==================== block 1
### src/rtl/ctrl_pipeline_if.sv
// Control-pipeline bus: decoded ID bundle in, per-stage control and hazard selects out.
interface ctrl_pipeline_if;
  logic [7:0] Control_i;
  logic       Jump_i;
  logic       Branch_i;
  logic       Eq_i;
  logic [4:0] RsAddr_i;
  logic [4:0] RtAddr_i;
  logic [4:0] RdAddr_i;
  logic       EX_ALUSrc_o;
  logic [1:0] EX_ALUOp_o;
  logic       EX_RegDst_o;
  logic       MEM_MemRead_o;
  logic       MEM_MemWrite_o;
  logic       WB_RegWrite_o;
  logic       WB_MemtoReg_o;
  logic [4:0] WB_WriteAddr_o;
  logic       PCWrite_o;
  logic       IFIDWrite_o;
  logic       IFFlush_o;
  logic [1:0] ForwardA_o;
  logic [1:0] ForwardB_o;

  // Decoder / datapath side
  modport master (
    output Control_i, Jump_i, Branch_i, Eq_i, RsAddr_i, RtAddr_i, RdAddr_i,
    input  EX_ALUSrc_o, EX_ALUOp_o, EX_RegDst_o, MEM_MemRead_o, MEM_MemWrite_o,
    input  WB_RegWrite_o, WB_MemtoReg_o, WB_WriteAddr_o,
    input  PCWrite_o, IFIDWrite_o, IFFlush_o, ForwardA_o, ForwardB_o
  );

  // Control pipeline side
  modport slave (
    input  Control_i, Jump_i, Branch_i, Eq_i, RsAddr_i, RtAddr_i, RdAddr_i,
    output EX_ALUSrc_o, EX_ALUOp_o, EX_RegDst_o, MEM_MemRead_o, MEM_MemWrite_o,
    output WB_RegWrite_o, WB_MemtoReg_o, WB_WriteAddr_o,
    output PCWrite_o, IFIDWrite_o, IFFlush_o, ForwardA_o, ForwardB_o
  );
endinterface

### src/rtl/ctrl_pipeline.sv
// Control word carrier ID/EX -> EX/MEM -> MEM/WB with load-use stall,
// IF flush on taken branch / jump, and EX operand forwarding selects.
// Control word layout: {RegWrite, MemtoReg, MemRead, MemWrite, ALUSrc, ALUOp[1:0], RegDst}.
module ctrl_pipeline (
  input  logic           clk_i,
  input  logic           rst_i,
  ctrl_pipeline_if.slave bus
);

  typedef struct packed {
    logic [7:0] ctrl;
    logic [4:0] rs;
    logic [4:0] rt;
    logic [4:0] rd;
  } idex_t;

  typedef struct packed {
    logic       reg_write;
    logic       mem_to_reg;
    logic       mem_read;
    logic       mem_write;
    logic [4:0] waddr;
  } exmem_t;

  typedef struct packed {
    logic       reg_write;
    logic       mem_to_reg;
    logic [4:0] waddr;
  } memwb_t;

  idex_t  ex_q, ex_d;
  exmem_t mem_q, mem_d;
  memwb_t wb_q, wb_d;

  logic       stall;
  logic [4:0] ex_waddr;

  // EX/MEM has priority over MEM/WB; register $0 never forwards.
  function automatic logic [1:0] fwd_sel(input logic [4:0] src, input exmem_t m, input memwb_t w);
    if (m.reg_write && (m.waddr != 5'd0) && (m.waddr == src))      fwd_sel = 2'b10;
    else if (w.reg_write && (w.waddr != 5'd0) && (w.waddr == src)) fwd_sel = 2'b01;
    else                                                            fwd_sel = 2'b00;
  endfunction

  // Hazard detection and next-state for each stage register.
  // The load-use compare ignores instruction type on purpose: a spurious stall is harmless.
  always_comb begin
    stall    = ex_q.ctrl[5] && (ex_q.rt != 5'd0) &&
               ((ex_q.rt == bus.RsAddr_i) || (ex_q.rt == bus.RtAddr_i));
    ex_waddr = ex_q.ctrl[0] ? ex_q.rd : ex_q.rt;

    // Bubble zeroes only the control; register fields still track ID.
    ex_d.ctrl = stall ? 8'd0 : bus.Control_i;
    ex_d.rs   = bus.RsAddr_i;
    ex_d.rt   = bus.RtAddr_i;
    ex_d.rd   = bus.RdAddr_i;

    mem_d.reg_write  = ex_q.ctrl[7];
    mem_d.mem_to_reg = ex_q.ctrl[6];
    mem_d.mem_read   = ex_q.ctrl[5];
    mem_d.mem_write  = ex_q.ctrl[4];
    mem_d.waddr      = ex_waddr;

    wb_d.reg_write  = mem_q.reg_write;
    wb_d.mem_to_reg = mem_q.mem_to_reg;
    wb_d.waddr      = mem_q.waddr;
  end

  // Stage registers; reset discards all in-flight control at once.
  always_ff @(posedge clk_i or negedge rst_i) begin
    if (!rst_i) begin
      ex_q  <= '0;
      mem_q <= '0;
      wb_q  <= '0;
    end else begin
      ex_q  <= ex_d;
      mem_q <= mem_d;
      wb_q  <= wb_d;
    end
  end

  assign bus.EX_ALUSrc_o    = ex_q.ctrl[3];
  assign bus.EX_ALUOp_o     = ex_q.ctrl[2:1];
  assign bus.EX_RegDst_o    = ex_q.ctrl[0];
  assign bus.MEM_MemRead_o  = mem_q.mem_read;
  assign bus.MEM_MemWrite_o = mem_q.mem_write;
  assign bus.WB_RegWrite_o  = wb_q.reg_write;
  assign bus.WB_MemtoReg_o  = wb_q.mem_to_reg;
  assign bus.WB_WriteAddr_o = wb_q.waddr;

  // A stalled branch must not flush yet: the instruction behind it stays put.
  assign bus.PCWrite_o   = ~stall;
  assign bus.IFIDWrite_o = ~stall;
  assign bus.IFFlush_o   = (bus.Jump_i | (bus.Branch_i & bus.Eq_i)) & ~stall;
  assign bus.ForwardA_o  = fwd_sel(ex_q.rs, mem_q, wb_q);
  assign bus.ForwardB_o  = fwd_sel(ex_q.rt, mem_q, wb_q);

endmodule

### src/flat_wrapper.sv
// flat-port wrapper written by rule: the top's interface ports become plain ports
module ctrl_pipeline_flat 
  (clk_i, rst_i, bus_Control_i, bus_Jump_i, bus_Branch_i, bus_Eq_i, bus_RsAddr_i, bus_RtAddr_i, bus_RdAddr_i, bus_EX_ALUSrc_o, bus_EX_ALUOp_o, bus_EX_RegDst_o, bus_MEM_MemRead_o, bus_MEM_MemWrite_o, bus_WB_RegWrite_o, bus_WB_MemtoReg_o, bus_WB_WriteAddr_o, bus_PCWrite_o, bus_IFIDWrite_o, bus_IFFlush_o, bus_ForwardA_o, bus_ForwardB_o);
  ctrl_pipeline_if bus_i ();
  input  logic clk_i;
  input  logic rst_i;
  input wire logic [$bits(bus_i.Control_i)-1:0] bus_Control_i;
  input wire logic [$bits(bus_i.Jump_i)-1:0] bus_Jump_i;
  input wire logic [$bits(bus_i.Branch_i)-1:0] bus_Branch_i;
  input wire logic [$bits(bus_i.Eq_i)-1:0] bus_Eq_i;
  input wire logic [$bits(bus_i.RsAddr_i)-1:0] bus_RsAddr_i;
  input wire logic [$bits(bus_i.RtAddr_i)-1:0] bus_RtAddr_i;
  input wire logic [$bits(bus_i.RdAddr_i)-1:0] bus_RdAddr_i;
  output wire logic [$bits(bus_i.EX_ALUSrc_o)-1:0] bus_EX_ALUSrc_o;
  output wire logic [$bits(bus_i.EX_ALUOp_o)-1:0] bus_EX_ALUOp_o;
  output wire logic [$bits(bus_i.EX_RegDst_o)-1:0] bus_EX_RegDst_o;
  output wire logic [$bits(bus_i.MEM_MemRead_o)-1:0] bus_MEM_MemRead_o;
  output wire logic [$bits(bus_i.MEM_MemWrite_o)-1:0] bus_MEM_MemWrite_o;
  output wire logic [$bits(bus_i.WB_RegWrite_o)-1:0] bus_WB_RegWrite_o;
  output wire logic [$bits(bus_i.WB_MemtoReg_o)-1:0] bus_WB_MemtoReg_o;
  output wire logic [$bits(bus_i.WB_WriteAddr_o)-1:0] bus_WB_WriteAddr_o;
  output wire logic [$bits(bus_i.PCWrite_o)-1:0] bus_PCWrite_o;
  output wire logic [$bits(bus_i.IFIDWrite_o)-1:0] bus_IFIDWrite_o;
  output wire logic [$bits(bus_i.IFFlush_o)-1:0] bus_IFFlush_o;
  output wire logic [$bits(bus_i.ForwardA_o)-1:0] bus_ForwardA_o;
  output wire logic [$bits(bus_i.ForwardB_o)-1:0] bus_ForwardB_o;
  assign bus_i.Control_i = bus_Control_i;
  assign bus_i.Jump_i = bus_Jump_i;
  assign bus_i.Branch_i = bus_Branch_i;
  assign bus_i.Eq_i = bus_Eq_i;
  assign bus_i.RsAddr_i = bus_RsAddr_i;
  assign bus_i.RtAddr_i = bus_RtAddr_i;
  assign bus_i.RdAddr_i = bus_RdAddr_i;
  assign bus_EX_ALUSrc_o = bus_i.EX_ALUSrc_o;
  assign bus_EX_ALUOp_o = bus_i.EX_ALUOp_o;
  assign bus_EX_RegDst_o = bus_i.EX_RegDst_o;
  assign bus_MEM_MemRead_o = bus_i.MEM_MemRead_o;
  assign bus_MEM_MemWrite_o = bus_i.MEM_MemWrite_o;
  assign bus_WB_RegWrite_o = bus_i.WB_RegWrite_o;
  assign bus_WB_MemtoReg_o = bus_i.WB_MemtoReg_o;
  assign bus_WB_WriteAddr_o = bus_i.WB_WriteAddr_o;
  assign bus_PCWrite_o = bus_i.PCWrite_o;
  assign bus_IFIDWrite_o = bus_i.IFIDWrite_o;
  assign bus_IFFlush_o = bus_i.IFFlush_o;
  assign bus_ForwardA_o = bus_i.ForwardA_o;
  assign bus_ForwardB_o = bus_i.ForwardB_o;
  ctrl_pipeline u_core (.clk_i(clk_i), .rst_i(rst_i), .bus(bus_i));
endmodule
### config.mk
export PLATFORM = sky130hd
export DESIGN_NAME = ctrl_pipeline_flat
export DESIGN_NICKNAME = d
export VERILOG_FILES = /design/src/rtl/ctrl_pipeline_if.sv /design/src/rtl/ctrl_pipeline.sv /design/src/flat_wrapper.sv
export SDC_FILE = /design/constraint.sdc
export NUM_CORES = 1
export LEC_CHECK = 0
export CAP_MARGIN = 0
export CORE_UTILIZATION = 45
export DETAILED_ROUTE_END_ITERATION = 10
export GPL_ROUTABILITY_DRIVEN = 1
export PLACE_DENSITY_LB_ADDON = 0.25
export SYNTH_ARGS = -nofsm -noshare
export SYNTH_HDL_FRONTEND = slang
export SYNTH_SLANG_ARGS = --single-unit
### constraint.sdc
create_clock -name clk_i -period 2.1 [get_ports clk_i]
set_clock_uncertainty 0.05 [all_clocks]
set_input_delay 0.42 -clock clk_i [delete_from_list [all_inputs] [get_ports clk_i]]
set_output_delay 0.42 -clock clk_i [all_outputs]
set_load 0.005 [all_outputs]
==================== block 2
### config.mk
export PLATFORM = sky130hd
export DESIGN_NAME = fp_align_add_flat
export DESIGN_NICKNAME = d
export VERILOG_FILES = /design/src/rtl/fp_pkg.sv /design/src/rtl/fp_align_add_if.sv /design/src/rtl/fp_unpack.sv /design/src/rtl/fp_align_add.sv /design/src/flat_wrapper.sv
export SDC_FILE = /design/constraint.sdc
export NUM_CORES = 1
export LEC_CHECK = 0
export CAP_MARGIN = 20
export CORE_ASPECT_RATIO = 0.5
export CORE_MARGIN = 1
export CORE_UTILIZATION = 33
export DETAILED_ROUTE_END_ITERATION = 6
export PLACE_DENSITY = 0.63
export SKIP_LAST_GASP = 1
export SYNTH_ARGS = -nofsm -noshare
export SYNTH_HDL_FRONTEND = slang
export SYNTH_HIERARCHICAL = 1
export SYNTH_SLANG_ARGS = --single-unit
### constraint.sdc
create_clock -name clock -period 4.65 [get_ports clock]
set_input_delay 0.93 -clock clock [delete_from_list [all_inputs] [get_ports clock]]
set_output_delay 0.93 -clock clock [all_outputs]
set_load 0.02 [all_outputs]
### src/rtl/fp_pkg.sv
// Shared constants, float field layout and FSM state type for the align/add datapath.
package fp_pkg;

  localparam int unsigned MANTISSA_N = 25;   // carry + hidden + fraction
  localparam int unsigned EXP_N      = 8;
  localparam int unsigned FRAC_N     = 23;
  localparam int unsigned BIAS       = 127;
  localparam int unsigned SHIFT_CAP  = 25;   // beyond this the small operand is all zeros

  typedef struct packed {
    logic              sign;
    logic [EXP_N-1:0]  exp;
    logic [FRAC_N-1:0] frac;
  } fp32_t;

  typedef enum logic [1:0] {
    StIdle,
    StAlign,
    StAdd,
    StDone
  } state_e;

endpackage

### src/rtl/fp_align_add_if.sv
// Operand/result handshake bundle between the producer, fp_align_add and the normalizer.
interface fp_align_add_if #(
  parameter int unsigned MANTISSA_N = fp_pkg::MANTISSA_N,
  parameter int unsigned EXP_N      = fp_pkg::EXP_N
);
  logic [31:0]           a;
  logic [31:0]           b;
  logic                  in_valid;
  logic                  in_ready;
  logic                  out_valid;
  logic                  out_ready;
  logic                  sign;
  logic [EXP_N-1:0]      exp;
  logic [MANTISSA_N-1:0] mantissa;
  logic                  shiftRight;

  modport master (
    output a, b, in_valid, out_ready,
    input  in_ready, out_valid, sign, exp, mantissa, shiftRight
  );

  modport slave (
    input  a, b, in_valid, out_ready,
    output in_ready, out_valid, sign, exp, mantissa, shiftRight
  );
endinterface

### src/rtl/fp_unpack.sv
// Splits a single-precision word into sign, exponent and {hidden, fraction} significand.
module fp_unpack
  import fp_pkg::*;
(
  input  fp32_t             op_i,
  output logic              sign_o,
  output logic [EXP_N-1:0]  exp_o,
  output logic [FRAC_N:0]   sig_o
);
  // Hidden bit is implied for every non-zero exponent, including 255.
  assign sign_o = op_i.sign;
  assign exp_o  = op_i.exp;
  assign sig_o  = {op_i.exp != '0, op_i.frac};
endmodule

### src/rtl/fp_align_add.sv
// Aligns two single-precision operands one bit per cycle and adds their magnitudes,
// producing an unnormalized {sign, exp, mantissa} for a downstream normalizer.
module fp_align_add #(
  parameter int unsigned MANTISSA_N = fp_pkg::MANTISSA_N,
  parameter int unsigned EXP_N      = fp_pkg::EXP_N
) (
  input logic           clock,
  input logic           reset,
  fp_align_add_if.slave bus_io
);
  import fp_pkg::*;

  localparam int unsigned SigW = MANTISSA_N - 1;  // hidden + fraction
  localparam int unsigned CntW = $clog2(SHIFT_CAP + 1);

  fp32_t            op_a, op_b;
  logic             a_sign, b_sign;
  logic [EXP_N-1:0] a_exp, b_exp;
  logic [SigW-1:0]  a_sig, b_sig;

  assign op_a = bus_io.a;
  assign op_b = bus_io.b;

  fp_unpack u_unpack_a (.op_i(op_a), .sign_o(a_sign), .exp_o(a_exp), .sig_o(a_sig));
  fp_unpack u_unpack_b (.op_i(op_b), .sign_o(b_sign), .exp_o(b_exp), .sig_o(b_sig));

  state_e                state_q, state_d;
  logic [CntW-1:0]       cnt_q, cnt_d;
  logic [SigW-1:0]       big_sig_q, big_sig_d, small_sig_q, small_sig_d;
  logic                  big_sign_q, big_sign_d, small_sign_q, small_sign_d;
  logic [EXP_N-1:0]      big_exp_q, big_exp_d;
  logic                  sign_q, sign_d;
  logic [EXP_N-1:0]      exp_q, exp_d;
  logic [MANTISSA_N-1:0] mant_q, mant_d;

  logic [EXP_N-1:0]      exp_diff;
  logic [MANTISSA_N-1:0] sum;
  logic                  res_sign;

  // Next-state, operand capture, alignment shift and magnitude add.
  always_comb begin
    state_d      = state_q;
    cnt_d        = cnt_q;
    big_sig_d    = big_sig_q;
    small_sig_d  = small_sig_q;
    big_sign_d   = big_sign_q;
    small_sign_d = small_sign_q;
    big_exp_d    = big_exp_q;
    sign_d       = sign_q;
    exp_d        = exp_q;
    mant_d       = mant_q;
    exp_diff     = '0;
    sum          = '0;
    res_sign     = 1'b0;
    unique case (state_q)
      StIdle: begin
        if (bus_io.in_valid) begin
          // Ties on exponent keep A as the big operand.
          if (a_exp >= b_exp) begin
            big_sig_d    = a_sig;
            big_sign_d   = a_sign;
            big_exp_d    = a_exp;
            small_sig_d  = b_sig;
            small_sign_d = b_sign;
            exp_diff     = a_exp - b_exp;
          end else begin
            big_sig_d    = b_sig;
            big_sign_d   = b_sign;
            big_exp_d    = b_exp;
            small_sig_d  = a_sig;
            small_sign_d = a_sign;
            exp_diff     = b_exp - a_exp;
          end
          cnt_d   = (exp_diff > EXP_N'(SHIFT_CAP)) ? CntW'(SHIFT_CAP) : CntW'(exp_diff);
          state_d = (exp_diff != '0) ? StAlign : StAdd;
        end
      end
      StAlign: begin
        small_sig_d = small_sig_q >> 1;
        cnt_d       = cnt_q - CntW'(1);
        if (cnt_q == CntW'(1)) state_d = StAdd;
      end
      StAdd: begin
        if (big_sign_q == small_sign_q) begin
          sum      = {1'b0, big_sig_q} + {1'b0, small_sig_q};
          res_sign = big_sign_q;
        end else if (big_sig_q >= small_sig_q) begin
          sum      = {1'b0, big_sig_q} - {1'b0, small_sig_q};
          res_sign = big_sign_q;
        end else begin
          sum      = {1'b0, small_sig_q} - {1'b0, big_sig_q};
          res_sign = small_sign_q;
        end
        sign_d  = (sum == '0) ? 1'b0 : res_sign;
        exp_d   = big_exp_q;
        mant_d  = sum;
        state_d = StDone;
      end
      StDone: begin
        if (bus_io.out_ready) state_d = StIdle;
      end
    endcase
  end

  // State, operand and result registers; reset discards any in-flight operation.
  always_ff @(posedge clock or posedge reset) begin
    if (reset) begin
      state_q      <= StIdle;
      cnt_q        <= '0;
      big_sig_q    <= '0;
      small_sig_q  <= '0;
      big_sign_q   <= 1'b0;
      small_sign_q <= 1'b0;
      big_exp_q    <= '0;
      sign_q       <= 1'b0;
      exp_q        <= '0;
      mant_q       <= '0;
    end else begin
      state_q      <= state_d;
      cnt_q        <= cnt_d;
      big_sig_q    <= big_sig_d;
      small_sig_q  <= small_sig_d;
      big_sign_q   <= big_sign_d;
      small_sign_q <= small_sign_d;
      big_exp_q    <= big_exp_d;
      sign_q       <= sign_d;
      exp_q        <= exp_d;
      mant_q       <= mant_d;
    end
  end

  assign bus_io.in_ready   = (state_q == StIdle);
  assign bus_io.out_valid  = (state_q == StDone);
  assign bus_io.sign       = sign_q;
  assign bus_io.exp        = exp_q;
  assign bus_io.mantissa   = mant_q;
  assign bus_io.shiftRight = mant_q[MANTISSA_N-1];
endmodule

### src/flat_wrapper.sv
// flat-port wrapper written by rule: the top's interface ports become plain ports
module fp_align_add_flat import fp_pkg::*;
#(
  parameter int unsigned MANTISSA_N = fp_pkg::MANTISSA_N,
  parameter int unsigned EXP_N      = fp_pkg::EXP_N
)
  (clock, reset, bus_io_a, bus_io_b, bus_io_in_valid, bus_io_out_ready, bus_io_in_ready, bus_io_out_valid, bus_io_sign, bus_io_exp, bus_io_mantissa, bus_io_shiftRight);
  fp_align_add_if #(.MANTISSA_N(MANTISSA_N), .EXP_N(EXP_N)) bus_io_i ();
  input logic clock;
  input logic reset;
  input wire logic [$bits(bus_io_i.a)-1:0] bus_io_a;
  input wire logic [$bits(bus_io_i.b)-1:0] bus_io_b;
  input wire logic [$bits(bus_io_i.in_valid)-1:0] bus_io_in_valid;
  input wire logic [$bits(bus_io_i.out_ready)-1:0] bus_io_out_ready;
  output wire logic [$bits(bus_io_i.in_ready)-1:0] bus_io_in_ready;
  output wire logic [$bits(bus_io_i.out_valid)-1:0] bus_io_out_valid;
  output wire logic [$bits(bus_io_i.sign)-1:0] bus_io_sign;
  output wire logic [$bits(bus_io_i.exp)-1:0] bus_io_exp;
  output wire logic [$bits(bus_io_i.mantissa)-1:0] bus_io_mantissa;
  output wire logic [$bits(bus_io_i.shiftRight)-1:0] bus_io_shiftRight;
  assign bus_io_i.a = bus_io_a;
  assign bus_io_i.b = bus_io_b;
  assign bus_io_i.in_valid = bus_io_in_valid;
  assign bus_io_i.out_ready = bus_io_out_ready;
  assign bus_io_in_ready = bus_io_i.in_ready;
  assign bus_io_out_valid = bus_io_i.out_valid;
  assign bus_io_sign = bus_io_i.sign;
  assign bus_io_exp = bus_io_i.exp;
  assign bus_io_mantissa = bus_io_i.mantissa;
  assign bus_io_shiftRight = bus_io_i.shiftRight;
  fp_align_add #(.MANTISSA_N(MANTISSA_N), .EXP_N(EXP_N)) u_core (.clock(clock), .reset(reset), .bus_io(bus_io_i));
endmodule

==> notes/layouts.md <==
Pictures saved along the way, in no particular order.

Clock routing.
Plate I
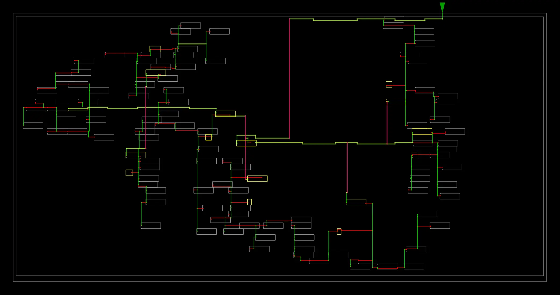
Plate II
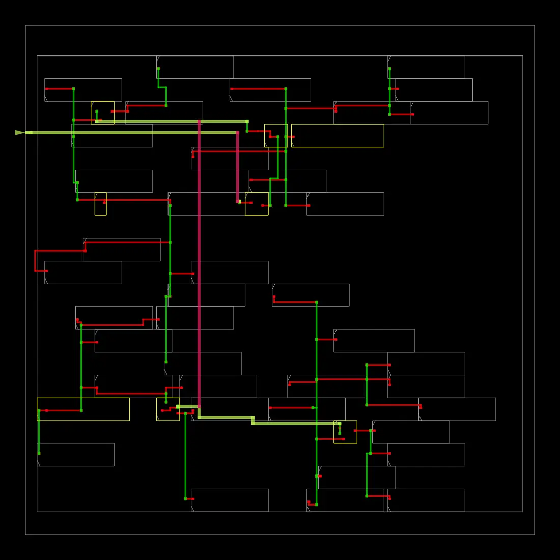
Block 1 is Plate II.
Block 2 is Plate I.
- most clock buffers: Plate I
- most sequential cells: Plate I

Fig. 1: block 1, placed cells, one color a class
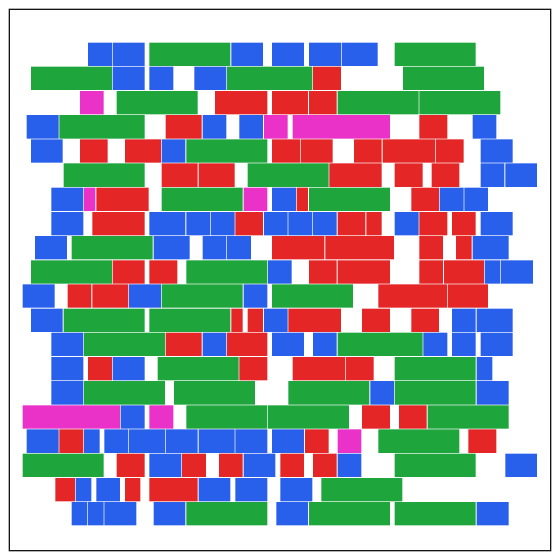
[remaining buffers and delay cells] blue | cells: 83
[remaining logic cells] red | cells: 65
[clock drivers and dummy loads] magenta | cells: 8
[registers] green | cells: 39
final instance area: 2526 um2
number of core rows: 20
total core area: 3153 um2

==> impl_metrics.tcl, block 1 <==
# place-and-route summary
set metrics [dict create \
    status "finished, violations left" \
    violations "negative setup slack" \
    mux_share_pct 3.626 \
    finalSetupViolCount 7 \
    insertion_delay_ns 0.35 \
    clockRootBuffer "clkbuf_4" \
    startpoint "u_core.mem_q[0]" \
    gr-total-overflow 0 \
    path_class "flop to output port" \
    fin_ws_ns -0.3617 \
    logic_area_um2 658.1 \
    crit_arrival_ns 1.99 \
    synth-async-reset-ratio_pct 100.0 \
    drtPass1Iterations 5 \
    tns_ns -1.752 \
]
==> block 1: flip-flops by register name, summed over array words and instances (netlist names) <==
| signal | cells |
|---|---|
| u_core.bus.EX_ALUOp_o | 2 |
| u_core.bus.EX_ALUSrc_o | 1 |
| u_core.bus.EX_RegDst_o | 1 |
| u_core.bus.MEM_MemRead_o | 1 |
| u_core.bus.MEM_MemWrite_o | 1 |
| u_core.bus.WB_MemtoReg_o | 1 |
| u_core.bus.WB_RegWrite_o | 1 |
| u_core.bus.WB_WriteAddr_o | 5 |
| u_core.ex_q | 19 |
| u_core.mem_q | 7 |
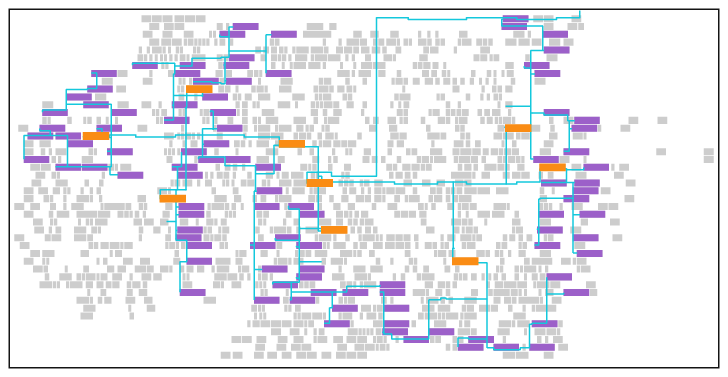
Fig. 2. Clock distribution (block 2).
[clock wires] cyan | length: 1,420 um
[clock-net drivers] orange | count: 9
[flip-flops] purple | count: 99
flops lie: widely spread

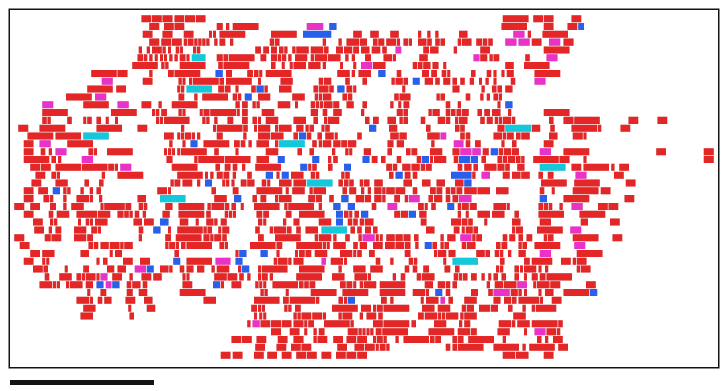
Fig. 3. Drive-strength map (block 2).
Bar = 50 um.
[x1 and smaller] red | cells: 1,195
[x6 and larger] cyan | cells: 10
[x2] magenta | cells: 44
[x3 and x4] blue | cells: 54

==> impl_metrics.tcl, block 2 <==
# place-and-route summary
set metrics [dict create \
    clock_path_buffers 2 \
    final_cells 1696 \
    status "finished clean" \
    required_ns 4.91 \
    nClkBuffers 10 \
    synth-edff-count 0 \
    finalSetupViolCount 0 \
    crit_fanout 9 \
    r2r-start "u_core/big_sig_q[13]" \
    tns_ns 0 \
    syn_area_um2 9831 \
    relSlewSlack_pct 32.55 \
    largest_class "combinational gates" \
    rrSetupSlack_ns 0.51 \
    holdWs_ns 0.4840 \
    finalCriticalPeriod_ns 4.221 \
    grt_use_met1_pct 30.34 \
    hold_viol_final 0 \
    grt_use_total_pct 21.52 \
    chip_area_um2 30530 \
    crit_end "u_core/cnt_q[2]" \
    final_max_slew_viol_count 0 \
    area_share_nonclk_buffers_pct 12.32 \
    slowest_delay_ns 0.53 \
    grt_busiest_layer "met2" \
]
[block 2: cells by family after synthesis]
family	share of synthesized area [%]
AND/OR/NAND/NOR	17.89
AND-OR/OR-AND	23.72
buffers and inverters	12.03
adder cells (fa/ha/maj)	13.24
flip-flops	25.20
multiplexers	5.511
XOR/XNOR	2.405
[block 2: flip-flops by register name (all words and copies together), names as in the netlist]
signal,count
u_core/big_exp_q,8
u_core/bus_io.exp,8
u_core/cnt_q,5
u_core/small_sign_q,1
u_core/big_sign_q,1
u_core/state_q,2
u_core/bus_io.sign,1
u_core/bus_io.mantissa,25
u_core/big_sig_q,24
u_core/small_sig_q,24

==================== block 3
File: src/rtl/enc_lane_scheduler_if.sv
// Requester/control bundle between byte-stream sources and the two-lane encoder scheduler.
// Latency: none (wires only); all timing is owned by enc_lane_scheduler.
// Backpressure: requesters see rd_en as their pop strobe; no other stall path exists.
interface enc_lane_scheduler_if #(
    parameter int NUM_REQ = 3
) ();
    logic                   enable;
    logic [1:0]             gen_speed;
    logic [NUM_REQ-1:0]     req;
    logic [NUM_REQ-1:0]     req_last;
    logic [4*NUM_REQ-1:0]   req_dsel;
    logic [8*NUM_REQ-1:0]   lane0_in;
    logic [8*NUM_REQ-1:0]   lane1_in;
    logic [NUM_REQ-1:0]     gnt;
    logic [NUM_REQ-1:0]     rd_en;
    logic [7:0]             lane_0_tx;
    logic [7:0]             lane_1_tx;
    logic [3:0]             d_sel;
    logic                   sym_start;
    logic                   busy;

    // Requester / control side
    modport master (
        output enable, gen_speed, req, req_last, req_dsel, lane0_in, lane1_in,
        input  gnt, rd_en, lane_0_tx, lane_1_tx, d_sel, sym_start, busy
    );

    // Scheduler side
    modport slave (
        input  enable, gen_speed, req, req_last, req_dsel, lane0_in, lane1_in,
        output gnt, rd_en, lane_0_tx, lane_1_tx, d_sel, sym_start, busy
    );
endinterface

File: src/rtl/enc_lane_scheduler.sv
// Arbitrates NUM_REQ byte streams onto the shared two-lane encoder path, one burst of whole symbols per grant.
// Latency: req -> gnt 1 cycle; rd_en -> lane_x_tx/d_sel/sym_start 1 cycle.
// Backpressure: none from the encoder; requesters are popped via rd_en every granted cycle.
// Optional: define ENC_SCHED_RR_EN for round-robin arbitration (default fixed priority, index 0 highest).
module enc_lane_scheduler #(
    parameter int         NUM_REQ   = 3,
    parameter logic [3:0] IDLE_DSEL = 4'h9,
    parameter int         MAX_BURST = 0
) (
    input logic                 enc_clk,
    input logic                 rst,
    enc_lane_scheduler_if.slave bus
);
    localparam int IW = (NUM_REQ > 1) ? $clog2(NUM_REQ) : 1;
    localparam int BW = (MAX_BURST > 0) ? $clog2(MAX_BURST + 1) : 1;
    localparam logic [BW-1:0]      BURST_LAST = (MAX_BURST > 0) ? BW'(MAX_BURST - 1) : '0;
    localparam logic [NUM_REQ-1:0] REQ_ONE    = NUM_REQ'(1);

    typedef enum logic [0:0] {
        ST_IDLE = 1'b0,
        ST_XFER = 1'b1
    } state_t;

    state_t             state_q, state_d;
    logic [NUM_REQ-1:0] gnt_q, gnt_d;
    logic [3:0]         byte_cnt_q, byte_cnt_d;
    logic [3:0]         sym_last_q, sym_last_d;
    logic [BW-1:0]      burst_cnt_q, burst_cnt_d;
    logic [7:0]         lane_0_tx_q, lane_0_tx_d;
    logic [7:0]         lane_1_tx_q, lane_1_tx_d;
    logic [3:0]         d_sel_q, d_sel_d;
    logic               sym_start_q, sym_start_d;

    logic [IW-1:0]      arb_start;
    logic [7:0]         g_lane0, g_lane1;
    logic [3:0]         g_dsel;
    logic               g_last, g_req, burst_hit, release_gnt;
    logic [NUM_REQ-1:0] others;

    // Last byte index of a symbol for a given link speed (speed 3 never reaches here).
    function automatic logic [3:0] sym_last_of(input logic [1:0] spd);
        case (spd)
            2'd0:    return 4'd0;
            2'd1:    return 4'd15;
            2'd2:    return 4'd7;
            default: return 4'd0;
        endcase
    endfunction

    // Rotate so 'start' is bit 0, keep the lowest set bit, rotate back.
    function automatic logic [NUM_REQ-1:0] arb_pick(input logic [NUM_REQ-1:0] cand,
                                                    input logic [IW-1:0]      start);
        logic [2*NUM_REQ-1:0] dbl;
        logic [NUM_REQ-1:0]   rot;
        logic [NUM_REQ-1:0]   low;
        dbl = {cand, cand} >> start;
        rot = dbl[NUM_REQ-1:0];
        low = rot & (~rot + REQ_ONE);
        dbl = {low, low} << start;
        return dbl[2*NUM_REQ-1:NUM_REQ];
    endfunction

`ifdef ENC_SCHED_RR_EN
    logic [IW-1:0] rr_ptr_q, rr_ptr_d;

    function automatic logic [IW-1:0] idx_of(input logic [NUM_REQ-1:0] oh);
        logic [IW-1:0] r;
        r = '0;
        for (int i = 0; i < NUM_REQ; i++) begin
            if (oh[i]) r = IW'(i);
        end
        return r;
    endfunction

    // Pointer tracks the last new grant; search begins just after it.
    always_comb begin
        rr_ptr_d = rr_ptr_q;
        if ((gnt_d != '0) && (gnt_d != gnt_q)) rr_ptr_d = idx_of(gnt_d);
        arb_start = (rr_ptr_q == IW'(NUM_REQ - 1)) ? '0 : rr_ptr_q + IW'(1);
    end

    // Pointer register; reset value makes requester 0 the first winner.
    always_ff @(posedge enc_clk) begin
        if (rst) rr_ptr_q <= IW'(NUM_REQ - 1);
        else     rr_ptr_q <= rr_ptr_d;
    end
`else
    // Fixed priority: search always starts at index 0.
    always_comb begin
        arb_start = '0;
    end
`endif

    // Select the granted requester's bytes and control bits (gnt is one-hot or zero).
    always_comb begin
        g_lane0 = '0;
        g_lane1 = '0;
        g_dsel  = '0;
        for (int i = 0; i < NUM_REQ; i++) begin
            if (gnt_q[i]) begin
                g_lane0 = g_lane0 | bus.lane0_in[8*i +: 8];
                g_lane1 = g_lane1 | bus.lane1_in[8*i +: 8];
                g_dsel  = g_dsel  | bus.req_dsel[4*i +: 4];
            end
        end
        g_last      = |(bus.req_last & gnt_q);
        g_req       = |(bus.req & gnt_q);
        burst_hit   = (MAX_BURST != 0) && (burst_cnt_q == BURST_LAST);
        release_gnt = g_last || !g_req || burst_hit;
        others      = bus.req & ~gnt_q;
    end

    // Next-state: grant at idle, count bytes, decide release only on a symbol's last byte.
    always_comb begin
        state_d     = state_q;
        gnt_d       = gnt_q;
        byte_cnt_d  = byte_cnt_q;
        sym_last_d  = sym_last_q;
        burst_cnt_d = burst_cnt_q;
        lane_0_tx_d = '0;
        lane_1_tx_d = '0;
        d_sel_d     = IDLE_DSEL;
        sym_start_d = 1'b0;

        case (state_q)
            ST_IDLE: begin
                gnt_d = '0;
                if ((|bus.req) && (bus.gen_speed != 2'd3)) begin
                    gnt_d       = arb_pick(bus.req, arb_start);
                    state_d     = ST_XFER;
                    byte_cnt_d  = '0;
                    burst_cnt_d = '0;
                    sym_last_d  = sym_last_of(bus.gen_speed);
                end
            end
            ST_XFER: begin
                lane_0_tx_d = g_lane0;
                lane_1_tx_d = g_lane1;
                d_sel_d     = g_dsel;
                sym_start_d = (byte_cnt_q == 4'd0);
                if (byte_cnt_q == sym_last_q) begin
                    // Symbol boundary: speed and release are only looked at here.
                    byte_cnt_d = '0;
                    if (bus.gen_speed == 2'd3) begin
                        state_d = ST_IDLE;
                        gnt_d   = '0;
                    end else if (release_gnt) begin
                        if (|others) begin
                            gnt_d       = arb_pick(others, arb_start);
                            burst_cnt_d = '0;
                            sym_last_d  = sym_last_of(bus.gen_speed);
                        end else begin
                            state_d = ST_IDLE;
                            gnt_d   = '0;
                        end
                    end else begin
                        burst_cnt_d = burst_cnt_q + BW'(1);
                        sym_last_d  = sym_last_of(bus.gen_speed);
                    end
                end else begin
                    byte_cnt_d = byte_cnt_q + 4'd1;
                end
            end
            default: begin
                state_d = ST_IDLE;
                gnt_d   = '0;
            end
        endcase

        // Abort truncates the symbol in flight; it is never resumed.
        if (!bus.enable) begin
            state_d     = ST_IDLE;
            gnt_d       = '0;
            byte_cnt_d  = '0;
            burst_cnt_d = '0;
            lane_0_tx_d = '0;
            lane_1_tx_d = '0;
            d_sel_d     = IDLE_DSEL;
            sym_start_d = 1'b0;
        end
    end

    // State and output registers.
    always_ff @(posedge enc_clk) begin
        if (rst) begin
            state_q     <= ST_IDLE;
            gnt_q       <= '0;
            byte_cnt_q  <= '0;
            sym_last_q  <= '0;
            burst_cnt_q <= '0;
            lane_0_tx_q <= '0;
            lane_1_tx_q <= '0;
            d_sel_q     <= IDLE_DSEL;
            sym_start_q <= 1'b0;
        end else begin
            state_q     <= state_d;
            gnt_q       <= gnt_d;
            byte_cnt_q  <= byte_cnt_d;
            sym_last_q  <= sym_last_d;
            burst_cnt_q <= burst_cnt_d;
            lane_0_tx_q <= lane_0_tx_d;
            lane_1_tx_q <= lane_1_tx_d;
            d_sel_q     <= d_sel_d;
            sym_start_q <= sym_start_d;
        end
    end

    assign bus.gnt       = gnt_q;
    assign bus.rd_en     = (state_q == ST_XFER) ? gnt_q : '0;
    assign bus.lane_0_tx = lane_0_tx_q;
    assign bus.lane_1_tx = lane_1_tx_q;
    assign bus.d_sel     = d_sel_q;
    assign bus.sym_start = sym_start_q;
    assign bus.busy      = (state_q != ST_IDLE);
endmodule
File: src/flat_wrapper.sv
// flat-port wrapper written by rule: the top's interface ports become plain ports
module enc_lane_scheduler_flat 
#(
    parameter int         NUM_REQ   = 3,
    parameter logic [3:0] IDLE_DSEL = 4'h9,
    parameter int         MAX_BURST = 0
)
  (enc_clk, rst, bus_enable, bus_gen_speed, bus_req, bus_req_last, bus_req_dsel, bus_lane0_in, bus_lane1_in, bus_gnt, bus_rd_en, bus_lane_0_tx, bus_lane_1_tx, bus_d_sel, bus_sym_start, bus_busy);
  enc_lane_scheduler_if #(.NUM_REQ(NUM_REQ)) bus_i ();
  input logic enc_clk;
  input logic rst;
  input wire logic [$bits(bus_i.enable)-1:0] bus_enable;
  input wire logic [$bits(bus_i.gen_speed)-1:0] bus_gen_speed;
  input wire logic [$bits(bus_i.req)-1:0] bus_req;
  input wire logic [$bits(bus_i.req_last)-1:0] bus_req_last;
  input wire logic [$bits(bus_i.req_dsel)-1:0] bus_req_dsel;
  input wire logic [$bits(bus_i.lane0_in)-1:0] bus_lane0_in;
  input wire logic [$bits(bus_i.lane1_in)-1:0] bus_lane1_in;
  output wire logic [$bits(bus_i.gnt)-1:0] bus_gnt;
  output wire logic [$bits(bus_i.rd_en)-1:0] bus_rd_en;
  output wire logic [$bits(bus_i.lane_0_tx)-1:0] bus_lane_0_tx;
  output wire logic [$bits(bus_i.lane_1_tx)-1:0] bus_lane_1_tx;
  output wire logic [$bits(bus_i.d_sel)-1:0] bus_d_sel;
  output wire logic [$bits(bus_i.sym_start)-1:0] bus_sym_start;
  output wire logic [$bits(bus_i.busy)-1:0] bus_busy;
  assign bus_i.enable = bus_enable;
  assign bus_i.gen_speed = bus_gen_speed;
  assign bus_i.req = bus_req;
  assign bus_i.req_last = bus_req_last;
  assign bus_i.req_dsel = bus_req_dsel;
  assign bus_i.lane0_in = bus_lane0_in;
  assign bus_i.lane1_in = bus_lane1_in;
  assign bus_gnt = bus_i.gnt;
  assign bus_rd_en = bus_i.rd_en;
  assign bus_lane_0_tx = bus_i.lane_0_tx;
  assign bus_lane_1_tx = bus_i.lane_1_tx;
  assign bus_d_sel = bus_i.d_sel;
  assign bus_sym_start = bus_i.sym_start;
  assign bus_busy = bus_i.busy;
  enc_lane_scheduler #(.NUM_REQ(NUM_REQ), .IDLE_DSEL(IDLE_DSEL), .MAX_BURST(MAX_BURST)) u_core (.enc_clk(enc_clk), .rst(rst), .bus(bus_i));
endmodule
File: config.mk
export PLATFORM = sky130hd
export DESIGN_NAME = enc_lane_scheduler_flat
export DESIGN_NICKNAME = d
export VERILOG_FILES = /design/src/rtl/enc_lane_scheduler_if.sv /design/src/rtl/enc_lane_scheduler.sv /design/src/flat_wrapper.sv
export SDC_FILE = /design/constraint.sdc
export NUM_CORES = 1
export LEC_CHECK = 0
export ABC_AREA = 1
export CAP_MARGIN = 10
export CORE_AREA = 4 4 51 99
export DETAILED_ROUTE_END_ITERATION = 8
export DIE_AREA = 0 0 55 103
export HOLD_SLACK_MARGIN = 0.08
export PLACE_DENSITY = 0.85
export SETUP_SLACK_MARGIN = 0.02
export SYNTH_ARGS = -nofsm -noshare
export SYNTH_HDL_FRONTEND = slang
export SYNTH_SLANG_ARGS = --single-unit
File: constraint.sdc
create_clock -name enc_clk -period 3.2 [get_ports enc_clk]
set_input_delay 0.96 -clock enc_clk [delete_from_list [all_inputs] [get_ports enc_clk]]
set_output_delay 0.96 -clock enc_clk [all_outputs]
set_load 0.005 [all_outputs]
==================== block 4
[src/rtl/enokida_pkg.sv]
`default_nettype none
// ============================================================================
//  Module      : enokida_pkg
//  Description : Shared types for the Enokida memory-port arbiter. It holds
//                the requester identity stored in the owner FIFO and the
//                arbiter FSM state encoding.
//  Revision    : 1.0 - initial release
// ============================================================================
package enokida_pkg;

  // Requester identity: port 0 is the cache miss/fill path, port 1 the
  // trace-driven prefetch/bypass path.
  typedef enum logic {
    OWNER_CACHE = 1'b0,
    OWNER_PREF  = 1'b1
  } owner_t;

  typedef enum logic {
    IDLE = 1'b0,
    HOLD = 1'b1
  } arb_state_t;

  // After a grant, round-robin favours the port that did not just win.
  function automatic owner_t other_owner(input owner_t o);
    return (o == OWNER_CACHE) ? OWNER_PREF : OWNER_CACHE;
  endfunction

endpackage
`default_nettype wire

[src/rtl/enokida_owner_fifo.sv]
`default_nettype none
// ============================================================================
//  Module      : enokida_owner_fifo
//  Description : Small FIFO of owner_t entries. It records which requester
//                owns each granted-but-unanswered memory transaction, in
//                grant order. Push and pop may occur in the same cycle.
//  Ports       : clk, rst (async, active-high)
//                push/push_id - enqueue an owner (ignored when full)
//                pop          - dequeue the head (ignored when empty)
//                head         - oldest owner; valid while !empty
//                full, empty  - occupancy flags
//                count        - occupancy, 0..DEPTH
//  Revision    : 1.0 - initial release
// ============================================================================
module enokida_owner_fifo
  import enokida_pkg::*;
#(
  parameter int DEPTH = 4
) (
  input  logic                   clk,
  input  logic                   rst,
  input  logic                   push,
  input  owner_t                 push_id,
  input  logic                   pop,
  output owner_t                 head,
  output logic                   full,
  output logic                   empty,
  output logic [$clog2(DEPTH):0] count
);

  localparam int PTR_W = $clog2(DEPTH);
  localparam logic [PTR_W-1:0] PTR_ONE  = (PTR_W)'(1);
  localparam logic [PTR_W:0]   CNT_ONE  = (PTR_W+1)'(1);
  localparam logic [PTR_W:0]   FULL_CNT = (PTR_W+1)'(DEPTH);

  owner_t           slots [DEPTH];
  logic [PTR_W-1:0] wr_ptr;
  logic [PTR_W-1:0] rd_ptr;
  logic             do_push;
  logic             do_pop;

  assign full    = (count == FULL_CNT);
  assign empty   = (count == '0);
  assign do_push = push & ~full;
  assign do_pop  = pop & ~empty;
  assign head    = slots[rd_ptr];

  // DEPTH is a power of two, so the pointers wrap on natural overflow.
  always_ff @(posedge clk or posedge rst) begin
    if (rst) begin
      wr_ptr <= '0;
      rd_ptr <= '0;
      count  <= '0;
      for (int i = 0; i < DEPTH; i++) begin
        slots[i] <= OWNER_CACHE;
      end
    end else begin
      if (do_push) begin
        slots[wr_ptr] <= push_id;
        wr_ptr        <= wr_ptr + PTR_ONE;
      end
      if (do_pop) begin
        rd_ptr <= rd_ptr + PTR_ONE;
      end
      case ({do_push, do_pop})
        2'b10:   count <= count + CNT_ONE;
        2'b01:   count <= count - CNT_ONE;
        default: count <= count;
      endcase
    end
  end

endmodule
`default_nettype wire

[src/rtl/enokida_mem_arbiter.sv]
`default_nettype none
// ============================================================================
//  Module      : enokida_mem_arbiter
//  Description : Two-requester arbiter for the RI5CY-protocol data memory
//                port. Port 0 = cache miss/fill, port 1 = prefetch/bypass.
//                Round-robin selection, selection held until memory grants,
//                and responses routed back through an owner FIFO.
//  Ports       : p0_* / p1_*    - requester-side RI5CY data interfaces
//                mem_*          - memory-side RI5CY data interface
//                lock_i         - excludes port 1 from new arbitrations
//                outstanding_o  - granted-but-unanswered transaction count
//                protocol_err_o - sticky: owner dropped req in HOLD, or
//                                 rvalid arrived with nothing outstanding
//                pN_gnt_count_o - per-port accepted-grant counters (wrap)
//  Revision    : 1.0 - initial release
// ============================================================================
module enokida_mem_arbiter
  import enokida_pkg::*;
#(
  parameter int ADDR_WIDTH      = 16,
  parameter int DATA_WIDTH      = 32,
  parameter int MAX_OUTSTANDING = 4
) (
  input  logic                               clk,
  input  logic                               rst,
  input  logic                               p0_req_i,
  input  logic                               p0_we_i,
  input  logic [ADDR_WIDTH-1:0]              p0_addr_i,
  input  logic [DATA_WIDTH/8-1:0]            p0_be_i,
  input  logic [DATA_WIDTH-1:0]              p0_wdata_i,
  output logic                               p0_gnt_o,
  output logic                               p0_rvalid_o,
  output logic [DATA_WIDTH-1:0]              p0_rdata_o,
  input  logic                               p1_req_i,
  input  logic                               p1_we_i,
  input  logic [ADDR_WIDTH-1:0]              p1_addr_i,
  input  logic [DATA_WIDTH/8-1:0]            p1_be_i,
  input  logic [DATA_WIDTH-1:0]              p1_wdata_i,
  output logic                               p1_gnt_o,
  output logic                               p1_rvalid_o,
  output logic [DATA_WIDTH-1:0]              p1_rdata_o,
  output logic                               mem_req_o,
  output logic                               mem_we_o,
  output logic [ADDR_WIDTH-1:0]              mem_addr_o,
  output logic [DATA_WIDTH/8-1:0]            mem_be_o,
  output logic [DATA_WIDTH-1:0]              mem_wdata_o,
  input  logic                               mem_gnt_i,
  input  logic                               mem_rvalid_i,
  input  logic [DATA_WIDTH-1:0]              mem_rdata_i,
  input  logic                               lock_i,
  output logic [$clog2(MAX_OUTSTANDING):0]   outstanding_o,
  output logic                               protocol_err_o,
  output logic [31:0]                        p0_gnt_count_o,
  output logic [31:0]                        p1_gnt_count_o
);

  arb_state_t state, state_next;
  owner_t     rr;          // port favoured when both are eligible
  owner_t     held;        // owner latched while waiting for mem_gnt_i
  owner_t     held_next;
  owner_t     sel;
  logic       sel_valid;
  logic       elig0, elig1;
  logic       owner_req;
  logic       drop_err;
  logic       accept;
  logic       pop;
  logic       fifo_full, fifo_empty;
  owner_t     fifo_head;

  // Next-state and selection. Arbitration is suppressed while rst is high so
  // that an asynchronous reset silences mem_req_o immediately, even with a
  // requester still asserting req.
  always_comb begin
    state_next = state;
    held_next  = held;
    sel        = OWNER_CACHE;
    sel_valid  = 1'b0;
    drop_err   = 1'b0;
    elig0      = p0_req_i;
    elig1      = p1_req_i & ~lock_i;
    owner_req  = (held == OWNER_CACHE) ? p0_req_i : p1_req_i;
    case (state)
      IDLE: begin
        if (!rst && !fifo_full && (elig0 || elig1)) begin
          sel_valid = 1'b1;
          if (elig0 && elig1) sel = rr;
          else if (elig1)     sel = OWNER_PREF;
          else                sel = OWNER_CACHE;
          if (!mem_gnt_i) begin
            state_next = HOLD;
            held_next  = sel;
          end
        end
      end
      HOLD: begin
        // The held owner keeps the port regardless of lock_i or the other
        // requester; only the owner withdrawing its request releases it.
        sel = held;
        if (!owner_req) begin
          drop_err   = 1'b1;
          state_next = IDLE;
        end else if (!fifo_full) begin
          sel_valid = 1'b1;
          if (mem_gnt_i) state_next = IDLE;
        end
      end
    endcase
  end

  assign accept = sel_valid & mem_gnt_i;

  // Memory-side forwarding; data fields are zeroed when nothing is selected.
  always_comb begin
    mem_req_o   = sel_valid;
    mem_we_o    = 1'b0;
    mem_addr_o  = '0;
    mem_be_o    = '0;
    mem_wdata_o = '0;
    if (sel_valid) begin
      if (sel == OWNER_CACHE) begin
        mem_we_o    = p0_we_i;
        mem_addr_o  = p0_addr_i;
        mem_be_o    = p0_be_i;
        mem_wdata_o = p0_wdata_i;
      end else begin
        mem_we_o    = p1_we_i;
        mem_addr_o  = p1_addr_i;
        mem_be_o    = p1_be_i;
        mem_wdata_o = p1_wdata_i;
      end
    end
  end

  assign p0_gnt_o = accept & (sel == OWNER_CACHE);
  assign p1_gnt_o = accept & (sel == OWNER_PREF);

  // Response routing: the FIFO head names the requester of the oldest
  // outstanding transaction. A response with nothing outstanding is dropped.
  assign pop         = mem_rvalid_i & ~fifo_empty;
  assign p0_rvalid_o = pop & (fifo_head == OWNER_CACHE);
  assign p1_rvalid_o = pop & (fifo_head == OWNER_PREF);
  assign p0_rdata_o  = mem_rdata_i;
  assign p1_rdata_o  = mem_rdata_i;

  enokida_owner_fifo #(
    .DEPTH (MAX_OUTSTANDING)
  ) u_owner_fifo (
    .clk     (clk),
    .rst     (rst),
    .push    (accept),
    .push_id (sel),
    .pop     (pop),
    .head    (fifo_head),
    .full    (fifo_full),
    .empty   (fifo_empty),
    .count   (outstanding_o)
  );

  always_ff @(posedge clk or posedge rst) begin
    if (rst) begin
      state          <= IDLE;
      held           <= OWNER_CACHE;
      rr             <= OWNER_CACHE;
      protocol_err_o <= 1'b0;
      p0_gnt_count_o <= '0;
      p1_gnt_count_o <= '0;
    end else begin
      state <= state_next;
      held  <= held_next;
      if (accept) begin
        rr <= other_owner(sel);
        if (sel == OWNER_CACHE) p0_gnt_count_o <= p0_gnt_count_o + 32'd1;
        else                    p1_gnt_count_o <= p1_gnt_count_o + 32'd1;
      end
      if (drop_err || (mem_rvalid_i && fifo_empty)) begin
        protocol_err_o <= 1'b1;
      end
    end
  end

endmodule
`default_nettype wire
[config.mk]
export PLATFORM = sky130hd
export DESIGN_NAME = enokida_mem_arbiter
export DESIGN_NICKNAME = d
export VERILOG_FILES = /design/src/rtl/enokida_pkg.sv /design/src/rtl/enokida_owner_fifo.sv /design/src/rtl/enokida_mem_arbiter.sv
export SDC_FILE = /design/constraint.sdc
export NUM_CORES = 1
export LEC_CHECK = 0
export CAP_MARGIN = 20
export CORE_AREA = 2 2 128 130
export CTS_BUF_LIST = sky130_fd_sc_hd__clkbuf_4
export CTS_CLUSTER_SIZE = 20
export DETAILED_ROUTE_END_ITERATION = 8
export DIE_AREA = 0 0 130 132
export PLACE_DENSITY = 0.76
export SETUP_SLACK_MARGIN = 0.15
export SLEW_MARGIN = 25
export SYNTH_ARGS = -nofsm -noshare
export SYNTH_HDL_FRONTEND = slang
export SYNTH_SLANG_ARGS = --single-unit
[constraint.sdc]
create_clock -name clk -period 2.7 [get_ports clk]
set_input_delay 0.54 -clock clk [delete_from_list [all_inputs] [get_ports clk]]
set_output_delay 0.54 -clock clk [all_outputs]
set_load 0.005 [all_outputs]
==================== block 5
`src/rtl/bcd_pkg.sv`:
```
// ---------------------------------------------------------------------------
// bcd_pkg
// Types and constants shared by the BCD counter slice. Contents:
//   bcd_t     - one BCD decade (4 bits)
//   BCD_MAX   - largest legal decade value (9)
//   BCD_MIN   - smallest legal decade value (0)
//   bcd_valid - returns 1 when a 4-bit value is a legal BCD digit
// ---------------------------------------------------------------------------
package bcd_pkg;

    typedef logic [3:0] bcd_t;

    localparam bcd_t BCD_MAX = 4'd9;
    localparam bcd_t BCD_MIN = 4'd0;

    function automatic logic bcd_valid(input bcd_t d);
        return (d <= BCD_MAX);
    endfunction

endpackage

```
`src/rtl/bcd_digit_cell.sv`:
```
// ---------------------------------------------------------------------------
// bcd_digit_cell
// One decade of the multi-digit BCD counter. It holds a single BCD digit.
// The digit steps up or down when 'step' is high, and a parallel load
// takes priority over stepping. An illegal load digit is stored as 0.
//
// Ports:
//   clk      in   clock, rising edge
//   rst      in   asynchronous active-low reset (digit -> 0)
//   step     in   advance this decade by one this cycle
//   up       in   direction: 1 = increment, 0 = decrement
//   load     in   parallel load of load_dig
//   load_dig in   digit to load (values above 9 are replaced by 0)
//   digit    out  current digit value
//   term     out  digit is at its terminal value for the current direction
//                 (9 when counting up, 0 when counting down)
//   load_bad out  combinational: this cycle's load carries a non-BCD digit
// ---------------------------------------------------------------------------
module bcd_digit_cell
    import bcd_pkg::*;
(
    input  logic clk,
    input  logic rst,
    input  logic step,
    input  logic up,
    input  logic load,
    input  bcd_t load_dig,
    output bcd_t digit,
    output logic term,
    output logic load_bad
);

    always_ff @(posedge clk or negedge rst) begin
        if (!rst) begin
            digit <= BCD_MIN;
        end else if (load) begin
            digit <= bcd_valid(load_dig) ? load_dig : BCD_MIN;
        end else if (step) begin
            if (up)
                digit <= (digit == BCD_MAX) ? BCD_MIN : bcd_t'(digit + 4'd1);
            else
                digit <= (digit == BCD_MIN) ? BCD_MAX : bcd_t'(digit - 4'd1);
        end
    end

    always_comb begin
        term     = up ? (digit == BCD_MAX) : (digit == BCD_MIN);
        load_bad = load & ~bcd_valid(load_dig);
    end

endmodule

```
`src/rtl/bcd_multidigit_counter.sv`:
```
// ---------------------------------------------------------------------------
// bcd_multidigit_counter
// Synchronous up/down BCD counter built from DIGITS decade cells (legal
// range 1..8). It has count enable, parallel load (priority
// load > en > hold), a combinational terminal-count flag, a registered
// wrap pulse and a registered invalid-load flag.
//
// Build option:
//   BCD_COUNTER_SATURATE_EN - when defined, the counter saturates at
//   all-9s (up) or all-0s (down) instead of wrapping. co still pulses on
//   every blocked step.
//
// Ports:
//   clk      in   clock, rising edge
//   rst      in   asynchronous active-low reset
//   en       in   count enable, one step per cycle
//   up       in   direction: 1 = up, 0 = down
//   load     in   synchronous parallel load
//   load_val in   BCD load value, digit 0 in bits [3:0]
//   count    out  current BCD value, digit 0 least significant
//   tc       out  terminal count (all-9s when up, all-0s when down)
//   co       out  one-cycle pulse after a step that wrapped or saturated
//   load_err out  one-cycle pulse after a load with a non-BCD digit
// ---------------------------------------------------------------------------
module bcd_multidigit_counter
    import bcd_pkg::*;
#(
    parameter int DIGITS = 4
) (
    input  logic                clk,
    input  logic                rst,
    input  logic                en,
    input  logic                up,
    input  logic                load,
    input  logic [4*DIGITS-1:0] load_val,
    output logic [4*DIGITS-1:0] count,
    output logic                tc,
    output logic                co,
    output logic                load_err
);

    logic [DIGITS-1:0] term;
    logic [DIGITS-1:0] bad;
    logic [DIGITS-1:0] step;
    // chain[k] is high when every decade below k is at its terminal value.
    logic [DIGITS:0]   chain;
    logic              advance;
    logic              blocked;

    assign chain[0] = 1'b1;
    assign advance  = en & ~load;
    assign tc       = chain[DIGITS];

`ifdef BCD_COUNTER_SATURATE_EN
    // At the boundary, the step is suppressed so the value sticks.
    assign blocked = tc;
`else
    assign blocked = 1'b0;
`endif

    for (genvar k = 0; k < DIGITS; k++) begin : g_digit
        assign chain[k+1] = chain[k] & term[k];
        assign step[k]    = advance & chain[k] & ~blocked;

        bcd_digit_cell u_cell (
            .clk      (clk),
            .rst      (rst),
            .step     (step[k]),
            .up       (up),
            .load     (load),
            .load_dig (load_val[4*k +: 4]),
            .digit    (count[4*k +: 4]),
            .term     (term[k]),
            .load_bad (bad[k])
        );
    end

    // A step taken while at terminal count is either a wrap or a blocked
    // saturating step; both report through co on the following cycle.
    always_ff @(posedge clk or negedge rst) begin
        if (!rst) begin
            co       <= 1'b0;
            load_err <= 1'b0;
        end else begin
            co       <= advance & tc;
            load_err <= |bad;
        end
    end

endmodule

```
`config.mk`:
```
export PLATFORM = sky130hd
export DESIGN_NAME = bcd_multidigit_counter
export DESIGN_NICKNAME = d
export VERILOG_FILES = /design/src/rtl/bcd_pkg.sv /design/src/rtl/bcd_digit_cell.sv /design/src/rtl/bcd_multidigit_counter.sv
export SDC_FILE = /design/constraint.sdc
export NUM_CORES = 1
export LEC_CHECK = 0
export ABC_CLOCK_PERIOD_IN_PS = 5300
export CAP_MARGIN = 20
export CELL_PAD_IN_SITES_DETAIL_PLACEMENT = 1
export CELL_PAD_IN_SITES_GLOBAL_PLACEMENT = 2
export CORE_ASPECT_RATIO = 1.75
export CORE_MARGIN = 2
export CORE_UTILIZATION = 30
export DETAILED_ROUTE_END_ITERATION = 10
export PLACE_DENSITY_LB_ADDON = 0.1
export SETUP_SLACK_MARGIN = 0.1
export SLEW_MARGIN = 40
export SYNTH_ARGS = -nofsm -noshare
export SYNTH_HDL_FRONTEND = slang
export SYNTH_SLANG_ARGS = --single-unit
```
`constraint.sdc`:
```
create_clock -name clk -period 5.3 [get_ports clk]
set_input_delay 1.59 -clock clk [delete_from_list [all_inputs] [get_ports clk]]
set_output_delay 1.59 -clock clk [all_outputs]
set_load 0.01 [all_outputs]
```
Fig. 4: block 4, placed cells, one color a class
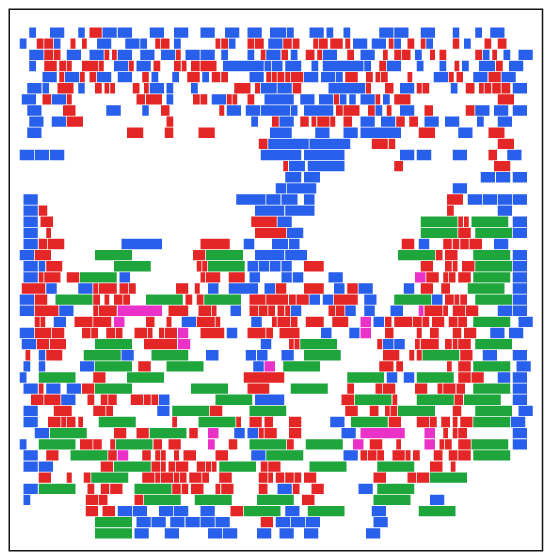
[remaining buffers and delay cells] blue | cells: 312
[registers] green | cells: 79
[remaining logic cells] red | cells: 420
[clock drivers and dummy loads] magenta | cells: 16

==> impl_metrics.tcl, block 4 <==
# place-and-route summary
set metrics [dict create \
    status "finished, violations left" \
    violations "negative setup slack" \
    pwr-share-comb_pct 48.9 \
    required_ns 2.16 \
    crit_fanout 6 \
    logic_area_um2 2815 \
    fp_util_pct 31.73 \
    crit_arrival_ns 2.43 \
    synth.avg_cell_area_um2 8.523 \
    top_cell "nand2_1" \
    fin_ws_ns -0.2708 \
    area_share_nonclk_buffers_pct 36.50 \
    synthTopCellsByArea "dfrtp_1 40%, nand2_1 10%, buf_4 9.8%" \
    grt_start_max_net_pins 47 \
    syn_to_final_growth_pct 66.78 \
    via_per_inst 4.797 \
    grt_pass1_vias 4851 \
    comb.multi_input.count 406 \
    finalSetupViolCount 53 \
    ys_top_cells_by_count "138 x nand2_1, 79 x dfrtp_1, 65 x buf_4, 60 x a21oi_1, 52 x xnor2_1" \
    clock_path_buffers 2 \
]
## block 4: layer usage
layer | vias up | track usage (%) | routed length (um)
met4 | 2 | 5.735 | 368
met1 | 2399 | 28.78 | 8149
li1 | 2377 | - | -
met5 | - | 0 | 13
met2 | 186 | 30.80 | 8417
met3 | 39 | 7.549 | 1595
## block 4: sequential cells by signal, summed over array words and instances (netlist names), 2 cells and up
name	count
p0_gnt_count_o	32
p1_gnt_count_o	32
u_owner_fifo.slots	4
u_owner_fifo.count	3
u_owner_fifo.rd_ptr	2
u_owner_fifo.wr_ptr	2
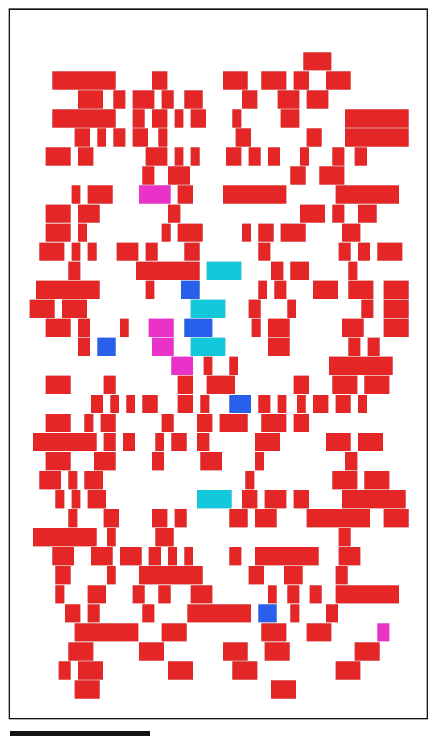
Fig. 5. Drive-strength map (block 5).
Bar = 20 um.
[x3 and x4] blue | cells: 5
[x6 and larger] cyan | cells: 4
[x2] magenta | cells: 5
[x1 and smaller] red | cells: 220
Plain + repair buffers: 42
final instance area: 2022 um2
worst setup margin: 0.2995 ns
P&R area growth vs syn: 24.88%

==> impl_metrics.tcl, block 5 <==
# place-and-route summary
set metrics [dict create \
    fin_crit_sh_pct 94.35 \
    wl_mm 5.105 \
    comb.multi_input.count 165 \
    status "finished clean" \
    pwr-share-comb_pct 32.9 \
    dr_wl_met2_mm 2.821 \
    ys_area_um2 1619 \
    port_buffers 39 \
    htreeDepth 1 \
    synth_top_area_share_pct 27.82 \
    met1Wirelength_mm 2.115 \
    gr-total-overflow 0 \
    dpl.hpwl_mm 3.780 \
    largest_reg_flops 16 \
    fp_nets 234 \
    drive_gt1_share_pct 5.983 \
    insertion_delay_ns 0.27 \
    drc_errors 0 \
    grt_use_total_pct 17.51 \
    ys.flop_type "dfrtp_1" \
    top_register "g_digit.u_cell.digit" \
    cts_setup_buffers 0 \
    p_sw_mw 0.1633 \
    grt_busiest_layer "met2" \
    sh_seq_area_pct 22.28 \
    rsz0062_at_grt "no" \
    area_share_nonclk_buffers_pct 20.17 \
    grt_pass1_vias 1677 \
    r2r_end "g_digit[2].u_cell.digit[2]" \
]
-- block 5: cell families (layout without fill, tap and decap cells) --
group           count (synthesis)  count (layout)  synth area share [%]
simple gates                   91              91                 30.45
xor+xnor                        7               7                 3.787
buf+inv                        30              51                 9.119
compound gates                 60              60                 24.50
mux                             7               7                 4.328
flops                          18              18                 27.82
-- block 5: critical path, cell delays in order --
cell	delay, ns
clkdlybuf4s50_1	0.52
nor3_1	0.32
o21ai_2	0.14
nor2_1	0.10
nand2_1	0.09
nor2_1	0.11
clkdlybuf4s50_1	0.54
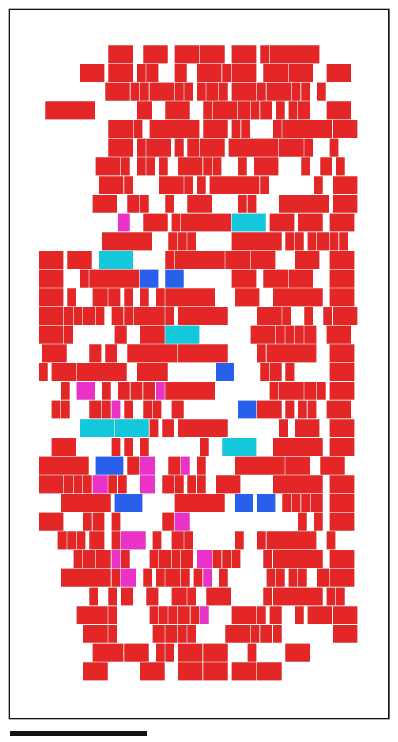
Fig. 6. Drive-strength map (block 3).
Bar = 20 um.
[x3 and x4] blue | cells: 8
[x6 and larger] cyan | cells: 6
[x2] magenta | cells: 15
[x1 and smaller] red | cells: 340
Plain + repair buffers: 104
final instance area: 2804 um2

==> impl_metrics.tcl, block 3 <==
# place-and-route summary
set metrics [dict create \
    use_met3_pct 3.763 \
    whs_endpoint "u_core.sym_last_q[2]" \
    ctsHoldBuffers 0 \
    comb.multi_input.count 187 \
    pre_cts_ws_ns 0.7793 \
    grt_pass1_vias 1925 \
    chip_area_um2 5665 \
    fin_crit_sh_pct 80.01 \
    grt_use_total_pct 19.37 \
    syn_area_um2 1700 \
    ys_warn_count 0 \
    antenna_left 0 \
    die_h_um 103 \
    inverters 40 \
    cap_violations 0 \
    antennaDiodeCount 0 \
    p_int_mw 0.6789 \
    total_power_mw 0.9102 \
    fin_util_pct 65.26 \
    synthTopCellsByArea "dfxtp_1 36%, nand2_1 24%, nand3_1 8.8%" \
    top_layer "met4" \
    max_slew.worst_pin.slew_ns 0.4933 \
    status "finished clean" \
    yosysTopAreaCell "dfxtp_1" \
]
==> block 3: registers in the layout (all words and copies together), names as in the netlist <==
register	count
u_core.bus.busy	1
u_core.sym_last_q	2
u_core.bus.lane_0_tx	8
u_core.bus.lane_1_tx	8
u_core.bus.gnt	3
u_core.bus.d_sel	4
u_core.byte_cnt_q	4
u_core.bus.sym_start	1
==> block 3: critical path: stages, from the launching register on <==
cell             delay [ns]
dfxtp_1                0.63
nand2_1                0.11
inv_1                  0.08
clkdlybuf4s50_1        0.50

## Gallery

Clock distribution.
picture 1
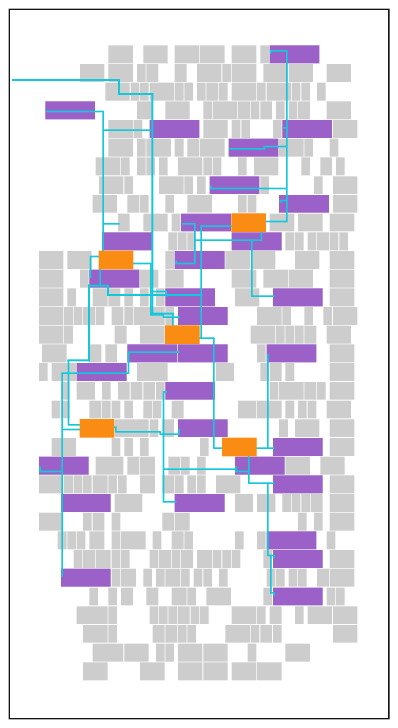
picture 2
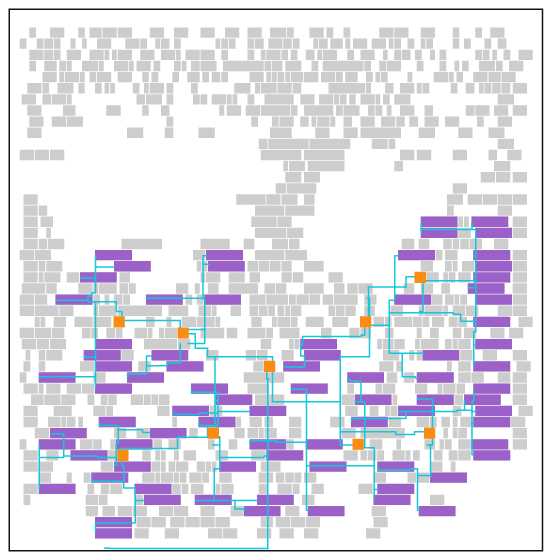
picture 3
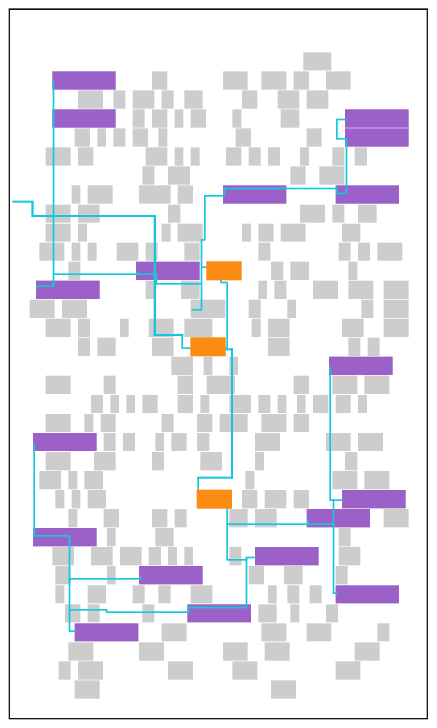
Of these, most sequential cells: picture 2
block 3: picture 1
block 5: picture 3
block 4: picture 2



==> screenshots <==
Placed cells, one color a class.
(a)
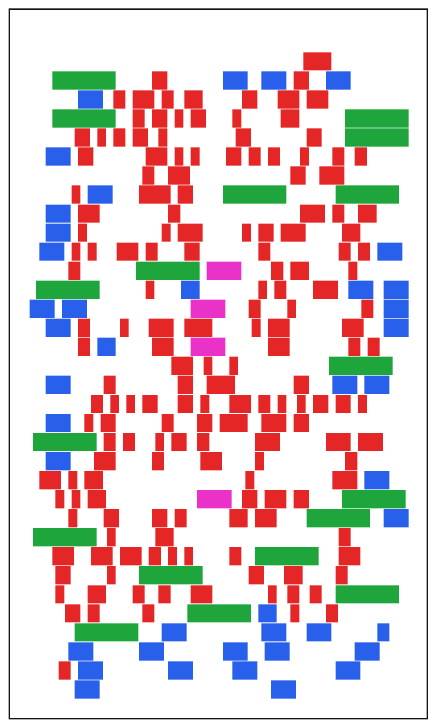
(b)
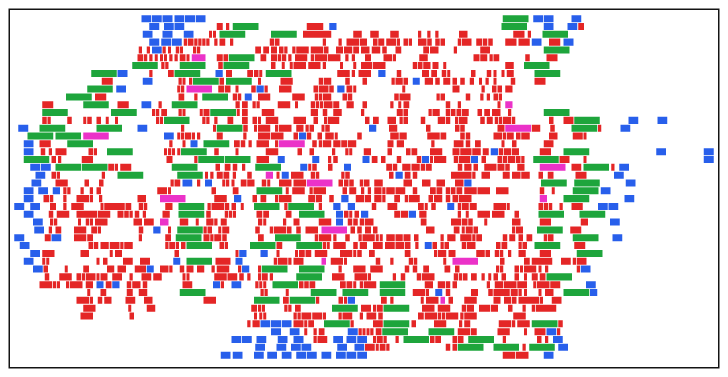
(c)
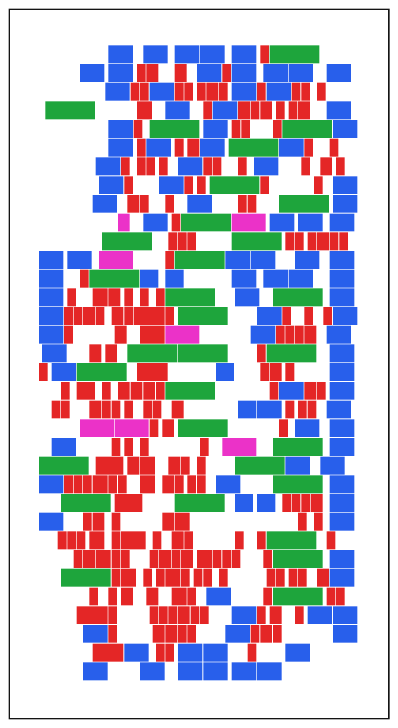
(a) comes from block 5.
(b) comes from block 2.
(c) comes from block 3.
- fewest sequential cells: (a)
- most sequential cells: (b)

Key to (a):
[registers] green | cells: 18
[remaining buffers and delay cells] blue | cells: 42
[remaining logic cells] red | cells: 170
[clock drivers and dummy loads] magenta | cells: 4


==> notes/layouts.md <==
Pictures saved along the way, in no particular order.

Clock routing.
panel A
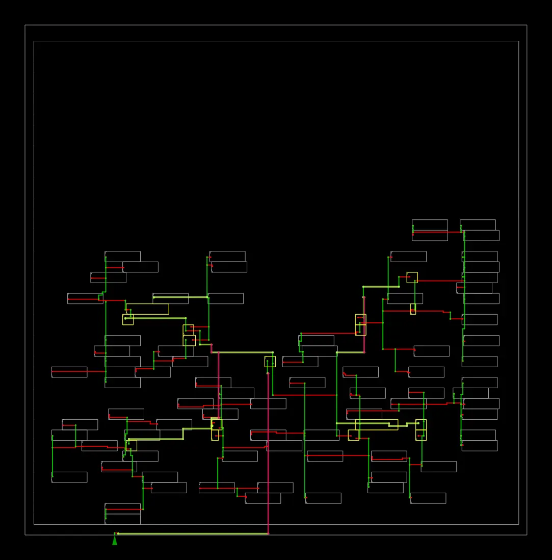
panel B
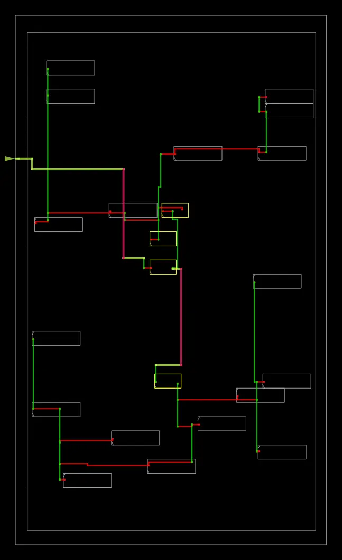
panel C
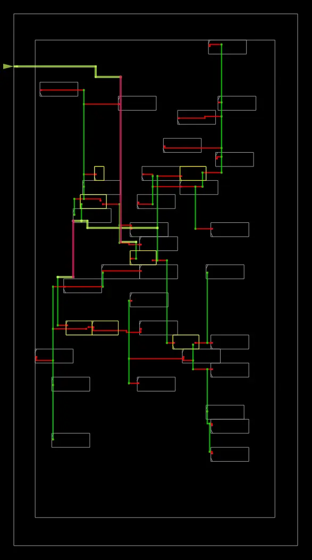
Of these, most clock buffers: panel A
block 5: panel B
block 3: panel C
block 4: panel A

Power and IR drop assume default switching activity.
